######## block 1 ########
Block 1, wire density map:
17 x 17 tiles, from black (low) to pale yellow (high), scaled to the fullest tile. Values are wire area over tile area, all layers added.
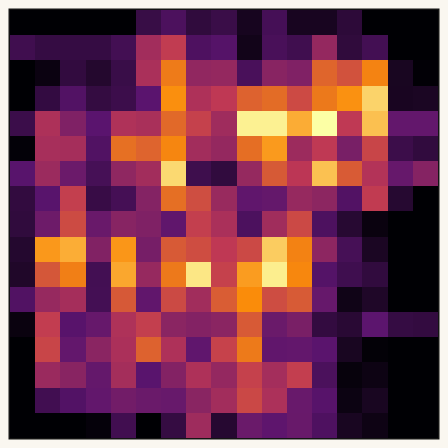

File: src/rtl/wildcard_match_pkg.sv
// rtl/wildcard_match_pkg.sv - shared types and default constants for the wildcard match table
// Contents: default parameter values, default-width entry struct, miss-counter saturation value.
package wildcard_match_pkg;

  localparam int DATA_W_DEF       = 4;
  localparam int ENTRIES_DEF      = 4;
  localparam int CODE_W_DEF       = 2;
  localparam int DEFAULT_CODE_DEF = 0;
  localparam int CNT_W_DEF        = 16;

  // Saturation value of the miss counter at its default width.
  localparam logic [CNT_W_DEF-1:0] MISS_CNT_SAT_DEF = {CNT_W_DEF{1'b1}};

  // One table entry at the default widths; the top declares the same shape at its own widths.
  typedef struct packed {
    logic                  en;
    logic [DATA_W_DEF-1:0] value;
    logic [DATA_W_DEF-1:0] mask;
    logic [CODE_W_DEF-1:0] code;
  } wm_entry_t;

endpackage

File: src/rtl/wildcard_match_table_if.sv
// rtl/wildcard_match_table_if.sv - config, lookup and result bundle for wildcard_match_table
// Signals: cfg_* (entry write), in_* (lookup request handshake), out_* (result handshake), miss_cnt.
// Modports: slave = table side, master = user side.
interface wildcard_match_table_if #(
  parameter int DATA_W = 4,
  parameter int IDX_W  = 2,
  parameter int CODE_W = 2,
  parameter int CNT_W  = 16
);
  logic              cfg_we;
  logic [IDX_W-1:0]  cfg_idx;
  logic              cfg_en;
  logic [DATA_W-1:0] cfg_value;
  logic [DATA_W-1:0] cfg_mask;
  logic [CODE_W-1:0] cfg_code;

  logic              in_valid;
  logic              in_ready;
  logic [DATA_W-1:0] in_data;

  logic              out_valid;
  logic              out_ready;
  logic              out_hit;
  logic [IDX_W-1:0]  out_idx;
  logic [CODE_W-1:0] out_code;
  logic [CNT_W-1:0]  miss_cnt;

  modport slave (
    input  cfg_we, cfg_idx, cfg_en, cfg_value, cfg_mask, cfg_code,
    input  in_valid, in_data, out_ready,
    output in_ready, out_valid, out_hit, out_idx, out_code, miss_cnt
  );

  modport master (
    output cfg_we, cfg_idx, cfg_en, cfg_value, cfg_mask, cfg_code,
    output in_valid, in_data, out_ready,
    input  in_ready, out_valid, out_hit, out_idx, out_code, miss_cnt
  );
endinterface

File: src/rtl/wildcard_match_entry.sv
// rtl/wildcard_match_entry.sv - combinational comparator for one table entry
// Ports: i_en, i_value, i_mask (stored entry), i_data (lookup word), o_match.
module wildcard_match_entry #(
  parameter int DATA_W = 4
) (
  input  logic              i_en,
  input  logic [DATA_W-1:0] i_value,
  input  logic [DATA_W-1:0] i_mask,
  input  logic [DATA_W-1:0] i_data,
  output logic              o_match
);
  // Masking after the XOR forces wildcard bits to 0 even when i_data carries X there.
  assign o_match = i_en & ~|((i_data ^ i_value) & i_mask);
endmodule

File: src/rtl/wildcard_match_table.sv
// rtl/wildcard_match_table.sv - programmable priority wildcard classifier with registered result
// Ports: clk, rst_n (sync, active-low), bus (wildcard_match_table_if.slave: cfg writes,
// in_valid/in_ready/in_data lookup, out_valid/out_ready/out_hit/out_idx/out_code result, miss_cnt).
module wildcard_match_table
  import wildcard_match_pkg::*;
#(
  parameter int DATA_W       = DATA_W_DEF,
  parameter int ENTRIES      = ENTRIES_DEF,
  parameter int CODE_W       = CODE_W_DEF,
  parameter int DEFAULT_CODE = DEFAULT_CODE_DEF,
  parameter int CNT_W        = CNT_W_DEF
) (
  input  logic                   clk,
  input  logic                   rst_n,
  wildcard_match_table_if.slave  bus
);
  localparam int IDX_W = $clog2(ENTRIES);
  localparam logic [CODE_W-1:0] DEF_CODE = CODE_W'(DEFAULT_CODE);
  localparam logic [CNT_W-1:0]  CNT_SAT  = {CNT_W{1'b1}};

  typedef struct packed {
    logic              en;
    logic [DATA_W-1:0] value;
    logic [DATA_W-1:0] mask;
    logic [CODE_W-1:0] code;
  } entry_t;

  entry_t            r_tab [ENTRIES];
  logic              r_out_valid;
  logic              r_out_hit;
  logic [IDX_W-1:0]  r_out_idx;
  logic [CODE_W-1:0] r_out_code;
  logic [CNT_W-1:0]  r_miss_cnt;

  logic [ENTRIES-1:0] w_match;
  logic               w_hit;
  logic [IDX_W-1:0]   w_idx;
  logic               w_accept;

  for (genvar g = 0; g < ENTRIES; g++) begin : g_entry
    wildcard_match_entry #(.DATA_W(DATA_W)) u_entry (
      .i_en    (r_tab[g].en),
      .i_value (r_tab[g].value),
      .i_mask  (r_tab[g].mask),
      .i_data  (bus.in_data),
      .o_match (w_match[g])
    );
  end

  // Scan from the top down so the lowest matching index is the last one written.
  always_comb begin
    w_hit = 1'b0;
    w_idx = '0;
    for (int i = ENTRIES - 1; i >= 0; i--) begin
      if (w_match[i]) begin
        w_hit = 1'b1;
        w_idx = IDX_W'(i);
      end
    end
  end

  assign bus.in_ready = !r_out_valid || bus.out_ready;
  assign w_accept     = bus.in_valid && bus.in_ready;

  // The comparators read r_tab, so a lookup on the same edge as a write sees the old entry.
  always_ff @(posedge clk) begin
    if (!rst_n) begin
      for (int i = 0; i < ENTRIES; i++) begin
        r_tab[i] <= '{en: 1'b0, value: '0, mask: '0, code: DEF_CODE};
      end
    end else if (bus.cfg_we && (int'(bus.cfg_idx) < ENTRIES)) begin
      r_tab[bus.cfg_idx] <= '{en: bus.cfg_en, value: bus.cfg_value,
                              mask: bus.cfg_mask, code: bus.cfg_code};
    end
  end

  always_ff @(posedge clk) begin
    if (!rst_n) begin
      r_out_valid <= 1'b0;
      r_out_hit   <= 1'b0;
      r_out_idx   <= '0;
      r_out_code  <= DEF_CODE;
      r_miss_cnt  <= '0;
    end else begin
      if (w_accept) begin
        r_out_valid <= 1'b1;
        r_out_hit   <= w_hit;
        r_out_idx   <= w_idx;
        r_out_code  <= w_hit ? r_tab[w_idx].code : DEF_CODE;
        if (!w_hit && (r_miss_cnt != CNT_SAT)) begin
          r_miss_cnt <= r_miss_cnt + 1'b1;
        end
      end else if (bus.out_ready) begin
        r_out_valid <= 1'b0;
      end
    end
  end

  assign bus.out_valid = r_out_valid;
  assign bus.out_hit   = r_out_hit;
  assign bus.out_idx   = r_out_idx;
  assign bus.out_code  = r_out_code;
  assign bus.miss_cnt  = r_miss_cnt;
endmodule
File: src/flat_wrapper.sv
// flat-port wrapper written by rule: the top's interface ports become plain ports
module wildcard_match_table_flat import wildcard_match_pkg::*;
#(
  parameter int DATA_W       = DATA_W_DEF,
  parameter int ENTRIES      = ENTRIES_DEF,
  parameter int CODE_W       = CODE_W_DEF,
  parameter int DEFAULT_CODE = DEFAULT_CODE_DEF,
  parameter int CNT_W        = CNT_W_DEF
)
  (clk, rst_n, bus_cfg_we, bus_cfg_idx, bus_cfg_en, bus_cfg_value, bus_cfg_mask, bus_cfg_code, bus_in_valid, bus_in_data, bus_out_ready, bus_in_ready, bus_out_valid, bus_out_hit, bus_out_idx, bus_out_code, bus_miss_cnt);
  wildcard_match_table_if #(.DATA_W(DATA_W), .CODE_W(CODE_W), .CNT_W(CNT_W)) bus_i ();
  input  logic clk;
  input  logic rst_n;
  input wire logic [$bits(bus_i.cfg_we)-1:0] bus_cfg_we;
  input wire logic [$bits(bus_i.cfg_idx)-1:0] bus_cfg_idx;
  input wire logic [$bits(bus_i.cfg_en)-1:0] bus_cfg_en;
  input wire logic [$bits(bus_i.cfg_value)-1:0] bus_cfg_value;
  input wire logic [$bits(bus_i.cfg_mask)-1:0] bus_cfg_mask;
  input wire logic [$bits(bus_i.cfg_code)-1:0] bus_cfg_code;
  input wire logic [$bits(bus_i.in_valid)-1:0] bus_in_valid;
  input wire logic [$bits(bus_i.in_data)-1:0] bus_in_data;
  input wire logic [$bits(bus_i.out_ready)-1:0] bus_out_ready;
  output wire logic [$bits(bus_i.in_ready)-1:0] bus_in_ready;
  output wire logic [$bits(bus_i.out_valid)-1:0] bus_out_valid;
  output wire logic [$bits(bus_i.out_hit)-1:0] bus_out_hit;
  output wire logic [$bits(bus_i.out_idx)-1:0] bus_out_idx;
  output wire logic [$bits(bus_i.out_code)-1:0] bus_out_code;
  output wire logic [$bits(bus_i.miss_cnt)-1:0] bus_miss_cnt;
  assign bus_i.cfg_we = bus_cfg_we;
  assign bus_i.cfg_idx = bus_cfg_idx;
  assign bus_i.cfg_en = bus_cfg_en;
  assign bus_i.cfg_value = bus_cfg_value;
  assign bus_i.cfg_mask = bus_cfg_mask;
  assign bus_i.cfg_code = bus_cfg_code;
  assign bus_i.in_valid = bus_in_valid;
  assign bus_i.in_data = bus_in_data;
  assign bus_i.out_ready = bus_out_ready;
  assign bus_in_ready = bus_i.in_ready;
  assign bus_out_valid = bus_i.out_valid;
  assign bus_out_hit = bus_i.out_hit;
  assign bus_out_idx = bus_i.out_idx;
  assign bus_out_code = bus_i.out_code;
  assign bus_miss_cnt = bus_i.miss_cnt;
  wildcard_match_table #(.DATA_W(DATA_W), .ENTRIES(ENTRIES), .CODE_W(CODE_W), .DEFAULT_CODE(DEFAULT_CODE), .CNT_W(CNT_W)) u_core (.clk(clk), .rst_n(rst_n), .bus(bus_i));
endmodule
File: config.mk
export PLATFORM = sky130hd
export DESIGN_NAME = wildcard_match_table_flat
export DESIGN_NICKNAME = d
export VERILOG_FILES = /design/src/rtl/wildcard_match_pkg.sv /design/src/rtl/wildcard_match_table_if.sv /design/src/rtl/wildcard_match_entry.sv /design/src/rtl/wildcard_match_table.sv /design/src/flat_wrapper.sv
export SDC_FILE = /design/constraint.sdc
export NUM_CORES = 1
export LEC_CHECK = 0
export ABC_CLOCK_PERIOD_IN_PS = 5200
export CORE_MARGIN = 2
export CORE_UTILIZATION = 45
export CTS_BUF_LIST = sky130_fd_sc_hd__clkbuf_16
export CTS_CLUSTER_DIAMETER = 50
export DETAILED_ROUTE_END_ITERATION = 10
export HOLD_SLACK_MARGIN = 0.08
export PLACE_DENSITY = 0.68
export SLEW_MARGIN = 5
export SYNTH_ARGS = -nofsm -noshare
export SYNTH_HDL_FRONTEND = slang
export SYNTH_SLANG_ARGS = --single-unit
File: constraint.sdc
create_clock -name clk -period 5.2 [get_ports clk]
set_input_delay 1.04 -clock clk [delete_from_list [all_inputs] [get_ports clk]]
set_output_delay 1.04 -clock clk [all_outputs]
set_load 0.05 [all_outputs]
######## block 2 ########
--- src/rtl/instr_enc_pkg.sv ---
// Shared encodings for the MSP430 instruction-stream writer: formats, As modes, FMT_II opcodes.
// Pure declarations plus one combinational word-0 packer; no state.
// No flow control here; consumers own all handshaking.
package instr_enc_pkg;

    // Descriptor format field
    localparam logic [1:0] FMT_ILL = 2'd0;
    localparam logic [1:0] FMT_I   = 2'd1;
    localparam logic [1:0] FMT_II  = 2'd2;
    localparam logic [1:0] FMT_J   = 2'd3;

    // Source addressing modes (As)
    localparam logic [1:0] AS_REG = 2'b00;
    localparam logic [1:0] AS_IDX = 2'b01;
    localparam logic [1:0] AS_IND = 2'b10;
    localparam logic [1:0] AS_INC = 2'b11;

    // Registers with special source-operand meaning
    localparam logic [3:0] REG_PC = 4'd0;
    localparam logic [3:0] REG_SR = 4'd2;
    localparam logic [3:0] REG_CG = 4'd3;

    // Lowest legal double-operand opcode (MOV)
    localparam logic [3:0] OP_FMT_I_MIN = 4'h4;

    // Single-operand opcode field codes; 3'b111 is unassigned
    localparam logic [2:0] OP2_RRC  = 3'd0;
    localparam logic [2:0] OP2_SWPB = 3'd1;
    localparam logic [2:0] OP2_RRA  = 3'd2;
    localparam logic [2:0] OP2_SXT  = 3'd3;
    localparam logic [2:0] OP2_PUSH = 3'd4;
    localparam logic [2:0] OP2_CALL = 3'd5;
    localparam logic [2:0] OP2_RETI = 3'd6;
    localparam logic [2:0] OP2_ILL  = 3'd7;

    // Writer sequencing states: opcode word, then optional src ext, then optional dst ext
    typedef enum logic [1:0] {
        ST_IDLE = 2'd0,
        ST_OP   = 2'd1,
        ST_SRC  = 2'd2,
        ST_DST  = 2'd3
    } enc_state_t;

    // Build the opcode word exactly as the decoder expects it off MDB
    function automatic logic [15:0] pack_word0(
        input logic [1:0] fmt,
        input logic [3:0] op,
        input logic [3:0] sreg,
        input logic [3:0] dreg,
        input logic [1:0] as_mode,
        input logic       ad,
        input logic       bw,
        input logic [9:0] jmp_off
    );
        logic [15:0] w;
        case (fmt)
            FMT_I:   w = {op, sreg, ad, bw, as_mode, dreg};
            FMT_II:  w = {6'b000100, op[2:0], bw, as_mode, sreg};
            FMT_J:   w = {3'b001, op[2:0], jmp_off};
            default: w = 16'h0000;
        endcase
        return w;
    endfunction

endpackage

--- src/rtl/instr_enc_ext_word_calc.sv ---
// Classifies a descriptor: which extension words follow the opcode word, and whether it is illegal.
// Purely combinational, zero latency.
// No backpressure; evaluated on the live descriptor inputs.
module instr_enc_ext_word_calc
    import instr_enc_pkg::*;
(
    input  logic [1:0] i_fmt,
    input  logic [3:0] i_op,
    input  logic [3:0] i_sreg,
    input  logic [1:0] i_as,
    input  logic       i_ad,
    output logic       o_need_src,
    output logic       o_need_dst,
    output logic       o_illegal
);

    logic w_has_src;

    // Constant-generator encodings (R3 any mode, R2 with As>=10) never carry an ext word;
    // R2 with As=01 is absolute addressing and does.
    always_comb begin
        w_has_src  = (i_fmt == FMT_I) || (i_fmt == FMT_II);
        o_need_src = w_has_src &&
                     (((i_as == AS_IDX) && (i_sreg != REG_CG)) ||
                      ((i_as == AS_INC) && (i_sreg == REG_PC)));
        o_need_dst = (i_fmt == FMT_I) && i_ad;
        o_illegal  = (i_fmt == FMT_ILL) ||
                     ((i_fmt == FMT_I)  && (i_op < OP_FMT_I_MIN)) ||
                     ((i_fmt == FMT_II) && (i_op[2:0] == OP2_ILL));
    end

endmodule

--- src/rtl/instr_enc.sv ---
// Packs one instruction descriptor into 1-3 ROM words written at consecutive even addresses.
// Latency: first write request one cycle after accept; done one cycle after the last word is taken.
// Backpressure: each word holds addr/data until wr_ready; descriptors accepted only while idle.
module instr_enc
    import instr_enc_pkg::*;
#(
    parameter logic [15:0] START_ADDR = 16'h0000
)(
    input  logic        i_clk,
    input  logic        i_rst,
    input  logic        i_org_load,
    input  logic [15:0] i_org_addr,
    input  logic        i_in_valid,
    output logic        o_in_ready,
    input  logic [1:0]  i_in_fmt,
    input  logic [3:0]  i_in_op,
    input  logic [3:0]  i_in_sreg,
    input  logic [3:0]  i_in_dreg,
    input  logic [1:0]  i_in_as,
    input  logic        i_in_ad,
    input  logic        i_in_bw,
    input  logic [15:0] i_in_src_ext,
    input  logic [15:0] i_in_dst_ext,
    input  logic [9:0]  i_in_jmp_off,
    output logic        o_wr_valid,
    input  logic        i_wr_ready,
    output logic [15:0] o_wr_addr,
    output logic [15:0] o_wr_data,
    output logic        o_done,
    output logic        o_err
);

    localparam logic [15:0] ADDR_MASK  = 16'hFFFE;
    localparam logic [15:0] RESET_ADDR = START_ADDR & ADDR_MASK;
    localparam logic [15:0] WORD_BYTES = 16'd2;

    enc_state_t  r_state;
    logic        r_in_ready;
    logic        r_wr_valid;
    logic [15:0] r_wr_addr;
    logic [15:0] r_wr_data;
    logic        r_done;
    logic        r_err;
    logic [15:0] r_src_ext;
    logic [15:0] r_dst_ext;
    logic        r_need_src;
    logic        r_need_dst;

    logic        w_need_src;
    logic        w_need_dst;
    logic        w_illegal;
    logic [15:0] w_word0;
    logic [15:0] w_base_addr;
    logic [15:0] w_next_addr;

    instr_enc_ext_word_calc u_ext_word_calc (
        .i_fmt      (i_in_fmt),
        .i_op       (i_in_op),
        .i_sreg     (i_in_sreg),
        .i_as       (i_in_as),
        .i_ad       (i_in_ad),
        .o_need_src (w_need_src),
        .o_need_dst (w_need_dst),
        .o_illegal  (w_illegal)
    );

    assign w_word0     = pack_word0(i_in_fmt, i_in_op, i_in_sreg, i_in_dreg,
                                    i_in_as, i_in_ad, i_in_bw, i_in_jmp_off);
    // An org load in the same idle cycle as a descriptor takes effect first
    assign w_base_addr = i_org_load ? (i_org_addr & ADDR_MASK) : r_wr_addr;
    // 16-bit add wraps 0xFFFE to 0x0000
    assign w_next_addr = r_wr_addr + WORD_BYTES;

    // Sequencer: accept in idle, then step through opcode/src/dst words one handshake at a time
    always_ff @(posedge i_clk) begin
        if (i_rst) begin
            r_state    <= ST_IDLE;
            r_in_ready <= 1'b1;
            r_wr_valid <= 1'b0;
            r_wr_addr  <= RESET_ADDR;
            r_wr_data  <= 16'h0000;
            r_done     <= 1'b0;
            r_err      <= 1'b0;
            r_src_ext  <= 16'h0000;
            r_dst_ext  <= 16'h0000;
            r_need_src <= 1'b0;
            r_need_dst <= 1'b0;
        end else begin
            r_done <= 1'b0;
            r_err  <= 1'b0;
            case (r_state)
                ST_IDLE: begin
                    r_wr_addr <= w_base_addr;
                    if (i_in_valid) begin
                        if (w_illegal) begin
                            r_err <= 1'b1;
                        end else begin
                            r_state    <= ST_OP;
                            r_in_ready <= 1'b0;
                            r_wr_valid <= 1'b1;
                            r_wr_data  <= w_word0;
                            r_src_ext  <= i_in_src_ext;
                            r_dst_ext  <= i_in_dst_ext;
                            r_need_src <= w_need_src;
                            r_need_dst <= w_need_dst;
                        end
                    end
                end
                ST_OP: begin
                    if (i_wr_ready) begin
                        r_wr_addr <= w_next_addr;
                        if (r_need_src) begin
                            r_state   <= ST_SRC;
                            r_wr_data <= r_src_ext;
                        end else if (r_need_dst) begin
                            r_state   <= ST_DST;
                            r_wr_data <= r_dst_ext;
                        end else begin
                            r_state    <= ST_IDLE;
                            r_wr_valid <= 1'b0;
                            r_in_ready <= 1'b1;
                            r_done     <= 1'b1;
                        end
                    end
                end
                ST_SRC: begin
                    if (i_wr_ready) begin
                        r_wr_addr <= w_next_addr;
                        if (r_need_dst) begin
                            r_state   <= ST_DST;
                            r_wr_data <= r_dst_ext;
                        end else begin
                            r_state    <= ST_IDLE;
                            r_wr_valid <= 1'b0;
                            r_in_ready <= 1'b1;
                            r_done     <= 1'b1;
                        end
                    end
                end
                ST_DST: begin
                    if (i_wr_ready) begin
                        r_wr_addr  <= w_next_addr;
                        r_state    <= ST_IDLE;
                        r_wr_valid <= 1'b0;
                        r_in_ready <= 1'b1;
                        r_done     <= 1'b1;
                    end
                end
                default: begin
                    r_state    <= ST_IDLE;
                    r_wr_valid <= 1'b0;
                    r_in_ready <= 1'b1;
                end
            endcase
        end
    end

    assign o_in_ready = r_in_ready;
    assign o_wr_valid = r_wr_valid;
    assign o_wr_addr  = r_wr_addr;
    assign o_wr_data  = r_wr_data;
    assign o_done     = r_done;
    assign o_err      = r_err;

endmodule

--- config.mk ---
export PLATFORM = sky130hd
export DESIGN_NAME = instr_enc
export DESIGN_NICKNAME = d
export VERILOG_FILES = /design/src/rtl/instr_enc_pkg.sv /design/src/rtl/instr_enc_ext_word_calc.sv /design/src/rtl/instr_enc.sv
export SDC_FILE = /design/constraint.sdc
export NUM_CORES = 1
export LEC_CHECK = 0
export ABC_AREA = 1
export CAP_MARGIN = 20
export CORE_ASPECT_RATIO = 1.4
export CORE_MARGIN = 4
export CORE_UTILIZATION = 48
export CTS_CLUSTER_DIAMETER = 120
export DETAILED_ROUTE_END_ITERATION = 6
export PLACE_DENSITY_LB_ADDON = 0.25
export SYNTH_ARGS = -nofsm -noshare
export SYNTH_HDL_FRONTEND = slang
export SYNTH_SLANG_ARGS = --single-unit
export TNS_END_PERCENT = 50
--- constraint.sdc ---
create_clock -name i_clk -period 2.16 [get_ports i_clk]
set_input_delay 0.324 -clock i_clk [delete_from_list [all_inputs] [get_ports i_clk]]
set_output_delay 0.324 -clock i_clk [all_outputs]
set_load 0.01 [all_outputs]
######## block 3 ########
`src/rtl/muldiv_seq_if.sv`:
```
// Handshake/bus bundle between the EX-stage pipeline control and the
// iterative RV32M multiply/divide sequencer.
interface muldiv_seq_if #(
   parameter int XLEN = 32
);
   logic            start;
   logic [2:0]      funct3;
   logic [XLEN-1:0] A;
   logic [XLEN-1:0] B;
   logic            flush;
   logic            stall;
   logic            busy;
   logic            done;
   logic [XLEN-1:0] Result;

   modport master (
      output start, funct3, A, B, flush,
      input  stall, busy, done, Result
   );

   modport slave (
      input  start, funct3, A, B, flush,
      output stall, busy, done, Result
   );
endinterface

```
`src/rtl/muldiv_seq.sv`:
```
// Iterative RV32M multiply/divide: radix-2 shift-add multiply and restoring
// divide on operand magnitudes, one bit per cycle, sign fixed up at the end.
module muldiv_seq #(
   parameter int XLEN = 32
) (
   input  logic         clk,
   input  logic         rst_n,
   muldiv_seq_if.slave  bus
);
   localparam int W2 = 2 * XLEN;

   typedef enum logic [2:0] {
      S_IDLE, S_PREP, S_CALC, S_FIX, S_DONE
   } state_t;

   state_t          state_q, state_d;
   logic [2:0]      f3_q, f3_d;
   logic [XLEN-1:0] a_q, a_d;
   logic [XLEN-1:0] b_q, b_d;
   logic [W2-1:0]   acc_q, acc_d;
   logic [5:0]      cnt_q, cnt_d;
   logic            sign_q, sign_d;
   logic [XLEN-1:0] result_q, result_d;
   logic            busy_q, busy_d;

   logic            is_div, signed_a, signed_b, neg_a, neg_b;
   logic [XLEN-1:0] mag_a, mag_b;
   logic [XLEN:0]   mul_sum, rem_sh, div_diff;
   logic            q_ok;
   logic [W2-1:0]   mul_acc, div_acc, prod;
   logic [XLEN-1:0] quo, rem;

   // Operand interpretation and magnitude conversion for PREP.
   always_comb begin
      is_div   = f3_q[2];
      signed_a = (f3_q == 3'd1) || (f3_q == 3'd2) || (f3_q == 3'd4) || (f3_q == 3'd6);
      signed_b = (f3_q == 3'd1) || (f3_q == 3'd4) || (f3_q == 3'd6);
      neg_a    = signed_a & a_q[XLEN-1];
      neg_b    = signed_b & b_q[XLEN-1];
      mag_a    = neg_a ? (~a_q + 1'b1) : a_q;
      mag_b    = neg_b ? (~b_q + 1'b1) : b_q;
   end

   // One iteration of each loop. Multiply keeps the multiplicand in a_q and
   // shifts the multiplier out of b_q; divide shifts the dividend out of a_q.
   always_comb begin
      mul_sum  = {1'b0, acc_q[W2-1:XLEN]} + {1'b0, (b_q[0] ? a_q : {XLEN{1'b0}})};
      mul_acc  = {mul_sum, acc_q[XLEN-1:1]};
      rem_sh   = {acc_q[W2-1:XLEN], a_q[XLEN-1]};
      div_diff = rem_sh - {1'b0, b_q};
      q_ok     = ~div_diff[XLEN];
      div_acc  = {(q_ok ? div_diff[XLEN-1:0] : rem_sh[XLEN-1:0]), acc_q[XLEN-2:0], q_ok};
   end

   always_comb begin
      prod = sign_q ? (~acc_q + 1'b1) : acc_q;
      quo  = sign_q ? (~acc_q[XLEN-1:0] + 1'b1) : acc_q[XLEN-1:0];
      rem  = sign_q ? (~acc_q[W2-1:XLEN] + 1'b1) : acc_q[W2-1:XLEN];
   end

   always_comb begin
      state_d  = state_q;
      f3_d     = f3_q;
      a_d      = a_q;
      b_d      = b_q;
      acc_d    = acc_q;
      cnt_d    = cnt_q;
      sign_d   = sign_q;
      result_d = result_q;

      case (state_q)
         S_IDLE: begin
            if (bus.start && !bus.flush) begin
               f3_d    = bus.funct3;
               a_d     = bus.A;
               b_d     = bus.B;
               state_d = S_PREP;
            end
         end
         S_PREP: begin
            a_d    = mag_a;
            b_d    = mag_b;
            acc_d  = '0;
            cnt_d  = 6'(XLEN);
            // Remainder follows the dividend; product and quotient follow both.
            sign_d = (is_div && f3_q[1]) ? neg_a : (neg_a ^ neg_b);
            if (is_div && (b_q == '0)) begin
               result_d = f3_q[1] ? a_q : {XLEN{1'b1}};
               state_d  = S_DONE;
            end else begin
               state_d = S_CALC;
            end
         end
         S_CALC: begin
            cnt_d = cnt_q - 6'd1;
            if (is_div) begin
               acc_d = div_acc;
               a_d   = a_q << 1;
            end else begin
               acc_d = mul_acc;
               b_d   = b_q >> 1;
            end
            if (cnt_q == 6'd1) state_d = S_FIX;
         end
         S_FIX: begin
            case (f3_q)
               3'd0:             result_d = prod[XLEN-1:0];
               3'd1, 3'd2, 3'd3: result_d = prod[W2-1:XLEN];
               3'd4, 3'd5:       result_d = quo;
               default:          result_d = rem;
            endcase
            state_d = S_DONE;
         end
         S_DONE:  state_d = S_IDLE;
         default: state_d = S_IDLE;
      endcase

      // Abort wins everywhere and must not disturb the last delivered result.
      if (bus.flush) begin
         state_d  = S_IDLE;
         result_d = result_q;
      end

      busy_d = (state_d != S_IDLE);
   end

   always_ff @(posedge clk or negedge rst_n) begin
      if (!rst_n) begin
         state_q  <= S_IDLE;
         f3_q     <= '0;
         a_q      <= '0;
         b_q      <= '0;
         acc_q    <= '0;
         cnt_q    <= '0;
         sign_q   <= 1'b0;
         result_q <= '0;
         busy_q   <= 1'b0;
      end else begin
         state_q  <= state_d;
         f3_q     <= f3_d;
         a_q      <= a_d;
         b_q      <= b_d;
         acc_q    <= acc_d;
         cnt_q    <= cnt_d;
         sign_q   <= sign_d;
         result_q <= result_d;
         busy_q   <= busy_d;
      end
   end

   // Stall drops in DONE so the dependent instruction advances with Result.
   assign bus.stall  = rst_n & ((bus.start & (state_q == S_IDLE) & ~bus.flush) |
                                (state_q == S_PREP) | (state_q == S_CALC) | (state_q == S_FIX));
   assign bus.busy   = busy_q;
   assign bus.done   = (state_q == S_DONE);
   assign bus.Result = result_q;
endmodule
```
`src/flat_wrapper.sv`:
```
// flat-port wrapper written by rule: the top's interface ports become plain ports
module muldiv_seq_flat 
#(
   parameter int XLEN = 32
)
  (clk, rst_n, bus_start, bus_funct3, bus_A, bus_B, bus_flush, bus_stall, bus_busy, bus_done, bus_Result);
  muldiv_seq_if #(.XLEN(XLEN)) bus_i ();
  input  logic clk;
  input  logic rst_n;
  input wire logic [$bits(bus_i.start)-1:0] bus_start;
  input wire logic [$bits(bus_i.funct3)-1:0] bus_funct3;
  input wire logic [$bits(bus_i.A)-1:0] bus_A;
  input wire logic [$bits(bus_i.B)-1:0] bus_B;
  input wire logic [$bits(bus_i.flush)-1:0] bus_flush;
  output wire logic [$bits(bus_i.stall)-1:0] bus_stall;
  output wire logic [$bits(bus_i.busy)-1:0] bus_busy;
  output wire logic [$bits(bus_i.done)-1:0] bus_done;
  output wire logic [$bits(bus_i.Result)-1:0] bus_Result;
  assign bus_i.start = bus_start;
  assign bus_i.funct3 = bus_funct3;
  assign bus_i.A = bus_A;
  assign bus_i.B = bus_B;
  assign bus_i.flush = bus_flush;
  assign bus_stall = bus_i.stall;
  assign bus_busy = bus_i.busy;
  assign bus_done = bus_i.done;
  assign bus_Result = bus_i.Result;
  muldiv_seq #(.XLEN(XLEN)) u_core (.clk(clk), .rst_n(rst_n), .bus(bus_i));
endmodule
```
`config.mk`:
```
export PLATFORM = sky130hd
export DESIGN_NAME = muldiv_seq_flat
export DESIGN_NICKNAME = d
export VERILOG_FILES = /design/src/rtl/muldiv_seq_if.sv /design/src/rtl/muldiv_seq.sv /design/src/flat_wrapper.sv
export SDC_FILE = /design/constraint.sdc
export NUM_CORES = 1
export LEC_CHECK = 0
export CORE_MARGIN = 4
export CORE_UTILIZATION = 55
export CTS_CLUSTER_DIAMETER = 80
export DETAILED_ROUTE_END_ITERATION = 7
export PLACE_DENSITY = 0.75
export SYNTH_ARGS = -nofsm -noshare
export SYNTH_HDL_FRONTEND = slang
export SYNTH_SLANG_ARGS = --single-unit
```
`constraint.sdc`:
```
create_clock -name clk -period 4.7 [get_ports clk]
set_input_delay 0.94 -clock clk [delete_from_list [all_inputs] [get_ports clk]]
set_output_delay 0.94 -clock clk [all_outputs]
set_load 0.1 [all_outputs]
```
Block 1, met3 routing:
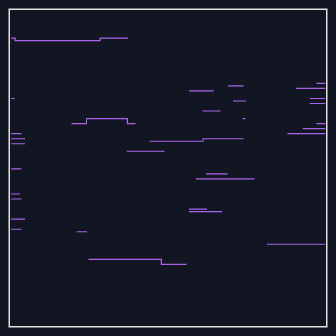
share of all routed wire: 4.0%
nets with wire on the layer: 25

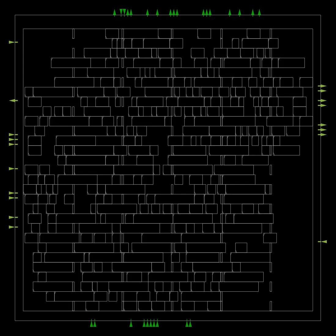
Block 1: cell outlines without signal wires
Core Util, Final: 0.595
Tapcell Cnt: 77

## Picture notes: 'wire density map' of block 1
tiles over half the peak: 25%
fullest tile: 0.40
emptiest ninth of the die: lower right
mean over tiles: 0.13
Post-Route WL: 6120 um
aggregate global-route resource usage: 0.179

==> flow_summary.rst, block 1 <==
Synthesis and place-and-route
=============================

.. list-table::
   :header-rows: 1

   * - Metric
     - Value
   * - Mapped Cells
     - between 200 and 300
   * - Flip-flop and latch count
     - ~66
   * - Initial antenna violation count
     - 0
   * - Combinational cell fraction of total power
     - 0.110
   * - Commonest cells after routing, fill and taps aside
     - 44 x clkdlybuf4s50_1, 44 x edfxtp_1, 34 x and2_1
   * - Number of distinct library cells after synthesis
     - 41
   * - Cell repeated most along the worst path
     - clkdlybuf4s50_1
   * - Logic power comb
     - 148 uW
   * - Largest cells by area after synthesis
     - edfxtp_1 44%, dfxtp_1 15%, and2_1 7.1%, xor2_1 5.9%, and3_1 2.9%
   * - Filler cells
     - ~520
   * - Core box area
     - roughly 0.0064 sq mm
   * - Fraction of met1 tracks used by global routing
     - 0.232
   * - Setup Viol. Count Final
     - 0
   * - Post-synthesis area per instance
     - about 12 sq um
   * - Post-synth ARST share
     - 0
   * - Area-dominant class
     - flip-flops and latches
   * - First-pass DRT Iterations
     - 4
   * - Largest net degree at the start of global routing
     - 25
   * - DR DRC count
     - 0
   * - Multi-input logic cell count
     - 177
   * - Run status
     - finished, final reports clean
   * - CP Data Required Time
     - 4.16 ns
   * - CP startpoint
     - bus_out_ready
   * - Leading post-synthesis cells by instance count
     - 44 x edfxtp_1, 34 x and2_1, 22 x dfxtp_1
   * - Clock tree cell share of total cell area
     - 0.0777
   * - Worst reg-to-reg setup slack
     - between 2 and 3 ns
   * - Metal1 wirelength
     - between 2000 and 3000 um
   * - Simple logic cell fraction of the synthesized area
     - 0.220
   * - Most flop-heavy register
     - u_core.r_tab
   * - Gates resized, CTS repair
     - 0
   * - TritonCTS clock tree
     - built
   * - CTS hold repair buffers
     - 0
   * - Element type at the critical path end
     - output port
   * - Wire length of the first global-routing pass
     - around 10000 um
   * - H-Tree Level Count
     - 3
   * - Placed Instance Area
     - approximately 0.0035 sq mm
   * - Final non-clock buffer share
     - 0.124
   * - Max FFs per register
     - 44
   * - Top cell type's share of synthesized area
     - 0.442
   * - Clock buffers
     - 9
   * - Combinational family with the most area after synthesis
     - simple AND/OR/NAND/NOR gates
   * - Number of buffers inserted to repair setup after CTS
     - 0
   * - Non-CTS buffers
     - roughly 48
   * - Startpoint of the most critical hold path
     - u_core.bus.out_idx[0]$_SDFFE_PN0P_
   * - Synthesized-area fraction occupied by ao, oa, aoi and oai cells
     - 0.0917
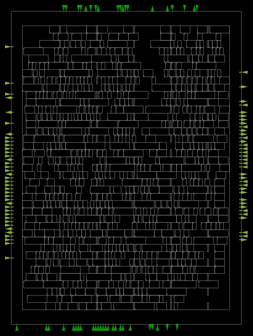
Block 2: cell outlines without signal wires
site row count: 39
register fraction of the total cell area: 0.250
Tapcell Cnt: 102

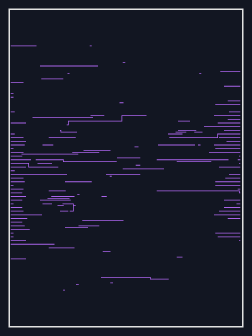
Block 2: met3 routing
wire length on this layer: 886 um
longest straight run: 30.4 um
share of all routed wire: 7.3%
main direction: horizontal
number of vias in the routed layout: 4,548
Post-Route WL: 12,200 um
global-route track usage on met3: 0.0574

==> flow_summary.rst, block 2 <==
Synthesis and place-and-route
=============================

.. list-table::
   :header-rows: 1

   * - Metric
     - Value
   * - Placed Instance Area
     - ~0.0054 sq mm
   * - Cell Count, Final, Fillers Out
     - approximately 870
   * - Largest net degree at the start of global routing
     - 31
   * - Hold Path Cell Cnt
     - 2
   * - Fraction of area in multi-input gates
     - 0.391
   * - Aggregate global-route resource usage
     - 0.249
   * - Number of global-route vias before repair
     - approximately 4,500
   * - Die boundary width
     - around 86 um
   * - Predominant post-synthesis flop cell
     - dfxtp_1
   * - First-pass DRT Iterations
     - 5
   * - Mapped Cells
     - approximately 650
   * - CTS hold repair buffers
     - 0
   * - Share of total power in sequential cells
     - 0.302
   * - Synthesized-area fraction occupied by ao, oa, aoi and oai cells
     - 0.205
   * - Peak fanout along the critical path
     - 28
   * - Die Area
     - 0.0100 sq mm
   * - Startpoint of the most critical hold path
     - r_src_ext[6]$_SDFFE_PP0P_
   * - Total buffers and inverters traversed by the critical path
     - 5
   * - Leakage power
     - about 2.4 nW
   * - Run status
     - finished, final reports clean
   * - Met2 Resource Use GR
     - 0.457
   * - Combinational cell fraction of total power
     - 0.501
   * - Latency at later pin
     - about 0.33 ns
   * - Post-placement worst setup slack
     - -0.0606 ns
   * - Combinational family with the most area after synthesis
     - simple AND/OR/NAND/NOR gates
   * - Multi-input logic cell count
     - around 480
   * - Area of the synthesized netlist per yosys stat
     - 0.00407 sq mm
   * - Number of flops mapped to enable cells by yosys
     - 0
   * - Reg2reg path depth
     - 9
   * - Fraction of met1 tracks used by global routing
     - 0.272
   * - Path class of the lowest-slack min-delay path
     - reg2reg
   * - Peak Freq
     - 0.520 GHz
   * - Buffers added on ports
     - 114
   * - Delay of the slowest cell on the worst path
     - ~0.50 ns
   * - Commonest cells after routing, fill and taps aside
     - 163 x nand2_1, 114 x clkdlybuf4s50_1, 96 x nor2_1
   * - Count of warnings emitted by yosys
     - 0
   * - Core box area
     - between 0.008 and 0.009 sq mm
   * - End of the critical path
     - o_wr_data[4]$_SDFFE_PP0P_
   * - Initial antenna violation count
     - 0
   * - Post-route total power
     - between 6 and 7 mW
   * - Fraction of layout cells with a size suffix above 1
     - 0.0689
   * - Switching power total
     - 2.86 mW
   * - Clock buffers
     - 12
   * - Mean routed wirelength per cell
     - around 14 um
   * - Post-synth ARST share
     - 0
   * - Switching part of the total power
     - 0.410
   * - Cell total in the yosys stat output
     - ~650
   * - DP HPWL
     - about 9000 um
   * - Logic power comb
     - ~3.5 mW
   * - Number of distinct library cells after synthesis
     - 32
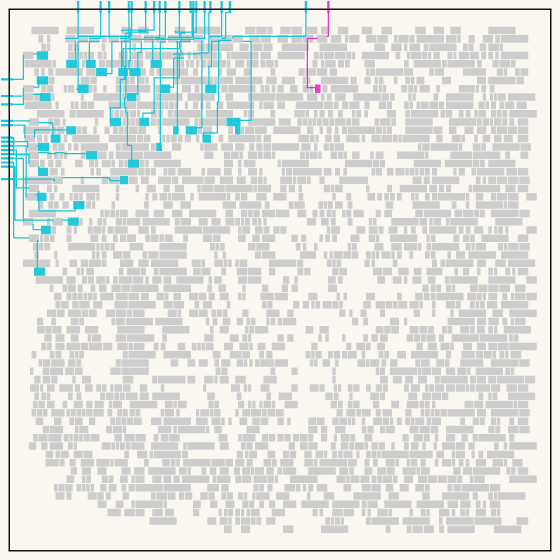
Block 3: I/O nets highlighted
[magenta] bus_done | direction: output | edge: top | end cells: 1 | buffers: 1 | wire: 31.8 um
[cyan] bus_B | direction: input | edge: 18 top, 14 left | end cells: 34 | buffers: 32 | wire: 1,100 um
I/O pin cnt: 106
buffers added on ports: 105

==> flow_summary.rst, block 3 <==
Synthesis and place-and-route
=============================

.. list-table::
   :header-rows: 1

   * - Metric
     - Value
   * - Wire length of the first global-routing pass
     - 86,900 um
   * - Final worst hold slack
     - 0.405 ns
   * - Worst slew margin relative to its limit
     - 0.217
   * - Clock input transition at the sequential cells of the worst setup and hold paths
     - ~0.080 ns
   * - Top contributor to total power
     - combinational logic
   * - Combinational cell fraction of total power
     - 0.656
   * - Register fraction of the total cell area
     - 0.249
   * - N_diodes
     - 0
   * - Combinational family with the most area after synthesis
     - AND-OR/OR-AND gates
   * - Total power divided by cell area
     - between 700 and 800 mW/mm^2
   * - Placed Instance Area
     - around 0.017 sq mm
   * - Slew at the pin closest to its max-slew limit
     - around 1.2 ns
   * - Reg2reg path depth
     - 13
   * - Top cell type's share of synthesized area
     - 0.278
   * - TritonCTS Buffers
     - 17
   * - Area of the synthesized netlist per yosys stat
     - between 0.015 and 0.02 sq mm
   * - Filler cells
     - between 2,000 and 3,000
   * - Storage element area
     - roughly 0.0044 sq mm
   * - Post-placement worst setup slack
     - approximately 0.72 ns
   * - Non-CTS buffers
     - between 100 and 150
   * - Clock period minus worst slack
     - approximately 4.0 ns
   * - Run status
     - finished, final reports clean
   * - Sort of element at the start of the critical path
     - flop
   * - Post-Synth XOR/XNOR Area
     - 0.0666
   * - Number of DRC markers after the initial detailed-route iteration
     - 1,987
   * - Peak Freq
     - between 0.2 and 0.25 GHz
   * - Element type at the critical path end
     - flop
   * - Multi-input logic cell count
     - approximately 1,600
   * - Die boundary width
     - ~180 um
   * - Final non-clock buffer share
     - 0.0754

######## block 4 ########
Block 4, met3 routing:
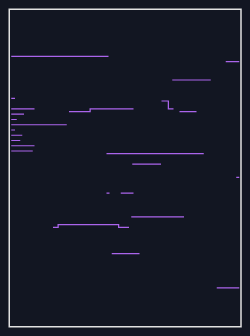

<file path="src/rtl/disp_arbiter_pkg.sv">
// disp_arbiter_pkg: shared definitions for the display arbiter slice.
//   - value width and display ceiling (3 decimal digits)
//   - source index constants (engine, entry)
//   - arbiter state encoding
//   - clamp helper producing the displayable value plus overflow flag
package disp_arbiter_pkg;

    localparam int unsigned VAL_W = 10;

    typedef logic [VAL_W-1:0] val_t;

    localparam val_t MAX_DISP = val_t'(999);

    // Source indices; also the bit positions in req/gnt.
    localparam logic SRC_ENGINE = 1'b0;
    localparam logic SRC_ENTRY  = 1'b1;

    // Arbiter state encoding.
    localparam logic ST_IDLE = 1'b0;
    localparam logic ST_OWN  = 1'b1;

    typedef struct packed {
        val_t bin;
        logic ovf;
    } disp_t;

    // Saturate a raw value to what three digits can show and flag the loss.
    function automatic disp_t clamp_val(input val_t v);
        disp_t r;
        if (v > MAX_DISP) begin
            r.bin = MAX_DISP;
            r.ovf = 1'b1;
        end else begin
            r.bin = v;
            r.ovf = 1'b0;
        end
        return r;
    endfunction

endpackage

</file>
<file path="src/rtl/disp_arbiter_if.sv">
// disp_arbiter_if: bundle between the two value producers and the display arbiter.
//   req     - per-source request level (bit 0 engine, bit 1 entry)
//   val0    - engine value
//   val1    - entry value
//   gnt     - one-hot grant, 00 when idle
//   bin_out - clamped value of the current owner
//   ovf     - owner value exceeded the display range
//   tick    - refresh strobe for the digit multiplexer
// Modports: master = producer/consumer side, slave = arbiter side.
import disp_arbiter_pkg::*;

interface disp_arbiter_if;

    logic [1:0] req;
    val_t       val0;
    val_t       val1;
    logic [1:0] gnt;
    val_t       bin_out;
    logic       ovf;
    logic       tick;

    modport master (
        output req,
        output val0,
        output val1,
        input  gnt,
        input  bin_out,
        input  ovf,
        input  tick
    );

    modport slave (
        input  req,
        input  val0,
        input  val1,
        output gnt,
        output bin_out,
        output ovf,
        output tick
    );

endinterface

</file>
<file path="src/rtl/disp_arbiter_tick_gen.sv">
// tick_gen: free-running prescaler producing a one-cycle strobe every DIV cycles.
//   clk   - system clock
//   rst_n - asynchronous active-low reset
//   tick  - registered strobe, first pulse DIV cycles after reset release
// Parameter DIV (>= 2) sets the strobe period.
module tick_gen #(
    parameter int unsigned DIV = 50000
) (
    input  logic clk,
    input  logic rst_n,
    output logic tick
);

    localparam int unsigned CNT_W   = (DIV > 2) ? $clog2(DIV) : 1;
    localparam logic [CNT_W-1:0] CNT_LAST = CNT_W'(DIV - 1);

    logic [CNT_W-1:0] cnt_q, cnt_d;
    logic             tick_q, tick_d;

    always_comb begin
        cnt_d  = (cnt_q == CNT_LAST) ? '0 : cnt_q + CNT_W'(1);
        // Strobe is registered, so it appears in the cycle after the wrap point.
        tick_d = (cnt_q == CNT_LAST);
    end

    always_ff @(posedge clk or negedge rst_n) begin
        if (!rst_n) begin
            cnt_q  <= '0;
            tick_q <= 1'b0;
        end else begin
            cnt_q  <= cnt_d;
            tick_q <= tick_d;
        end
    end

    assign tick = tick_q;

endmodule

</file>
<file path="src/rtl/disp_arbiter.sv">
// disp_arbiter: shares the 3-digit display between the engine and entry paths.
//   clk   - system clock
//   rst_n - asynchronous active-low reset
//   bus   - slave side of disp_arbiter_if (req/val0/val1 in; gnt/bin_out/ovf/tick out)
// Round-robin arbitration on ties, a minimum hold of HOLD refresh ticks before an
// owner can be pre-empted, clamping to 999 with an overflow flag, and the refresh
// strobe from an embedded prescaler of period DIV.
import disp_arbiter_pkg::*;

module disp_arbiter #(
    parameter int unsigned DIV  = 50000,
    parameter int unsigned HOLD = 256
) (
    input  logic           clk,
    input  logic           rst_n,
    disp_arbiter_if.slave  bus
);

    localparam int unsigned HOLD_W   = (HOLD > 1) ? $clog2(HOLD + 1) : 1;
    localparam logic [HOLD_W-1:0] HOLD_MAX = HOLD_W'(HOLD);

    logic              tick;

    logic              state_q, state_d;
    logic              owner_q, owner_d;
    logic              rr_q, rr_d;
    logic [HOLD_W-1:0] hold_q, hold_d;
    logic [1:0]        gnt_q, gnt_d;
    val_t              bin_q, bin_d;
    logic              ovf_q, ovf_d;

    logic              other;
    val_t              owner_val;
    disp_t             owner_disp;

    tick_gen #(
        .DIV (DIV)
    ) u_tick_gen (
        .clk   (clk),
        .rst_n (rst_n),
        .tick  (tick)
    );

    assign other      = ~owner_q;
    assign owner_val  = (owner_q == SRC_ENTRY) ? bus.val1 : bus.val0;
    assign owner_disp = clamp_val(owner_val);

    always_comb begin
        state_d = state_q;
        owner_d = owner_q;
        rr_d    = rr_q;
        hold_d  = hold_q;
        bin_d   = bin_q;
        ovf_d   = ovf_q;

        case (state_q)
            ST_IDLE: begin
                if (|bus.req) begin
                    state_d = ST_OWN;
                    hold_d  = '0;
                    if (bus.req == 2'b11) begin
                        owner_d = rr_q;
                    end else begin
                        owner_d = bus.req[SRC_ENTRY];
                    end
                    // Loser of this grant is favoured on the next tie.
                    rr_d = ~owner_d;
                end
            end
            ST_OWN: begin
                bin_d = owner_disp.bin;
                ovf_d = owner_disp.ovf;
                // A drop wins over pre-emption; both give the same hand-over anyway.
                if (!bus.req[owner_q]) begin
                    if (bus.req[other]) begin
                        owner_d = other;
                        hold_d  = '0;
                        rr_d    = owner_q;
                    end else begin
                        state_d = ST_IDLE;
                    end
                end else if ((hold_q == HOLD_MAX) && bus.req[other]) begin
                    owner_d = other;
                    hold_d  = '0;
                    rr_d    = owner_q;
                end else if (tick && (hold_q != HOLD_MAX)) begin
                    hold_d = hold_q + HOLD_W'(1);
                end
            end
            default: begin
                state_d = ST_IDLE;
            end
        endcase

        gnt_d = 2'b00;
        if (state_d == ST_OWN) begin
            gnt_d[owner_d] = 1'b1;
        end
    end

    always_ff @(posedge clk or negedge rst_n) begin
        if (!rst_n) begin
            state_q <= ST_IDLE;
            owner_q <= SRC_ENGINE;
            rr_q    <= SRC_ENGINE;
            hold_q  <= '0;
            gnt_q   <= 2'b00;
            bin_q   <= '0;
            ovf_q   <= 1'b0;
        end else begin
            state_q <= state_d;
            owner_q <= owner_d;
            rr_q    <= rr_d;
            hold_q  <= hold_d;
            gnt_q   <= gnt_d;
            bin_q   <= bin_d;
            ovf_q   <= ovf_d;
        end
    end

    assign bus.gnt     = gnt_q;
    assign bus.bin_out = bin_q;
    assign bus.ovf     = ovf_q;
    assign bus.tick    = tick;

endmodule

</file>
<file path="src/flat_wrapper.sv">
// flat-port wrapper written by rule: the top's interface ports become plain ports
module disp_arbiter_flat 
#(
    parameter int unsigned DIV  = 50000,
    parameter int unsigned HOLD = 256
)
  (clk, rst_n, bus_req, bus_val0, bus_val1, bus_gnt, bus_bin_out, bus_ovf, bus_tick);
  disp_arbiter_if bus_i ();
  input  logic clk;
  input  logic rst_n;
  input wire logic [$bits(bus_i.req)-1:0] bus_req;
  input wire logic [$bits(bus_i.val0)-1:0] bus_val0;
  input wire logic [$bits(bus_i.val1)-1:0] bus_val1;
  output wire logic [$bits(bus_i.gnt)-1:0] bus_gnt;
  output wire logic [$bits(bus_i.bin_out)-1:0] bus_bin_out;
  output wire logic [$bits(bus_i.ovf)-1:0] bus_ovf;
  output wire logic [$bits(bus_i.tick)-1:0] bus_tick;
  assign bus_i.req = bus_req;
  assign bus_i.val0 = bus_val0;
  assign bus_i.val1 = bus_val1;
  assign bus_gnt = bus_i.gnt;
  assign bus_bin_out = bus_i.bin_out;
  assign bus_ovf = bus_i.ovf;
  assign bus_tick = bus_i.tick;
  disp_arbiter #(.DIV(DIV), .HOLD(HOLD)) u_core (.clk(clk), .rst_n(rst_n), .bus(bus_i));
endmodule
</file>
<file path="config.mk">
export PLATFORM = sky130hd
export DESIGN_NAME = disp_arbiter_flat
export DESIGN_NICKNAME = d
export VERILOG_FILES = /design/src/rtl/disp_arbiter_pkg.sv /design/src/rtl/disp_arbiter_if.sv /design/src/rtl/disp_arbiter_tick_gen.sv /design/src/rtl/disp_arbiter.sv /design/src/flat_wrapper.sv
export SDC_FILE = /design/constraint.sdc
export NUM_CORES = 1
export LEC_CHECK = 0
export CAP_MARGIN = 20
export CORE_ASPECT_RATIO = 1.4
export CORE_MARGIN = 2
export CORE_UTILIZATION = 50
export DETAILED_ROUTE_END_ITERATION = 16
export MAX_ROUTING_LAYER = met4
export PLACE_DENSITY_LB_ADDON = 0.15
export SLEW_MARGIN = 20
export SYNTH_ARGS = -nofsm -noshare
export SYNTH_HDL_FRONTEND = slang
export SYNTH_SLANG_ARGS = --single-unit
</file>
<file path="constraint.sdc">
create_clock -name clk -period 4.9 [get_ports clk]
set_input_delay 0.98 -clock clk [delete_from_list [all_inputs] [get_ports clk]]
set_output_delay 0.98 -clock clk [all_outputs]
set_load 0.1 [all_outputs]
</file>
######## block 5 ########
===== src/rtl/rv32i_packet_queue_pkg.sv =====
// Shared packet type and queue sizing for the rv32i pipeline queues.
package rv32i_packet;

   typedef struct packed {
      logic        valid;
      logic [31:0] pc;
      logic [31:0] instr;
   } rv32i_packet_t;

   localparam int PKT_W       = $bits(rv32i_packet_t);
   localparam int PKT_Q_DEPTH = 4;

   typedef logic [$clog2(PKT_Q_DEPTH + 1) - 1:0] pkt_q_count_t;

endpackage


===== src/rtl/rv32i_packet_queue_mem.sv =====
// Register-array storage for the packet queue; a drop-in point for an SRAM macro.
module rv32i_packet_queue_mem #(
   parameter int WIDTH = 8,
   parameter int DEPTH = 4
) (
   input  logic                     clk,
   input  logic                     wr_en,
   input  logic [$clog2(DEPTH)-1:0] wr_addr,
   input  logic [WIDTH-1:0]         wr_data,
   input  logic [$clog2(DEPTH)-1:0] rd_addr,
   output logic [WIDTH-1:0]         rd_data
);

   logic [WIDTH-1:0] mem_r [DEPTH];

   // write port; contents are intentionally left unreset
   always_ff @(posedge clk) begin
      if (wr_en) begin
         mem_r[wr_addr] <= wr_data;
      end
   end

   assign rd_data = mem_r[rd_addr];

endmodule


===== src/rtl/rv32i_packet_queue.sv =====
// Ready/valid packet FIFO with optional zero-latency fall-through and flush on redirect.
module rv32i_packet_queue
   import rv32i_packet::*;
#(
   parameter int WIDTH       = PKT_W,
   parameter int DEPTH       = 4,
   parameter int FALLTHROUGH = 0
) (
   input  logic                       clk,
   input  logic                       rst,
   input  logic                       flush,
   input  logic                       in_valid,
   output logic                       in_ready,
   input  logic [WIDTH-1:0]           in_pkt,
   output logic                       out_valid,
   input  logic                       out_ready,
   output logic [WIDTH-1:0]           out_pkt,
   output logic [$clog2(DEPTH+1)-1:0] count
);

   localparam int   PTR_W = $clog2(DEPTH);
   localparam int   CNT_W = $clog2(DEPTH + 1);
   localparam logic FT_C  = (FALLTHROUGH != 0);

   logic [PTR_W-1:0] rd_ptr_r;
   logic [PTR_W-1:0] wr_ptr_r;
   logic [CNT_W-1:0] count_r;
   logic [WIDTH-1:0] rd_data_s;
   logic             empty_s;
   logic             full_s;
   logic             push_s;
   logic             pop_s;
   logic             bypass_s;
   logic             wr_en_s;
   logic             rd_en_s;

   assign empty_s   = (count_r == CNT_W'(0));
   assign full_s    = (count_r == CNT_W'(DEPTH));
   assign in_ready  = ~full_s;
   assign out_valid = ~empty_s | (FT_C & in_valid & ~flush);
   assign out_pkt   = (FT_C & empty_s) ? in_pkt : rd_data_s;
   assign count     = count_r;

   assign push_s   = in_valid & in_ready & ~flush;
   assign pop_s    = out_valid & out_ready & ~flush;
   // a fall-through packet consumed while empty never touches storage
   assign bypass_s = FT_C & empty_s & push_s & pop_s;
   assign wr_en_s  = push_s & ~bypass_s;
   assign rd_en_s  = pop_s & ~bypass_s;

   rv32i_packet_queue_mem #(
      .WIDTH (WIDTH),
      .DEPTH (DEPTH)
   ) u_mem (
      .clk     (clk),
      .wr_en   (wr_en_s),
      .wr_addr (wr_ptr_r),
      .wr_data (in_pkt),
      .rd_addr (rd_ptr_r),
      .rd_data (rd_data_s)
   );

   // pointer and occupancy update; reset outranks flush, flush outranks transfers
   always_ff @(posedge clk) begin
      if (rst || flush) begin
         rd_ptr_r <= PTR_W'(0);
         wr_ptr_r <= PTR_W'(0);
         count_r  <= CNT_W'(0);
      end else begin
         if (wr_en_s) begin
            wr_ptr_r <= wr_ptr_r + PTR_W'(1);
         end
         if (rd_en_s) begin
            rd_ptr_r <= rd_ptr_r + PTR_W'(1);
         end
         case ({wr_en_s, rd_en_s})
            2'b10:   count_r <= count_r + CNT_W'(1);
            2'b01:   count_r <= count_r - CNT_W'(1);
            default: count_r <= count_r;
         endcase
      end
   end

endmodule

===== config.mk =====
export PLATFORM = sky130hd
export DESIGN_NAME = rv32i_packet_queue
export DESIGN_NICKNAME = d
export VERILOG_FILES = /design/src/rtl/rv32i_packet_queue_pkg.sv /design/src/rtl/rv32i_packet_queue_mem.sv /design/src/rtl/rv32i_packet_queue.sv
export SDC_FILE = /design/constraint.sdc
export NUM_CORES = 1
export LEC_CHECK = 0
export CAP_MARGIN = 10
export CORE_ASPECT_RATIO = 0.75
export CORE_MARGIN = 8
export CORE_UTILIZATION = 54
export DETAILED_ROUTE_END_ITERATION = 6
export PLACE_DENSITY_LB_ADDON = 0.2
export SYNTH_ARGS = -nofsm -noshare
export SYNTH_HDL_FRONTEND = slang
export SYNTH_HIERARCHICAL = 1
export SYNTH_SLANG_ARGS = --single-unit

===== constraint.sdc =====
create_clock -name clk -period 7.28 [get_ports clk]
set_clock_uncertainty 0.05 [all_clocks]
set_input_delay 0.728 -clock clk [delete_from_list [all_inputs] [get_ports clk]]
set_output_delay 0.728 -clock clk [all_outputs]
set_load 0.01 [all_outputs]

Block 4, where the registers sit:
Other sequential cells in the stronger gray, the rest of the logic in the fainter gray.
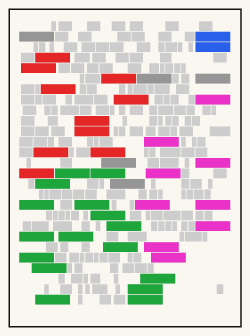
[green] u_core.u_tick_gen.cnt_q | flops: 16
[magenta] u_core.hold_q | flops: 9
[red] u_core.bus.bin_out | flops: 10
[blue] u_core.bus.gnt | flops: 2

About 'met3 routing' of block 4:
nets with wire on the layer: 21
longest straight run: 24.8 um
wire length on this layer: 187 um
Post-Route WL: 4510 um
number of vias in the routed layout: 1,727
global-route track usage on met3: 0.0551

==> flow_summary.rst, block 4 <==
Synthesis and place-and-route
=============================

.. list-table::
   :header-rows: 1

   * - Metric
     - Value
   * - Cell type contributing the most total cell area after synthesis
     - dfrtp_1
   * - Cell with the most instances after synthesis
     - dfrtp_1
   * - Post-Synth XOR/XNOR Area
     - 0.0610
   * - Uppermost signal routing layer after detailed routing
     - met4
   * - Top cell type's share of synthesized area
     - 0.488
   * - Logic power comb
     - a little over 200 uW
   * - Predominant post-synthesis flop cell
     - dfrtp_1
   * - Run status
     - finished, final reports clean
   * - Leakage power
     - ~1.1 nW
   * - Number of OpenROAD warnings
     - 27
   * - Tapcell Cnt
     - between 40 and 50
   * - Synth Area in Adders
     - 0.0174
   * - Metal3 WL
     - 186 um
   * - Sort of element at the start of the critical path
     - flop
   * - Leading post-synthesis cells by instance count
     - 42 x dfrtp_1, 25 x nor2_1, 13 x a21oi_1, 13 x nand2_1, 13 x nand3_1
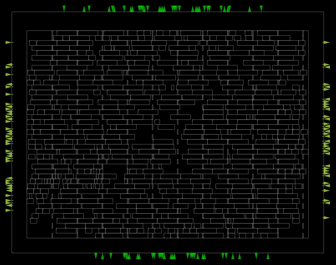
Block 5: cell outlines without signal wires
flip-flop and latch count: 267
Cell Count, Final, Fillers Out: 802
Filler cells: 1,114
core box area: 0.0177 sq mm

==> flow_summary.rst, block 5 <==
Synthesis and place-and-route
=============================

.. list-table::
   :header-rows: 1

   * - Metric
     - Value
   * - Most common library cell in the layout ignoring fill and taps
     - edfxtp_1
   * - End of the critical path
     - out_pkt[34]
   * - Most used routing layer in global routing
     - met2
   * - DP HPWL
     - around 11,000 um
   * - Switching part of the total power
     - 0.191
   * - Net count of the mapped netlist
     - approximately 460
   * - Max FFs per register
     - around 260
   * - Peak Freq
     - 0.256 GHz
   * - Wire length of the first global-routing pass
     - about 29,000 um
   * - Global-route congestion overflow total
     - 0
   * - Worst slew margin relative to its limit
     - 0.298
   * - Metal1 wirelength
     - about 8000 um
   * - Clock period minus worst slack
     - approximately 3.9 ns
   * - Run status
     - finished, final reports clean
   * - Placed Instance Area
     - 0.0114 sq mm
   * - Post-placement worst setup slack
     - ~3.7 ns
   * - CTS hold repair buffers
     - 0

######## block 6 ########
`config.mk`:
```
export PLATFORM = sky130hd
export DESIGN_NAME = pipe_hazard_tracker
export DESIGN_NICKNAME = d
export VERILOG_FILES = /design/src/rtl/pipe_ctrl_pkg.sv /design/src/rtl/pipe_ctrl_entry_reg.sv /design/src/rtl/pipe_hazard_tracker.sv
export SDC_FILE = /design/constraint.sdc
export NUM_CORES = 1
export LEC_CHECK = 0
export ABC_CLOCK_PERIOD_IN_PS = 2700
export CAP_MARGIN = 20
export CORE_MARGIN = 10
export CORE_UTILIZATION = 50
export CTS_CLUSTER_SIZE = 8
export DETAILED_ROUTE_END_ITERATION = 8
export PLACE_DENSITY = 0.84
export SLEW_MARGIN = 30
export SYNTH_ARGS = -nofsm -noshare
export SYNTH_HDL_FRONTEND = slang
export SYNTH_SLANG_ARGS = --single-unit
```
`constraint.sdc`:
```
create_clock -name clk -period 2.7 [get_ports clk]
set_input_delay 0.405 -clock clk [delete_from_list [all_inputs] [get_ports clk]]
set_output_delay 0.405 -clock clk [all_outputs]
set_load 0.01 [all_outputs]
```
`src/rtl/pipe_ctrl_pkg.sv`:
```
// rtl/pipe_ctrl_pkg.sv - control-record types and constants shared by the hazard tracker
// Contents: ctrl_entry_t in-flight instruction record, BUBBLE, EPC_ADDR, TNEW_NONE,
//           age_entry() one-stage Tnew aging helper.
package pipe_ctrl_pkg;

    // Record field widths; the tracker's REG_W/TNEW_W/RSEL_W must match these.
    localparam int ENTRY_REG_W  = 5;
    localparam int ENTRY_TNEW_W = 3;
    localparam int ENTRY_RSEL_W = 3;

    // CP0 register number of EPC; eret must not overtake a pending mtc0 to it.
    localparam logic [ENTRY_REG_W-1:0]  EPC_ADDR  = 5'd14;
    // Decoder-side code for "produces no result".
    localparam logic [ENTRY_TNEW_W-1:0] TNEW_NONE = 3'b111;

    typedef struct packed {
        logic                    valid;    // holds a real GPR writer
        logic [ENTRY_REG_W-1:0]  wr_addr;
        logic [ENTRY_TNEW_W-1:0] tnew;     // cycles until result is available
        logic [ENTRY_RSEL_W-1:0] rsel;     // carried unchanged for the forwarding muxes
        logic                    mtc0;     // tracked regardless of valid
        logic [ENTRY_REG_W-1:0]  rd;
        logic                    md;       // mult/div class, independent of rsel
    } ctrl_entry_t;

    localparam ctrl_entry_t BUBBLE = '0;

    // Result moves one stage closer: Tnew counts down and stops at zero.
    function automatic ctrl_entry_t age_entry(input ctrl_entry_t e);
        ctrl_entry_t r;
        r = e;
        if (e.tnew != '0) begin
            r.tnew = e.tnew - 1'b1;
        end
        return r;
    endfunction

endpackage

```
`src/rtl/pipe_ctrl_entry_reg.sv`:
```
// rtl/pipe_ctrl_entry_reg.sv - one pipeline control-record register with reset/flush/load and aging
// Ports: clk, reset (sync, active-high), flush (clear to bubble), load (capture d),
//        d (incoming record), q (held record). AGE=1 decrements Tnew on capture.
module pipe_ctrl_entry_reg
    import pipe_ctrl_pkg::*;
#(
    parameter bit AGE = 1'b1
) (
    input  logic        clk,
    input  logic        reset,
    input  logic        flush,
    input  logic        load,
    input  ctrl_entry_t d,
    output ctrl_entry_t q
);

    always_ff @(posedge clk) begin
        if (reset || flush) begin
            q <= BUBBLE;
        end else if (load) begin
            q <= AGE ? age_entry(d) : d;
        end
    end

endmodule

```
`src/rtl/pipe_hazard_tracker.sv`:
```
// rtl/pipe_hazard_tracker.sv - shift structure of in-flight control records with D-stage stall logic
// Inputs : clk, reset, flush, D-stage record (d_wr_en/addr/tnew/rsel/mtc0/rd/eret/md),
//          D sources (d_rs/rt, d_use_rs/rt, d_tuse_rs/rt), md_busy.
// Outputs: stall_d, per-stage st_valid/st_wr_addr/st_rsel/st_fwd_ok (stage 0 in LSBs),
//          saturating stall_cnt.
module pipe_hazard_tracker
    import pipe_ctrl_pkg::*;
#(
    parameter int NUM_STAGES = 3,
    parameter int REG_W      = 5,
    parameter int TNEW_W     = 3,
    parameter int RSEL_W     = 3,
    parameter int CNT_W      = 32
) (
    input  logic                         clk,
    input  logic                         reset,
    input  logic                         flush,
    input  logic                         d_wr_en,
    input  logic [REG_W-1:0]             d_wr_addr,
    input  logic [TNEW_W-1:0]            d_tnew,
    input  logic [RSEL_W-1:0]            d_rsel,
    input  logic                         d_mtc0,
    input  logic [REG_W-1:0]             d_rd,
    input  logic                         d_eret,
    input  logic [REG_W-1:0]             d_rs,
    input  logic [REG_W-1:0]             d_rt,
    input  logic                         d_use_rs,
    input  logic                         d_use_rt,
    input  logic [TNEW_W-1:0]            d_tuse_rs,
    input  logic [TNEW_W-1:0]            d_tuse_rt,
    input  logic                         d_md,
    input  logic                         md_busy,
    output logic                         stall_d,
    output logic [NUM_STAGES-1:0]        st_valid,
    output logic [NUM_STAGES*REG_W-1:0]  st_wr_addr,
    output logic [NUM_STAGES*RSEL_W-1:0] st_rsel,
    output logic [NUM_STAGES-1:0]        st_fwd_ok,
    output logic [CNT_W-1:0]             stall_cnt
);

    ctrl_entry_t st [NUM_STAGES];
    ctrl_entry_t d_rec;
    ctrl_entry_t st0_in;
    logic        haz_rs, haz_rt, epc_pending, md_haz;

    always_comb begin
        d_rec         = BUBBLE;
        d_rec.valid   = d_wr_en && (d_wr_addr != '0);   // $0 writes never create hazards
        d_rec.wr_addr = d_wr_addr;
        d_rec.tnew    = d_tnew;
        d_rec.rsel    = d_rsel;
        d_rec.mtc0    = d_mtc0;
        d_rec.rd      = d_rd;
        d_rec.md      = d_md;
        st0_in        = stall_d ? BUBBLE : d_rec;
    end

    // Stage 0 captures D without aging (Tnew is quoted at stage 0); later stages age.
    for (genvar k = 0; k < NUM_STAGES; k++) begin : g_stage
        if (k == 0) begin : g_first
            pipe_ctrl_entry_reg #(.AGE(1'b0)) u_entry (
                .clk(clk), .reset(reset), .flush(flush), .load(1'b1),
                .d(st0_in), .q(st[k])
            );
        end else begin : g_next
            pipe_ctrl_entry_reg #(.AGE(1'b1)) u_entry (
                .clk(clk), .reset(reset), .flush(flush), .load(1'b1),
                .d(st[k-1]), .q(st[k])
            );
        end
    end

    // Single OR across all stages; no stage ordering is needed for the stall decision.
    always_comb begin
        haz_rs      = 1'b0;
        haz_rt      = 1'b0;
        epc_pending = 1'b0;
        st_valid    = '0;
        st_fwd_ok   = '0;
        st_wr_addr  = '0;
        st_rsel     = '0;
        for (int k = 0; k < NUM_STAGES; k++) begin
            if (st[k].valid && d_use_rs && (st[k].wr_addr == d_rs) && (st[k].tnew > d_tuse_rs)) begin
                haz_rs = 1'b1;
            end
            if (st[k].valid && d_use_rt && (st[k].wr_addr == d_rt) && (st[k].tnew > d_tuse_rt)) begin
                haz_rt = 1'b1;
            end
            if (st[k].mtc0 && (st[k].rd == EPC_ADDR)) begin
                epc_pending = 1'b1;
            end
            st_valid[k]                   = st[k].valid;
            st_fwd_ok[k]                  = st[k].valid && (st[k].tnew == '0);
            st_wr_addr[k*REG_W +: REG_W]  = st[k].wr_addr;
            st_rsel[k*RSEL_W +: RSEL_W]   = st[k].rsel;
        end
        // A mult/div op just issued to E has not yet raised md_busy.
        md_haz  = d_md && (md_busy || st[0].md);
        stall_d = haz_rs || haz_rt || (d_eret && epc_pending) || md_haz;
    end

    always_ff @(posedge clk) begin
        if (reset) begin
            stall_cnt <= '0;
        end else if (stall_d && !flush && (stall_cnt != '1)) begin
            stall_cnt <= stall_cnt + 1'b1;
        end
    end

endmodule

```
######## block 7 ########
`src/rtl/if_stage.sv`:
```
// Instruction-fetch stage: owns the fetch PC, a one-outstanding-request imem
// handshake, a one-entry skid buffer and the IF/ID pipeline register.
module if_stage #(
  parameter logic [31:0] RESET_PC  = 32'h0000_0000,
  parameter logic [31:0] NOP_INSTR = 32'h0000_0013
) (
  input  logic        clk,
  input  logic        rst_n,
  output logic        imem_req_valid,
  input  logic        imem_req_ready,
  output logic [31:0] imem_addr,
  input  logic        imem_rsp_valid,
  input  logic [31:0] imem_rsp_data,
  input  logic        stall_d,
  input  logic        flush_d,
  input  logic        pc_src_e,
  input  logic [31:0] pc_target_e,
  output logic [31:0] instr_d,
  output logic [31:0] pc_d,
  output logic [31:0] pc_plus4_d,
  output logic        valid_d
);

  typedef enum logic [2:0] {
    S_BOOT,
    S_REQ,
    S_WAIT,
    S_HOLD,
    S_DRAIN
  } state_t;

  state_t      state_reg;
  logic [31:0] pc_f_reg;
  logic [31:0] skid_reg;
  logic [31:0] pc_f_plus4;
  logic        ifid_load;
  logic [31:0] ifid_instr;

  assign pc_f_plus4 = pc_f_reg + 32'd4;
  assign imem_addr  = pc_f_reg;

  // An instruction enters IF/ID only when nothing upstream or downstream
  // blocks it: no redirect, no flush and decode ready to accept.
  always_comb begin
    ifid_load  = 1'b0;
    ifid_instr = imem_rsp_data;
    if (!pc_src_e && !flush_d && !stall_d) begin
      if (state_reg == S_WAIT && imem_rsp_valid) begin
        ifid_load = 1'b1;
      end else if (state_reg == S_HOLD) begin
        ifid_load  = 1'b1;
        ifid_instr = skid_reg;
      end
    end
  end

  always_ff @(posedge clk or negedge rst_n) begin
    if (!rst_n) begin
      state_reg      <= S_BOOT;
      pc_f_reg       <= RESET_PC;
      skid_reg       <= '0;
      imem_req_valid <= 1'b0;
    end else begin
      if (pc_src_e) begin
        pc_f_reg <= pc_target_e;
      end else if (ifid_load) begin
        pc_f_reg <= pc_f_plus4;
      end

      case (state_reg)
        S_BOOT: begin
          state_reg      <= S_REQ;
          imem_req_valid <= 1'b1;
        end

        S_REQ: begin
          if (imem_req_ready) begin
            // A redirect that coincides with acceptance leaves a stale
            // response in flight that must be swallowed.
            state_reg      <= pc_src_e ? S_DRAIN : S_WAIT;
            imem_req_valid <= 1'b0;
          end else begin
            state_reg      <= S_REQ;
            imem_req_valid <= 1'b1;
          end
        end

        S_WAIT: begin
          if (pc_src_e) begin
            if (imem_rsp_valid) begin
              state_reg      <= S_REQ;
              imem_req_valid <= 1'b1;
            end else begin
              state_reg      <= S_DRAIN;
              imem_req_valid <= 1'b0;
            end
          end else if (imem_rsp_valid) begin
            if (flush_d) begin
              state_reg      <= S_REQ;
              imem_req_valid <= 1'b1;
            end else if (stall_d) begin
              skid_reg       <= imem_rsp_data;
              state_reg      <= S_HOLD;
              imem_req_valid <= 1'b0;
            end else begin
              state_reg      <= S_REQ;
              imem_req_valid <= 1'b1;
            end
          end else begin
            state_reg      <= S_WAIT;
            imem_req_valid <= 1'b0;
          end
        end

        S_HOLD: begin
          // Leaving HOLD either consumes the buffer or abandons it and
          // re-fetches from the (possibly redirected) PC.
          if (pc_src_e || flush_d || !stall_d) begin
            state_reg      <= S_REQ;
            imem_req_valid <= 1'b1;
          end else begin
            state_reg      <= S_HOLD;
            imem_req_valid <= 1'b0;
          end
        end

        S_DRAIN: begin
          if (imem_rsp_valid) begin
            state_reg      <= S_REQ;
            imem_req_valid <= 1'b1;
          end else begin
            state_reg      <= S_DRAIN;
            imem_req_valid <= 1'b0;
          end
        end

        default: begin
          state_reg      <= S_BOOT;
          imem_req_valid <= 1'b0;
        end
      endcase
    end
  end

  // IF/ID register: flush beats stall, stall holds, otherwise load or bubble.
  always_ff @(posedge clk or negedge rst_n) begin
    if (!rst_n) begin
      instr_d    <= NOP_INSTR;
      pc_d       <= '0;
      pc_plus4_d <= '0;
      valid_d    <= 1'b0;
    end else if (flush_d) begin
      instr_d <= NOP_INSTR;
      valid_d <= 1'b0;
    end else if (stall_d) begin
      instr_d    <= instr_d;
      pc_d       <= pc_d;
      pc_plus4_d <= pc_plus4_d;
      valid_d    <= valid_d;
    end else if (ifid_load) begin
      instr_d    <= ifid_instr;
      pc_d       <= pc_f_reg;
      pc_plus4_d <= pc_f_plus4;
      valid_d    <= 1'b1;
    end else begin
      instr_d <= NOP_INSTR;
      valid_d <= 1'b0;
    end
  end

endmodule

```
`config.mk`:
```
export PLATFORM = sky130hd
export DESIGN_NAME = if_stage
export DESIGN_NICKNAME = d
export VERILOG_FILES = /design/src/rtl/if_stage.sv
export SDC_FILE = /design/constraint.sdc
export NUM_CORES = 1
export LEC_CHECK = 0
export ABC_AREA = 1
export CELL_PAD_IN_SITES_DETAIL_PLACEMENT = 0
export CELL_PAD_IN_SITES_GLOBAL_PLACEMENT = 2
export CORE_ASPECT_RATIO = 0.5
export CORE_MARGIN = 4
export CORE_UTILIZATION = 37
export CTS_CLUSTER_DIAMETER = 120
export DETAILED_ROUTE_END_ITERATION = 8
export DONT_BUFFER_PORTS = 1
export PLACE_DENSITY_LB_ADDON = 0.1
export REMOVE_ABC_BUFFERS = 1
export SYNTH_ARGS = -nofsm -noshare
export SYNTH_HDL_FRONTEND = slang
export SYNTH_SLANG_ARGS = --single-unit
```
`constraint.sdc`:
```
create_clock -name clk -period 3.1 [get_ports clk]
set_input_delay 0.93 -clock clk [delete_from_list [all_inputs] [get_ports clk]]
set_output_delay 0.93 -clock clk [all_outputs]
set_load 0.01 [all_outputs]
```
######## block 8 ########
===== src/rtl/seg_display_driver.sv =====
// Six-position multiplexed 7-segment driver (sign + five BCD digits) with
// frame-synchronous double buffering. Optional: LEADING_ZERO_BLANK_EN.
module seg_display_driver #(
    parameter int unsigned REFRESH_DIV = 100000
) (
    input  logic       clk,
    input  logic       rst_n,
    input  logic       load,
    input  logic       sign,
    input  logic [3:0] d4,
    input  logic [3:0] d3,
    input  logic [3:0] d2,
    input  logic [3:0] d1,
    input  logic [3:0] d0,
    input  logic [2:0] dp_pos,
    output logic [5:0] an,
    output logic [6:0] seg,
    output logic       dp,
    output logic       frame_done
);

    localparam int unsigned CW = (REFRESH_DIV > 2) ? $clog2(REFRESH_DIV) : 1;
    localparam logic [2:0] IDX_SIGN = 3'd5;

    typedef struct packed {
        logic       sign;
        logic [3:0] d4;
        logic [3:0] d3;
        logic [3:0] d2;
        logic [3:0] d1;
        logic [3:0] d0;
        logic [2:0] dp_pos;
    } frame_t;

    logic [CW-1:0] div_cnt;
    logic [2:0]    idx;
    logic [2:0]    next_idx;
    logic          tick;
    logic          boundary;
    logic          pending;
    frame_t        shadow;
    frame_t        active;
    frame_t        next_active;
    logic [3:0]    dig [8];
    logic [7:0]    lz;
    logic [5:0]    an_d;
    logic [6:0]    seg_d;
    logic          dp_d;

    function automatic logic [6:0] seg_code(input logic [3:0] v);
        case (v)
            4'd0:    seg_code = 7'b1000000;
            4'd1:    seg_code = 7'b1111001;
            4'd2:    seg_code = 7'b0100100;
            4'd3:    seg_code = 7'b0110000;
            4'd4:    seg_code = 7'b0011001;
            4'd5:    seg_code = 7'b0010010;
            4'd6:    seg_code = 7'b0000010;
            4'd7:    seg_code = 7'b1111000;
            4'd8:    seg_code = 7'b0000000;
            4'd9:    seg_code = 7'b0010000;
            default: seg_code = 7'b0111111;
        endcase
    endfunction

    assign tick        = (div_cnt == CW'(REFRESH_DIV - 1));
    assign boundary    = tick && (idx == IDX_SIGN);
    assign next_idx    = (idx == IDX_SIGN) ? 3'd0 : idx + 3'd1;
    assign next_active = (boundary && pending) ? shadow : active;

    // Decode from the post-edge index and frame so the registered outputs
    // switch on the same edge as the index and never mix two frames.
    always_comb begin
        dig[0] = next_active.d0;
        dig[1] = next_active.d1;
        dig[2] = next_active.d2;
        dig[3] = next_active.d3;
        dig[4] = next_active.d4;
        dig[5] = '0;
        dig[6] = '0;
        dig[7] = '0;
    end

`ifdef LEADING_ZERO_BLANK_EN
    // Blank a zero only while every digit to its left is a blanked zero;
    // the decimal-point digit and d0 always show.
    always_comb begin
        logic run;
        lz  = '0;
        run = 1'b1;
        for (int unsigned k = 4; k >= 1; k--) begin
            run   = run && (dig[k] == 4'd0) && (next_active.dp_pos != 3'(k));
            lz[k] = run;
        end
    end
`else
    assign lz = '0;
`endif

    always_comb begin
        an_d          = '1;
        an_d[next_idx] = 1'b0;
        dp_d          = 1'b1;
        if (next_idx == IDX_SIGN) begin
            seg_d = next_active.sign ? 7'b0111111 : 7'b1111111;
        end else begin
            seg_d = lz[next_idx] ? 7'b1111111 : seg_code(dig[next_idx]);
            dp_d  = (next_active.dp_pos != next_idx);
        end
    end

    always_ff @(posedge clk or negedge rst_n) begin
        if (!rst_n) begin
            div_cnt    <= '0;
            idx        <= IDX_SIGN;
            an         <= '1;
            seg        <= '1;
            dp         <= 1'b1;
            frame_done <= 1'b0;
            shadow     <= '0;
            active     <= '0;
            pending    <= 1'b0;
        end else begin
            div_cnt    <= tick ? '0 : div_cnt + CW'(1);
            frame_done <= boundary;
            if (tick) begin
                idx <= next_idx;
                an  <= an_d;
                seg <= seg_d;
                dp  <= dp_d;
            end
            active <= next_active;
            if (load) begin
                shadow  <= '{sign, d4, d3, d2, d1, d0, dp_pos};
                pending <= 1'b1;
            end else if (boundary) begin
                pending <= 1'b0;
            end
        end
    end

endmodule


===== config.mk =====
export PLATFORM = sky130hd
export DESIGN_NAME = seg_display_driver
export DESIGN_NICKNAME = d
export VERILOG_FILES = /design/src/rtl/seg_display_driver.sv
export SDC_FILE = /design/constraint.sdc
export NUM_CORES = 1
export LEC_CHECK = 0
export ABC_AREA = 1
export CAP_MARGIN = 30
export CORE_ASPECT_RATIO = 2
export CORE_MARGIN = 3
export CORE_UTILIZATION = 54
export CTS_BUF_LIST = sky130_fd_sc_hd__clkbuf_2
export DETAILED_ROUTE_END_ITERATION = 10
export DONT_BUFFER_PORTS = 1
export PLACE_DENSITY = 0.7
export SYNTH_ARGS = -nofsm -noshare
export SYNTH_HDL_FRONTEND = slang
export SYNTH_SLANG_ARGS = --single-unit

===== constraint.sdc =====
create_clock -name clk -period 2.4 [get_ports clk]
set_clock_uncertainty 0.05 [all_clocks]
set_input_delay 0.24 -clock clk [delete_from_list [all_inputs] [get_ports clk]]
set_output_delay 0.24 -clock clk [all_outputs]
set_load 0.03 [all_outputs]

######## block 9 ########
===== src/rtl/mips_issue_sequencer_pkg.sv =====
// Shared types and constants for the Mini-MIPS issue sequencer and its decoders.
// Holds the FSM state and class enums, opcode field positions and the halt word.
package mips_ctrl_pkg;

  typedef enum logic [2:0] {
    ST_IDLE,
    ST_FETCH,
    ST_DECODE,
    ST_EXEC,
    ST_MEMW,
    ST_COMMIT,
    ST_HALTED
  } state_e;

  // One-hot so the class can drive the execute enables directly.
  typedef enum logic [4:0] {
    CLS_NONE   = 5'b00000,
    CLS_ALU    = 5'b00001,
    CLS_BRANCH = 5'b00010,
    CLS_FLOAT  = 5'b00100,
    CLS_JUMP   = 5'b01000,
    CLS_MEM    = 5'b10000
  } class_e;

  localparam int OP_F_HI = 31;
  localparam int OP_F_LO = 29;
  localparam int OP_S_HI = 28;
  localparam int OP_S_LO = 26;

  localparam logic [31:0] HALT_INSTR     = 32'hFFFF_FFFF;
  localparam logic [2:0]  SPLIT_ALU_JUMP = 3'b011;
  localparam logic [2:0]  SPLIT_JUMP_MEM = 3'b101;

  function automatic logic [31:0] word_align(input logic [31:0] addr);
    return {addr[31:2], 2'b00};
  endfunction

endpackage


===== src/rtl/mips_issue_sequencer_if.sv =====
// Bundle of fetch, data-memory, branch/jump and status signals around the sequencer.
// master = sequencer side, slave = memories, execution units and control.
interface mips_issue_sequencer_if;
  logic        start;
  logic        imem_req;
  logic [31:0] imem_addr;
  logic        imem_ack;
  logic [31:0] imem_rdata;
  logic [31:0] instr;
  logic        en_alu;
  logic        en_branch;
  logic        en_float;
  logic        en_jump;
  logic        en_mem;
  logic        dmem_req;
  logic        dmem_ack;
  logic        br_taken;
  logic [31:0] br_target;
  logic [31:0] jmp_target;
  logic [31:0] pc;
  logic [31:0] retired;
  logic        busy;
  logic        halted;

  modport master (
    input  start, imem_ack, imem_rdata, dmem_ack, br_taken, br_target, jmp_target,
    output imem_req, imem_addr, instr, en_alu, en_branch, en_float, en_jump, en_mem,
           dmem_req, pc, retired, busy, halted
  );

  modport slave (
    output start, imem_ack, imem_rdata, dmem_ack, br_taken, br_target, jmp_target,
    input  imem_req, imem_addr, instr, en_alu, en_branch, en_float, en_jump, en_mem,
           dmem_req, pc, retired, busy, halted
  );
endinterface


===== src/rtl/mips_issue_sequencer_decode.sv =====
// Combinational instruction classifier: one-hot execution class plus halt flag.
// The halt flag is independent of the class; callers give it priority.
module instr_class_decode
  import mips_ctrl_pkg::*;
(
  input  logic [31:0] word_i,
  output class_e      cls_o,
  output logic        halt_o
);

  logic [2:0] f;
  logic [2:0] s;

  always_comb begin
    f      = word_i[OP_F_HI:OP_F_LO];
    s      = word_i[OP_S_HI:OP_S_LO];
    halt_o = (word_i == HALT_INSTR);
    cls_o  = CLS_NONE;
    if (f < SPLIT_ALU_JUMP) begin
      cls_o = CLS_ALU;
    end else if (f == SPLIT_ALU_JUMP) begin
      cls_o = (s < SPLIT_JUMP_MEM) ? CLS_JUMP : CLS_MEM;
    end else if (f[2:1] == 2'b10) begin
      cls_o = CLS_BRANCH;
    end else begin
      cls_o = CLS_FLOAT;
    end
  end

endmodule


===== src/rtl/mips_issue_sequencer.sv =====
// Sequenced fetch/decode/execute/commit controller for the Mini-MIPS core.
// All outputs are registered; requests hold until their ack, reset drops them next edge.
module mips_issue_sequencer
  import mips_ctrl_pkg::*;
#(
  parameter logic [31:0] RESET_PC = 32'h0000_0000,
  parameter int          ALU_LAT  = 1,
  parameter int          FPU_LAT  = 4
) (
  input logic                  clk,
  input logic                  rst,
  mips_issue_sequencer_if.master bus
);

  localparam logic [3:0] ALU_CNT = 4'(ALU_LAT - 1);
  localparam logic [3:0] FPU_CNT = 4'(FPU_LAT - 1);

  state_e      state_q;
  class_e      cls_q;
  logic [31:0] pc_q;
  logic [31:0] pc_d;
  logic [31:0] instr_q;
  logic [31:0] retired_q;
  logic [3:0]  cnt_q;
  logic [4:0]  en_q;
  logic        imem_req_q;
  logic        dmem_req_q;
  logic        busy_q;
  logic        halted_q;
  logic        taken_q;
  logic [31:0] br_tgt_q;
  logic [31:0] jmp_tgt_q;

  class_e      dec_cls;
  logic        dec_halt;

  instr_class_decode u_decode (
    .word_i (instr_q),
    .cls_o  (dec_cls),
    .halt_o (dec_halt)
  );

  always_comb begin
    pc_d = pc_q + 32'd4;
    if (cls_q == CLS_BRANCH && taken_q) begin
      pc_d = br_tgt_q;
    end else if (cls_q == CLS_JUMP) begin
      pc_d = jmp_tgt_q;
    end
  end

  always_ff @(posedge clk) begin
    if (rst) begin
      state_q    <= ST_IDLE;
      cls_q      <= CLS_NONE;
      pc_q       <= RESET_PC;
      instr_q    <= '0;
      retired_q  <= '0;
      cnt_q      <= '0;
      en_q       <= '0;
      imem_req_q <= 1'b0;
      dmem_req_q <= 1'b0;
      busy_q     <= 1'b0;
      halted_q   <= 1'b0;
      taken_q    <= 1'b0;
      br_tgt_q   <= '0;
      jmp_tgt_q  <= '0;
    end else begin
      unique case (state_q)
        ST_IDLE: begin
          if (bus.start) begin
            state_q    <= ST_FETCH;
            imem_req_q <= 1'b1;
            busy_q     <= 1'b1;
          end
        end
        ST_FETCH: begin
          if (bus.imem_ack) begin
            instr_q    <= bus.imem_rdata;
            imem_req_q <= 1'b0;
            state_q    <= ST_DECODE;
          end
        end
        ST_DECODE: begin
          if (dec_halt) begin
            state_q  <= ST_HALTED;
            busy_q   <= 1'b0;
            halted_q <= 1'b1;
          end else begin
            state_q <= ST_EXEC;
            cls_q   <= dec_cls;
            en_q    <= dec_cls;
            cnt_q   <= (dec_cls == CLS_ALU)   ? ALU_CNT :
                       (dec_cls == CLS_FLOAT) ? FPU_CNT : 4'd0;
          end
        end
        ST_EXEC: begin
          if (cnt_q == 4'd0) begin
            // Branch outcome and targets are only guaranteed valid in this last cycle.
            taken_q   <= bus.br_taken;
            br_tgt_q  <= word_align(bus.br_target);
            jmp_tgt_q <= word_align(bus.jmp_target);
            if (cls_q == CLS_MEM) begin
              state_q    <= ST_MEMW;
              dmem_req_q <= 1'b1;
            end else begin
              state_q <= ST_COMMIT;
              en_q    <= '0;
            end
          end else begin
            cnt_q <= cnt_q - 4'd1;
          end
        end
        ST_MEMW: begin
          if (bus.dmem_ack) begin
            dmem_req_q <= 1'b0;
            en_q       <= '0;
            state_q    <= ST_COMMIT;
          end
        end
        ST_COMMIT: begin
          pc_q       <= pc_d;
          retired_q  <= retired_q + 32'd1;
          state_q    <= ST_FETCH;
          imem_req_q <= 1'b1;
        end
        default: begin
        end
      endcase
    end
  end

  assign bus.imem_req  = imem_req_q;
  assign bus.imem_addr = pc_q;
  assign bus.instr     = instr_q;
  assign bus.en_alu    = en_q[0];
  assign bus.en_branch = en_q[1];
  assign bus.en_float  = en_q[2];
  assign bus.en_jump   = en_q[3];
  assign bus.en_mem    = en_q[4];
  assign bus.dmem_req  = dmem_req_q;
  assign bus.pc        = pc_q;
  assign bus.retired   = retired_q;
  assign bus.busy      = busy_q;
  assign bus.halted    = halted_q;

endmodule


===== src/flat_wrapper.sv =====
// flat-port wrapper written by rule: the top's interface ports become plain ports
module mips_issue_sequencer_flat import mips_ctrl_pkg::*;
#(
  parameter logic [31:0] RESET_PC = 32'h0000_0000,
  parameter int          ALU_LAT  = 1,
  parameter int          FPU_LAT  = 4
)
  (clk, rst, bus_start, bus_imem_ack, bus_imem_rdata, bus_dmem_ack, bus_br_taken, bus_br_target, bus_jmp_target, bus_imem_req, bus_imem_addr, bus_instr, bus_en_alu, bus_en_branch, bus_en_float, bus_en_jump, bus_en_mem, bus_dmem_req, bus_pc, bus_retired, bus_busy, bus_halted);
  mips_issue_sequencer_if bus_i ();
  input logic clk;
  input logic rst;
  input wire logic [$bits(bus_i.start)-1:0] bus_start;
  input wire logic [$bits(bus_i.imem_ack)-1:0] bus_imem_ack;
  input wire logic [$bits(bus_i.imem_rdata)-1:0] bus_imem_rdata;
  input wire logic [$bits(bus_i.dmem_ack)-1:0] bus_dmem_ack;
  input wire logic [$bits(bus_i.br_taken)-1:0] bus_br_taken;
  input wire logic [$bits(bus_i.br_target)-1:0] bus_br_target;
  input wire logic [$bits(bus_i.jmp_target)-1:0] bus_jmp_target;
  output wire logic [$bits(bus_i.imem_req)-1:0] bus_imem_req;
  output wire logic [$bits(bus_i.imem_addr)-1:0] bus_imem_addr;
  output wire logic [$bits(bus_i.instr)-1:0] bus_instr;
  output wire logic [$bits(bus_i.en_alu)-1:0] bus_en_alu;
  output wire logic [$bits(bus_i.en_branch)-1:0] bus_en_branch;
  output wire logic [$bits(bus_i.en_float)-1:0] bus_en_float;
  output wire logic [$bits(bus_i.en_jump)-1:0] bus_en_jump;
  output wire logic [$bits(bus_i.en_mem)-1:0] bus_en_mem;
  output wire logic [$bits(bus_i.dmem_req)-1:0] bus_dmem_req;
  output wire logic [$bits(bus_i.pc)-1:0] bus_pc;
  output wire logic [$bits(bus_i.retired)-1:0] bus_retired;
  output wire logic [$bits(bus_i.busy)-1:0] bus_busy;
  output wire logic [$bits(bus_i.halted)-1:0] bus_halted;
  assign bus_i.start = bus_start;
  assign bus_i.imem_ack = bus_imem_ack;
  assign bus_i.imem_rdata = bus_imem_rdata;
  assign bus_i.dmem_ack = bus_dmem_ack;
  assign bus_i.br_taken = bus_br_taken;
  assign bus_i.br_target = bus_br_target;
  assign bus_i.jmp_target = bus_jmp_target;
  assign bus_imem_req = bus_i.imem_req;
  assign bus_imem_addr = bus_i.imem_addr;
  assign bus_instr = bus_i.instr;
  assign bus_en_alu = bus_i.en_alu;
  assign bus_en_branch = bus_i.en_branch;
  assign bus_en_float = bus_i.en_float;
  assign bus_en_jump = bus_i.en_jump;
  assign bus_en_mem = bus_i.en_mem;
  assign bus_dmem_req = bus_i.dmem_req;
  assign bus_pc = bus_i.pc;
  assign bus_retired = bus_i.retired;
  assign bus_busy = bus_i.busy;
  assign bus_halted = bus_i.halted;
  mips_issue_sequencer #(.RESET_PC(RESET_PC), .ALU_LAT(ALU_LAT), .FPU_LAT(FPU_LAT)) u_core (.clk(clk), .rst(rst), .bus(bus_i));
endmodule

===== config.mk =====
export PLATFORM = sky130hd
export DESIGN_NAME = mips_issue_sequencer_flat
export DESIGN_NICKNAME = d
export VERILOG_FILES = /design/src/rtl/mips_issue_sequencer_pkg.sv /design/src/rtl/mips_issue_sequencer_if.sv /design/src/rtl/mips_issue_sequencer_decode.sv /design/src/rtl/mips_issue_sequencer.sv /design/src/flat_wrapper.sv
export SDC_FILE = /design/constraint.sdc
export NUM_CORES = 1
export LEC_CHECK = 0
export CAP_MARGIN = 20
export CORE_MARGIN = 4
export CORE_UTILIZATION = 45
export DETAILED_ROUTE_END_ITERATION = 8
export PLACE_DENSITY = 0.79
export SLEW_MARGIN = 20
export SYNTH_ARGS = -nofsm -noshare
export SYNTH_HDL_FRONTEND = slang
export SYNTH_SLANG_ARGS = --single-unit

===== constraint.sdc =====
create_clock -name clk -period 2.9 [get_ports clk]
set_input_delay 0.435 -clock clk [delete_from_list [all_inputs] [get_ports clk]]
set_output_delay 0.435 -clock clk [all_outputs]
set_load 0.02 [all_outputs]

Block 9, met3 routing:
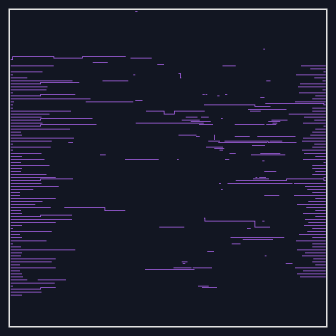
share of all routed wire: 9.9%
longest straight run: 35.6 um

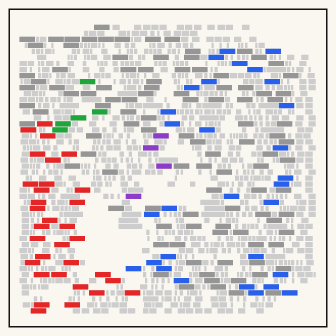
Block 9: where the registers sit
Other sequential cells in the stronger gray, the rest of the logic in the fainter gray.
[red] u_core.bus.instr | flops: 32
[purple] u_core.cnt_q | flops: 4 | where: center
[blue] u_core.br_tgt_q | flops: 30
[green] u_core.en_q | flops: 5
sequential power: 2.63 mW
storage element area: 0.00352 sq mm

==> flow_summary.rst, block 9 <==
Synthesis and place-and-route
=============================

.. list-table::
   :header-rows: 1

   * - Metric
     - Value
   * - Latency at later pin
     - around 0.43 ns
   * - Cell with the most instances after synthesis
     - nand2_1
   * - Multi-input logic area
     - a little over 0.004 sq mm
   * - Site row count
     - approximately 48
   * - Logic power comb
     - about 800 uW
   * - Die Ht
     - approximately 140 um
   * - Run status
     - finished, final reports clean
   * - Switching power total
     - about 1.5 mW
   * - Filler cells
     - about 1,600
   * - CTS hold repair buffers
     - 0
   * - Number of global-route vias before repair
     - between 7,000 and 8,000
   * - Combinational family with the most area after synthesis
     - simple AND/OR/NAND/NOR gates
   * - Number of DRC markers after the initial detailed-route iteration
     - about 520
   * - Largest net degree at the start of global routing
     - approximately 160
   * - Number of OpenROAD warnings
     - 33
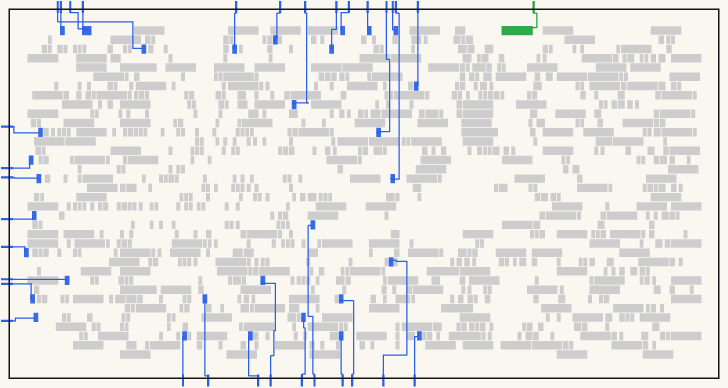
Block 7: I/O nets highlighted
[blue] pc_target_e | direction: input | edge: 14 top, 10 bottom, 8 left | end cells: 32 | buffers: 0 | wire: 584 um
[green] imem_req_valid | direction: output | edge: top | end cells: 1 | buffers: 0 | wire: 7.20 um
buffers added on ports: 0
I/O pin cnt: 201

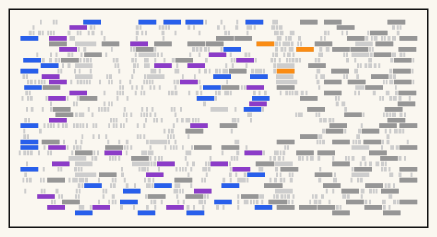
Block 7: where the registers sit
Other sequential cells in the stronger gray, the rest of the logic in the fainter gray.
[purple] pc_plus4_d | flops: 30
[orange] state_reg | flops: 3
[blue] pc_d | flops: 32
not colored: 98

==> flow_summary.rst, block 7 <==
Synthesis and place-and-route
=============================

.. list-table::
   :header-rows: 1

   * - Metric
     - Value
   * - Run status
     - finished, final reports clean
   * - Area of the synthesized netlist per yosys stat
     - between 0.007 and 0.008 sq mm
   * - Worst slew margin relative to its limit
     - 0.628
   * - Uppermost signal routing layer after detailed routing
     - met4
   * - Post-Synth XOR/XNOR Area
     - 0.00710
   * - Core Util, Final
     - 0.416
   * - CP Data Required Time
     - about 3.4 ns
   * - Die Area
     - roughly 0.022 sq mm
   * - Synth Area in Adders
     - 0.00169
   * - Levels on crit path
     - 6
   * - Met2 Resource Use GR
     - 0.309
   * - Most common library cell in the layout ignoring fill and taps
     - nand2_1
   * - CP startpoint
     - imem_rsp_valid
   * - Post-synthesis area per instance
     - around 8 sq um
   * - Cell area after synthesis
     - approximately 0.0074 sq mm
   * - Floorplan core density
     - 0.379
   * - Clock period minus worst slack
     - 2.19 ns
   * - Post-placement worst setup slack
     - a little over 0.4 ns
   * - Leakage power
     - 4.08 nW
   * - Final Skew
     - between 0.008 and 0.009 ns
   * - Switching power total
     - about 1.9 mW
   * - Final setup TNS
     - 0 ns
   * - Switching part of the total power
     - 0.314
   * - Max-Cap Viols
     - 0
   * - Register fraction of the total cell area
     - 0.502
   * - Slew at the pin closest to its max-slew limit
     - about 0.56 ns
   * - Final non-clock buffer share
     - 0.00738
   * - Clock input transition at the sequential cells of the worst setup and hold paths
     - around 0.070 ns
   * - Commonest cells after routing, fill and taps aside
     - 356 x nand2_1, 160 x dfrtp_1, 78 x o21ai_0
   * - Signed area change from the synthesized netlist to the final layout
     - 9.89%
   * - Number of sinks driven by the clock tree
     - 163
   * - Number of buffers inserted to repair setup after CTS
     - 0
   * - Die Ht
     - 108 um
   * - Core box area
     - between 0.015 and 0.02 sq mm
   * - Sequential power
     - roughly 3.2 mW
   * - Count of warnings emitted by yosys
     - 0
   * - Wire length of the first global-routing pass
     - 34,900 um
   * - Non-CTS buffers
     - 8
   * - Combinational cell fraction of total power
     - 0.121
   * - Metal1 wirelength
     - approximately 10,000 um
   * - Largest net degree at the start of global routing
     - between 150 and 200
   * - Delay of the slowest cell on the worst path
     - 0.56 ns
   * - Initial antenna violation count
     - 0
   * - Number of global-route vias before repair
     - between 5,000 and 6,000
   * - H-Tree Level Count
     - 4
   * - Tapcell Cnt
     - approximately 270
   * - Most used routing layer in global routing
     - met2
   * - Sort of element at the start of the critical path
     - primary input
   * - Multi-input logic area
     - ~0.0028 sq mm
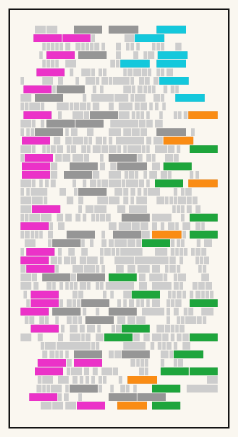
Block 8: where the registers sit
Other sequential cells in the stronger gray, the rest of the logic in the fainter gray.
[cyan] seg | flops: 7 | where: upper right
[green] div_cnt | flops: 17
[magenta] shadow | flops: 24
[orange] an | flops: 6
not colored: 30

==> flow_summary.rst, block 8 <==
Synthesis and place-and-route
=============================

.. list-table::
   :header-rows: 1

   * - Metric
     - Value
   * - Run status
     - finished, violations left
   * - Violated checks
     - setup timing
   * - Storage element area
     - between 0.002 and 0.0025 sq mm
   * - Setup Viol. Count Final
     - 7
   * - Peak Freq
     - ~0.4 GHz
   * - Site row count
     - between 40 and 50
   * - Post-Route WL
     - between 10,000 and 15,000 um
   * - Initial antenna violation count
     - 1
   * - Cell Count, Final, Fillers Out
     - between 600 and 700
   * - Reg2reg start
     - div_cnt[1]$_DFF_PN0_
   * - Total power divided by cell area
     - approximately 460 mW/mm^2
   * - Post-synthesis area per instance
     - approximately 8 sq um
   * - Post-Synth XOR/XNOR Area
     - 0.00606
   * - Power Internal
     - roughly 1.8 mW
   * - Logic power comb
     - ~120 uW
   * - Worst R2R End
     - seg[3]$_DFFE_PN1N_
   * - Share of the cycle needed by the critical path after routing
     - 1.05
   * - Die Ht
     - approximately 130 um
   * - Final Worst Setup Slack
     - -0.110 ns
   * - Non-CTS buffers
     - around 70
   * - Area of the synthesized netlist per yosys stat
     - roughly 0.0043 sq mm
   * - Floorplan core density
     - 0.562
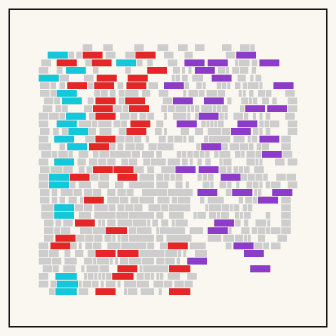
Block 6: where the registers sit
Other cells in gray.
[cyan] g_stage.g_first.u_entry.q | flops: 19
[purple] stall_cnt | flops: 32
[red] g_stage.g_next.u_entry.q | flops: 36
sequential power: 1.32 mW
storage element area: 0.00175 sq mm

==> flow_summary.rst, block 6 <==
Synthesis and place-and-route
=============================

.. list-table::
   :header-rows: 1

   * - Metric
     - Value
   * - Predominant post-synthesis flop cell
     - dfxtp_1
   * - Most common library cell in the layout ignoring fill and taps
     - clkdlybuf4s50_1
   * - Wire length of the first global-routing pass
     - 17,900 um
   * - Placer Congestion
     - approximately 0.89
   * - TritonCTS Buffers
     - 9
   * - Most used routing layer in global routing
     - met2
   * - Post-placement worst setup slack
     - -0.492 ns
   * - Setup Viol. Count Final
     - 0
   * - Largest net degree at the start of global routing
     - about 41
   * - Simple logic cell fraction of the synthesized area
     - 0.260
   * - Leakage power
     - between 2 and 2.5 nW
   * - CP Data Required Time
     - 3.01 ns
   * - Post-layout nets
     - roughly 640
   * - Number of buffers inserted to repair setup after CTS
     - 2
   * - Hold Path Cell Cnt
     - 1
   * - Clock period minus worst slack
     - roughly 2.6 ns
   * - CP max stage cell
     - or4_4
   * - Post-synthesis area per instance
     - 9.10 sq um
   * - Count of nets left with antenna violations after detail routing
     - 0
   * - Leading post-synthesis cells by instance count
     - 87 x dfxtp_1, 48 x and2_1, 38 x nor2_1
   * - Post-Route WL
     - approximately 12,000 um
   * - Run status
     - finished, final reports clean
   * - Number of global-route vias before repair
     - approximately 3,700
   * - Reg2reg start
     - g_stage[0].g_first.u_entry.q[11]$_SDFF_PP0_
   * - Number of distinct library cells after synthesis
     - between 40 and 50
   * - Non-CTS buffers
     - approximately 130


==> layout pictures side by side <==
Wire density map.
panel A
35 x 35 tiles, from black (low) to pale yellow (high), scaled to the fullest tile. Values are wire area over tile area, all layers added.
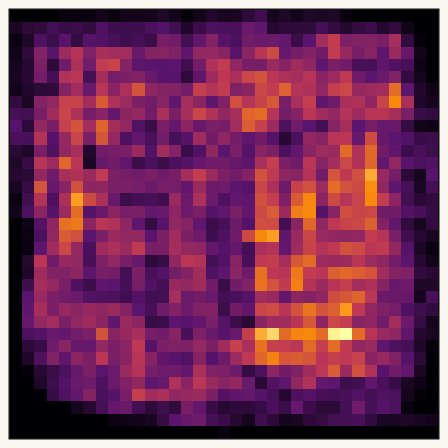
panel B
21 x 11 tiles, from black (low) to pale yellow (high), scaled to the fullest tile. Values are wire area over tile area, all layers added.
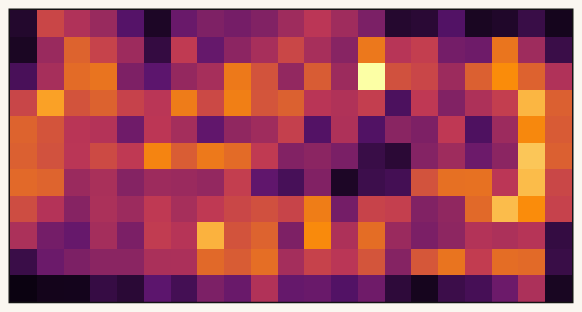
panel C
34 x 27 tiles, from black (low) to pale yellow (high), scaled to the fullest tile. Values are wire area over tile area, all layers added.
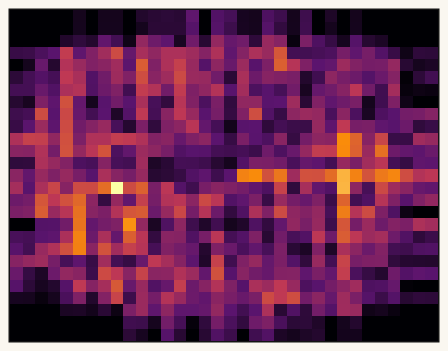
panel D
12 x 16 tiles, from black (low) to pale yellow (high), scaled to the fullest tile. Values are wire area over tile area, all layers added.
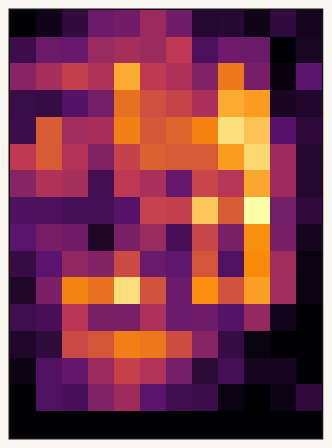
panel E
17 x 23 tiles, from black (low) to pale yellow (high), scaled to the fullest tile. Values are wire area over tile area, all layers added.
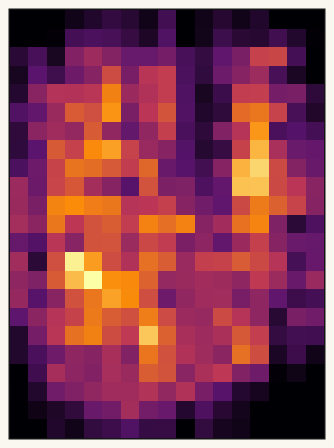
panel F
28 x 28 tiles, from black (low) to pale yellow (high), scaled to the fullest tile. Values are wire area over tile area, all layers added.
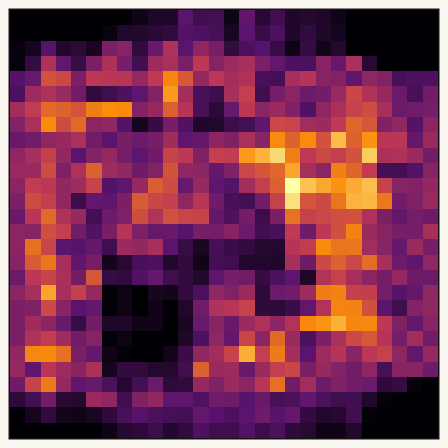
panel F: block 9
panel C: block 5
panel E: block 2
panel A: block 3
panel B: block 7
panel D: block 4


==> layout pictures side by side <==
Where the registers sit.
Other sequential cells in the stronger gray, the rest of the logic in the fainter gray.
(a)
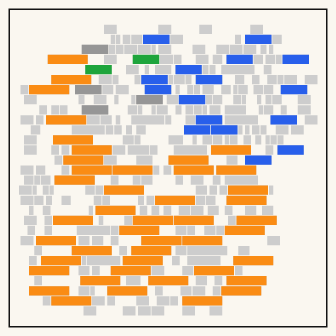
(b)
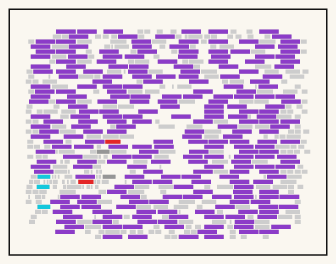
(c)
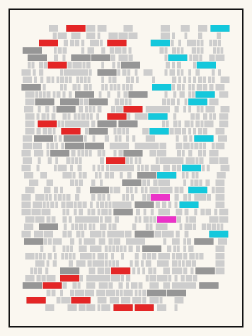
(d)
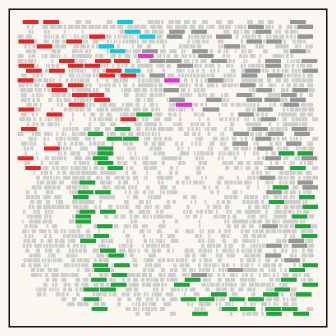
(d): block 3
(c): block 2
(a): block 1
(b): block 5

Key to (d):
[green] u_core.acc_q | flops: 64
[red] u_core.b_q | flops: 32 | where: upper left
[cyan] u_core.cnt_q | flops: 6
[magenta] u_core.f3_q | flops: 3
not colored: 69

Power and IR drop assume default switching activity.
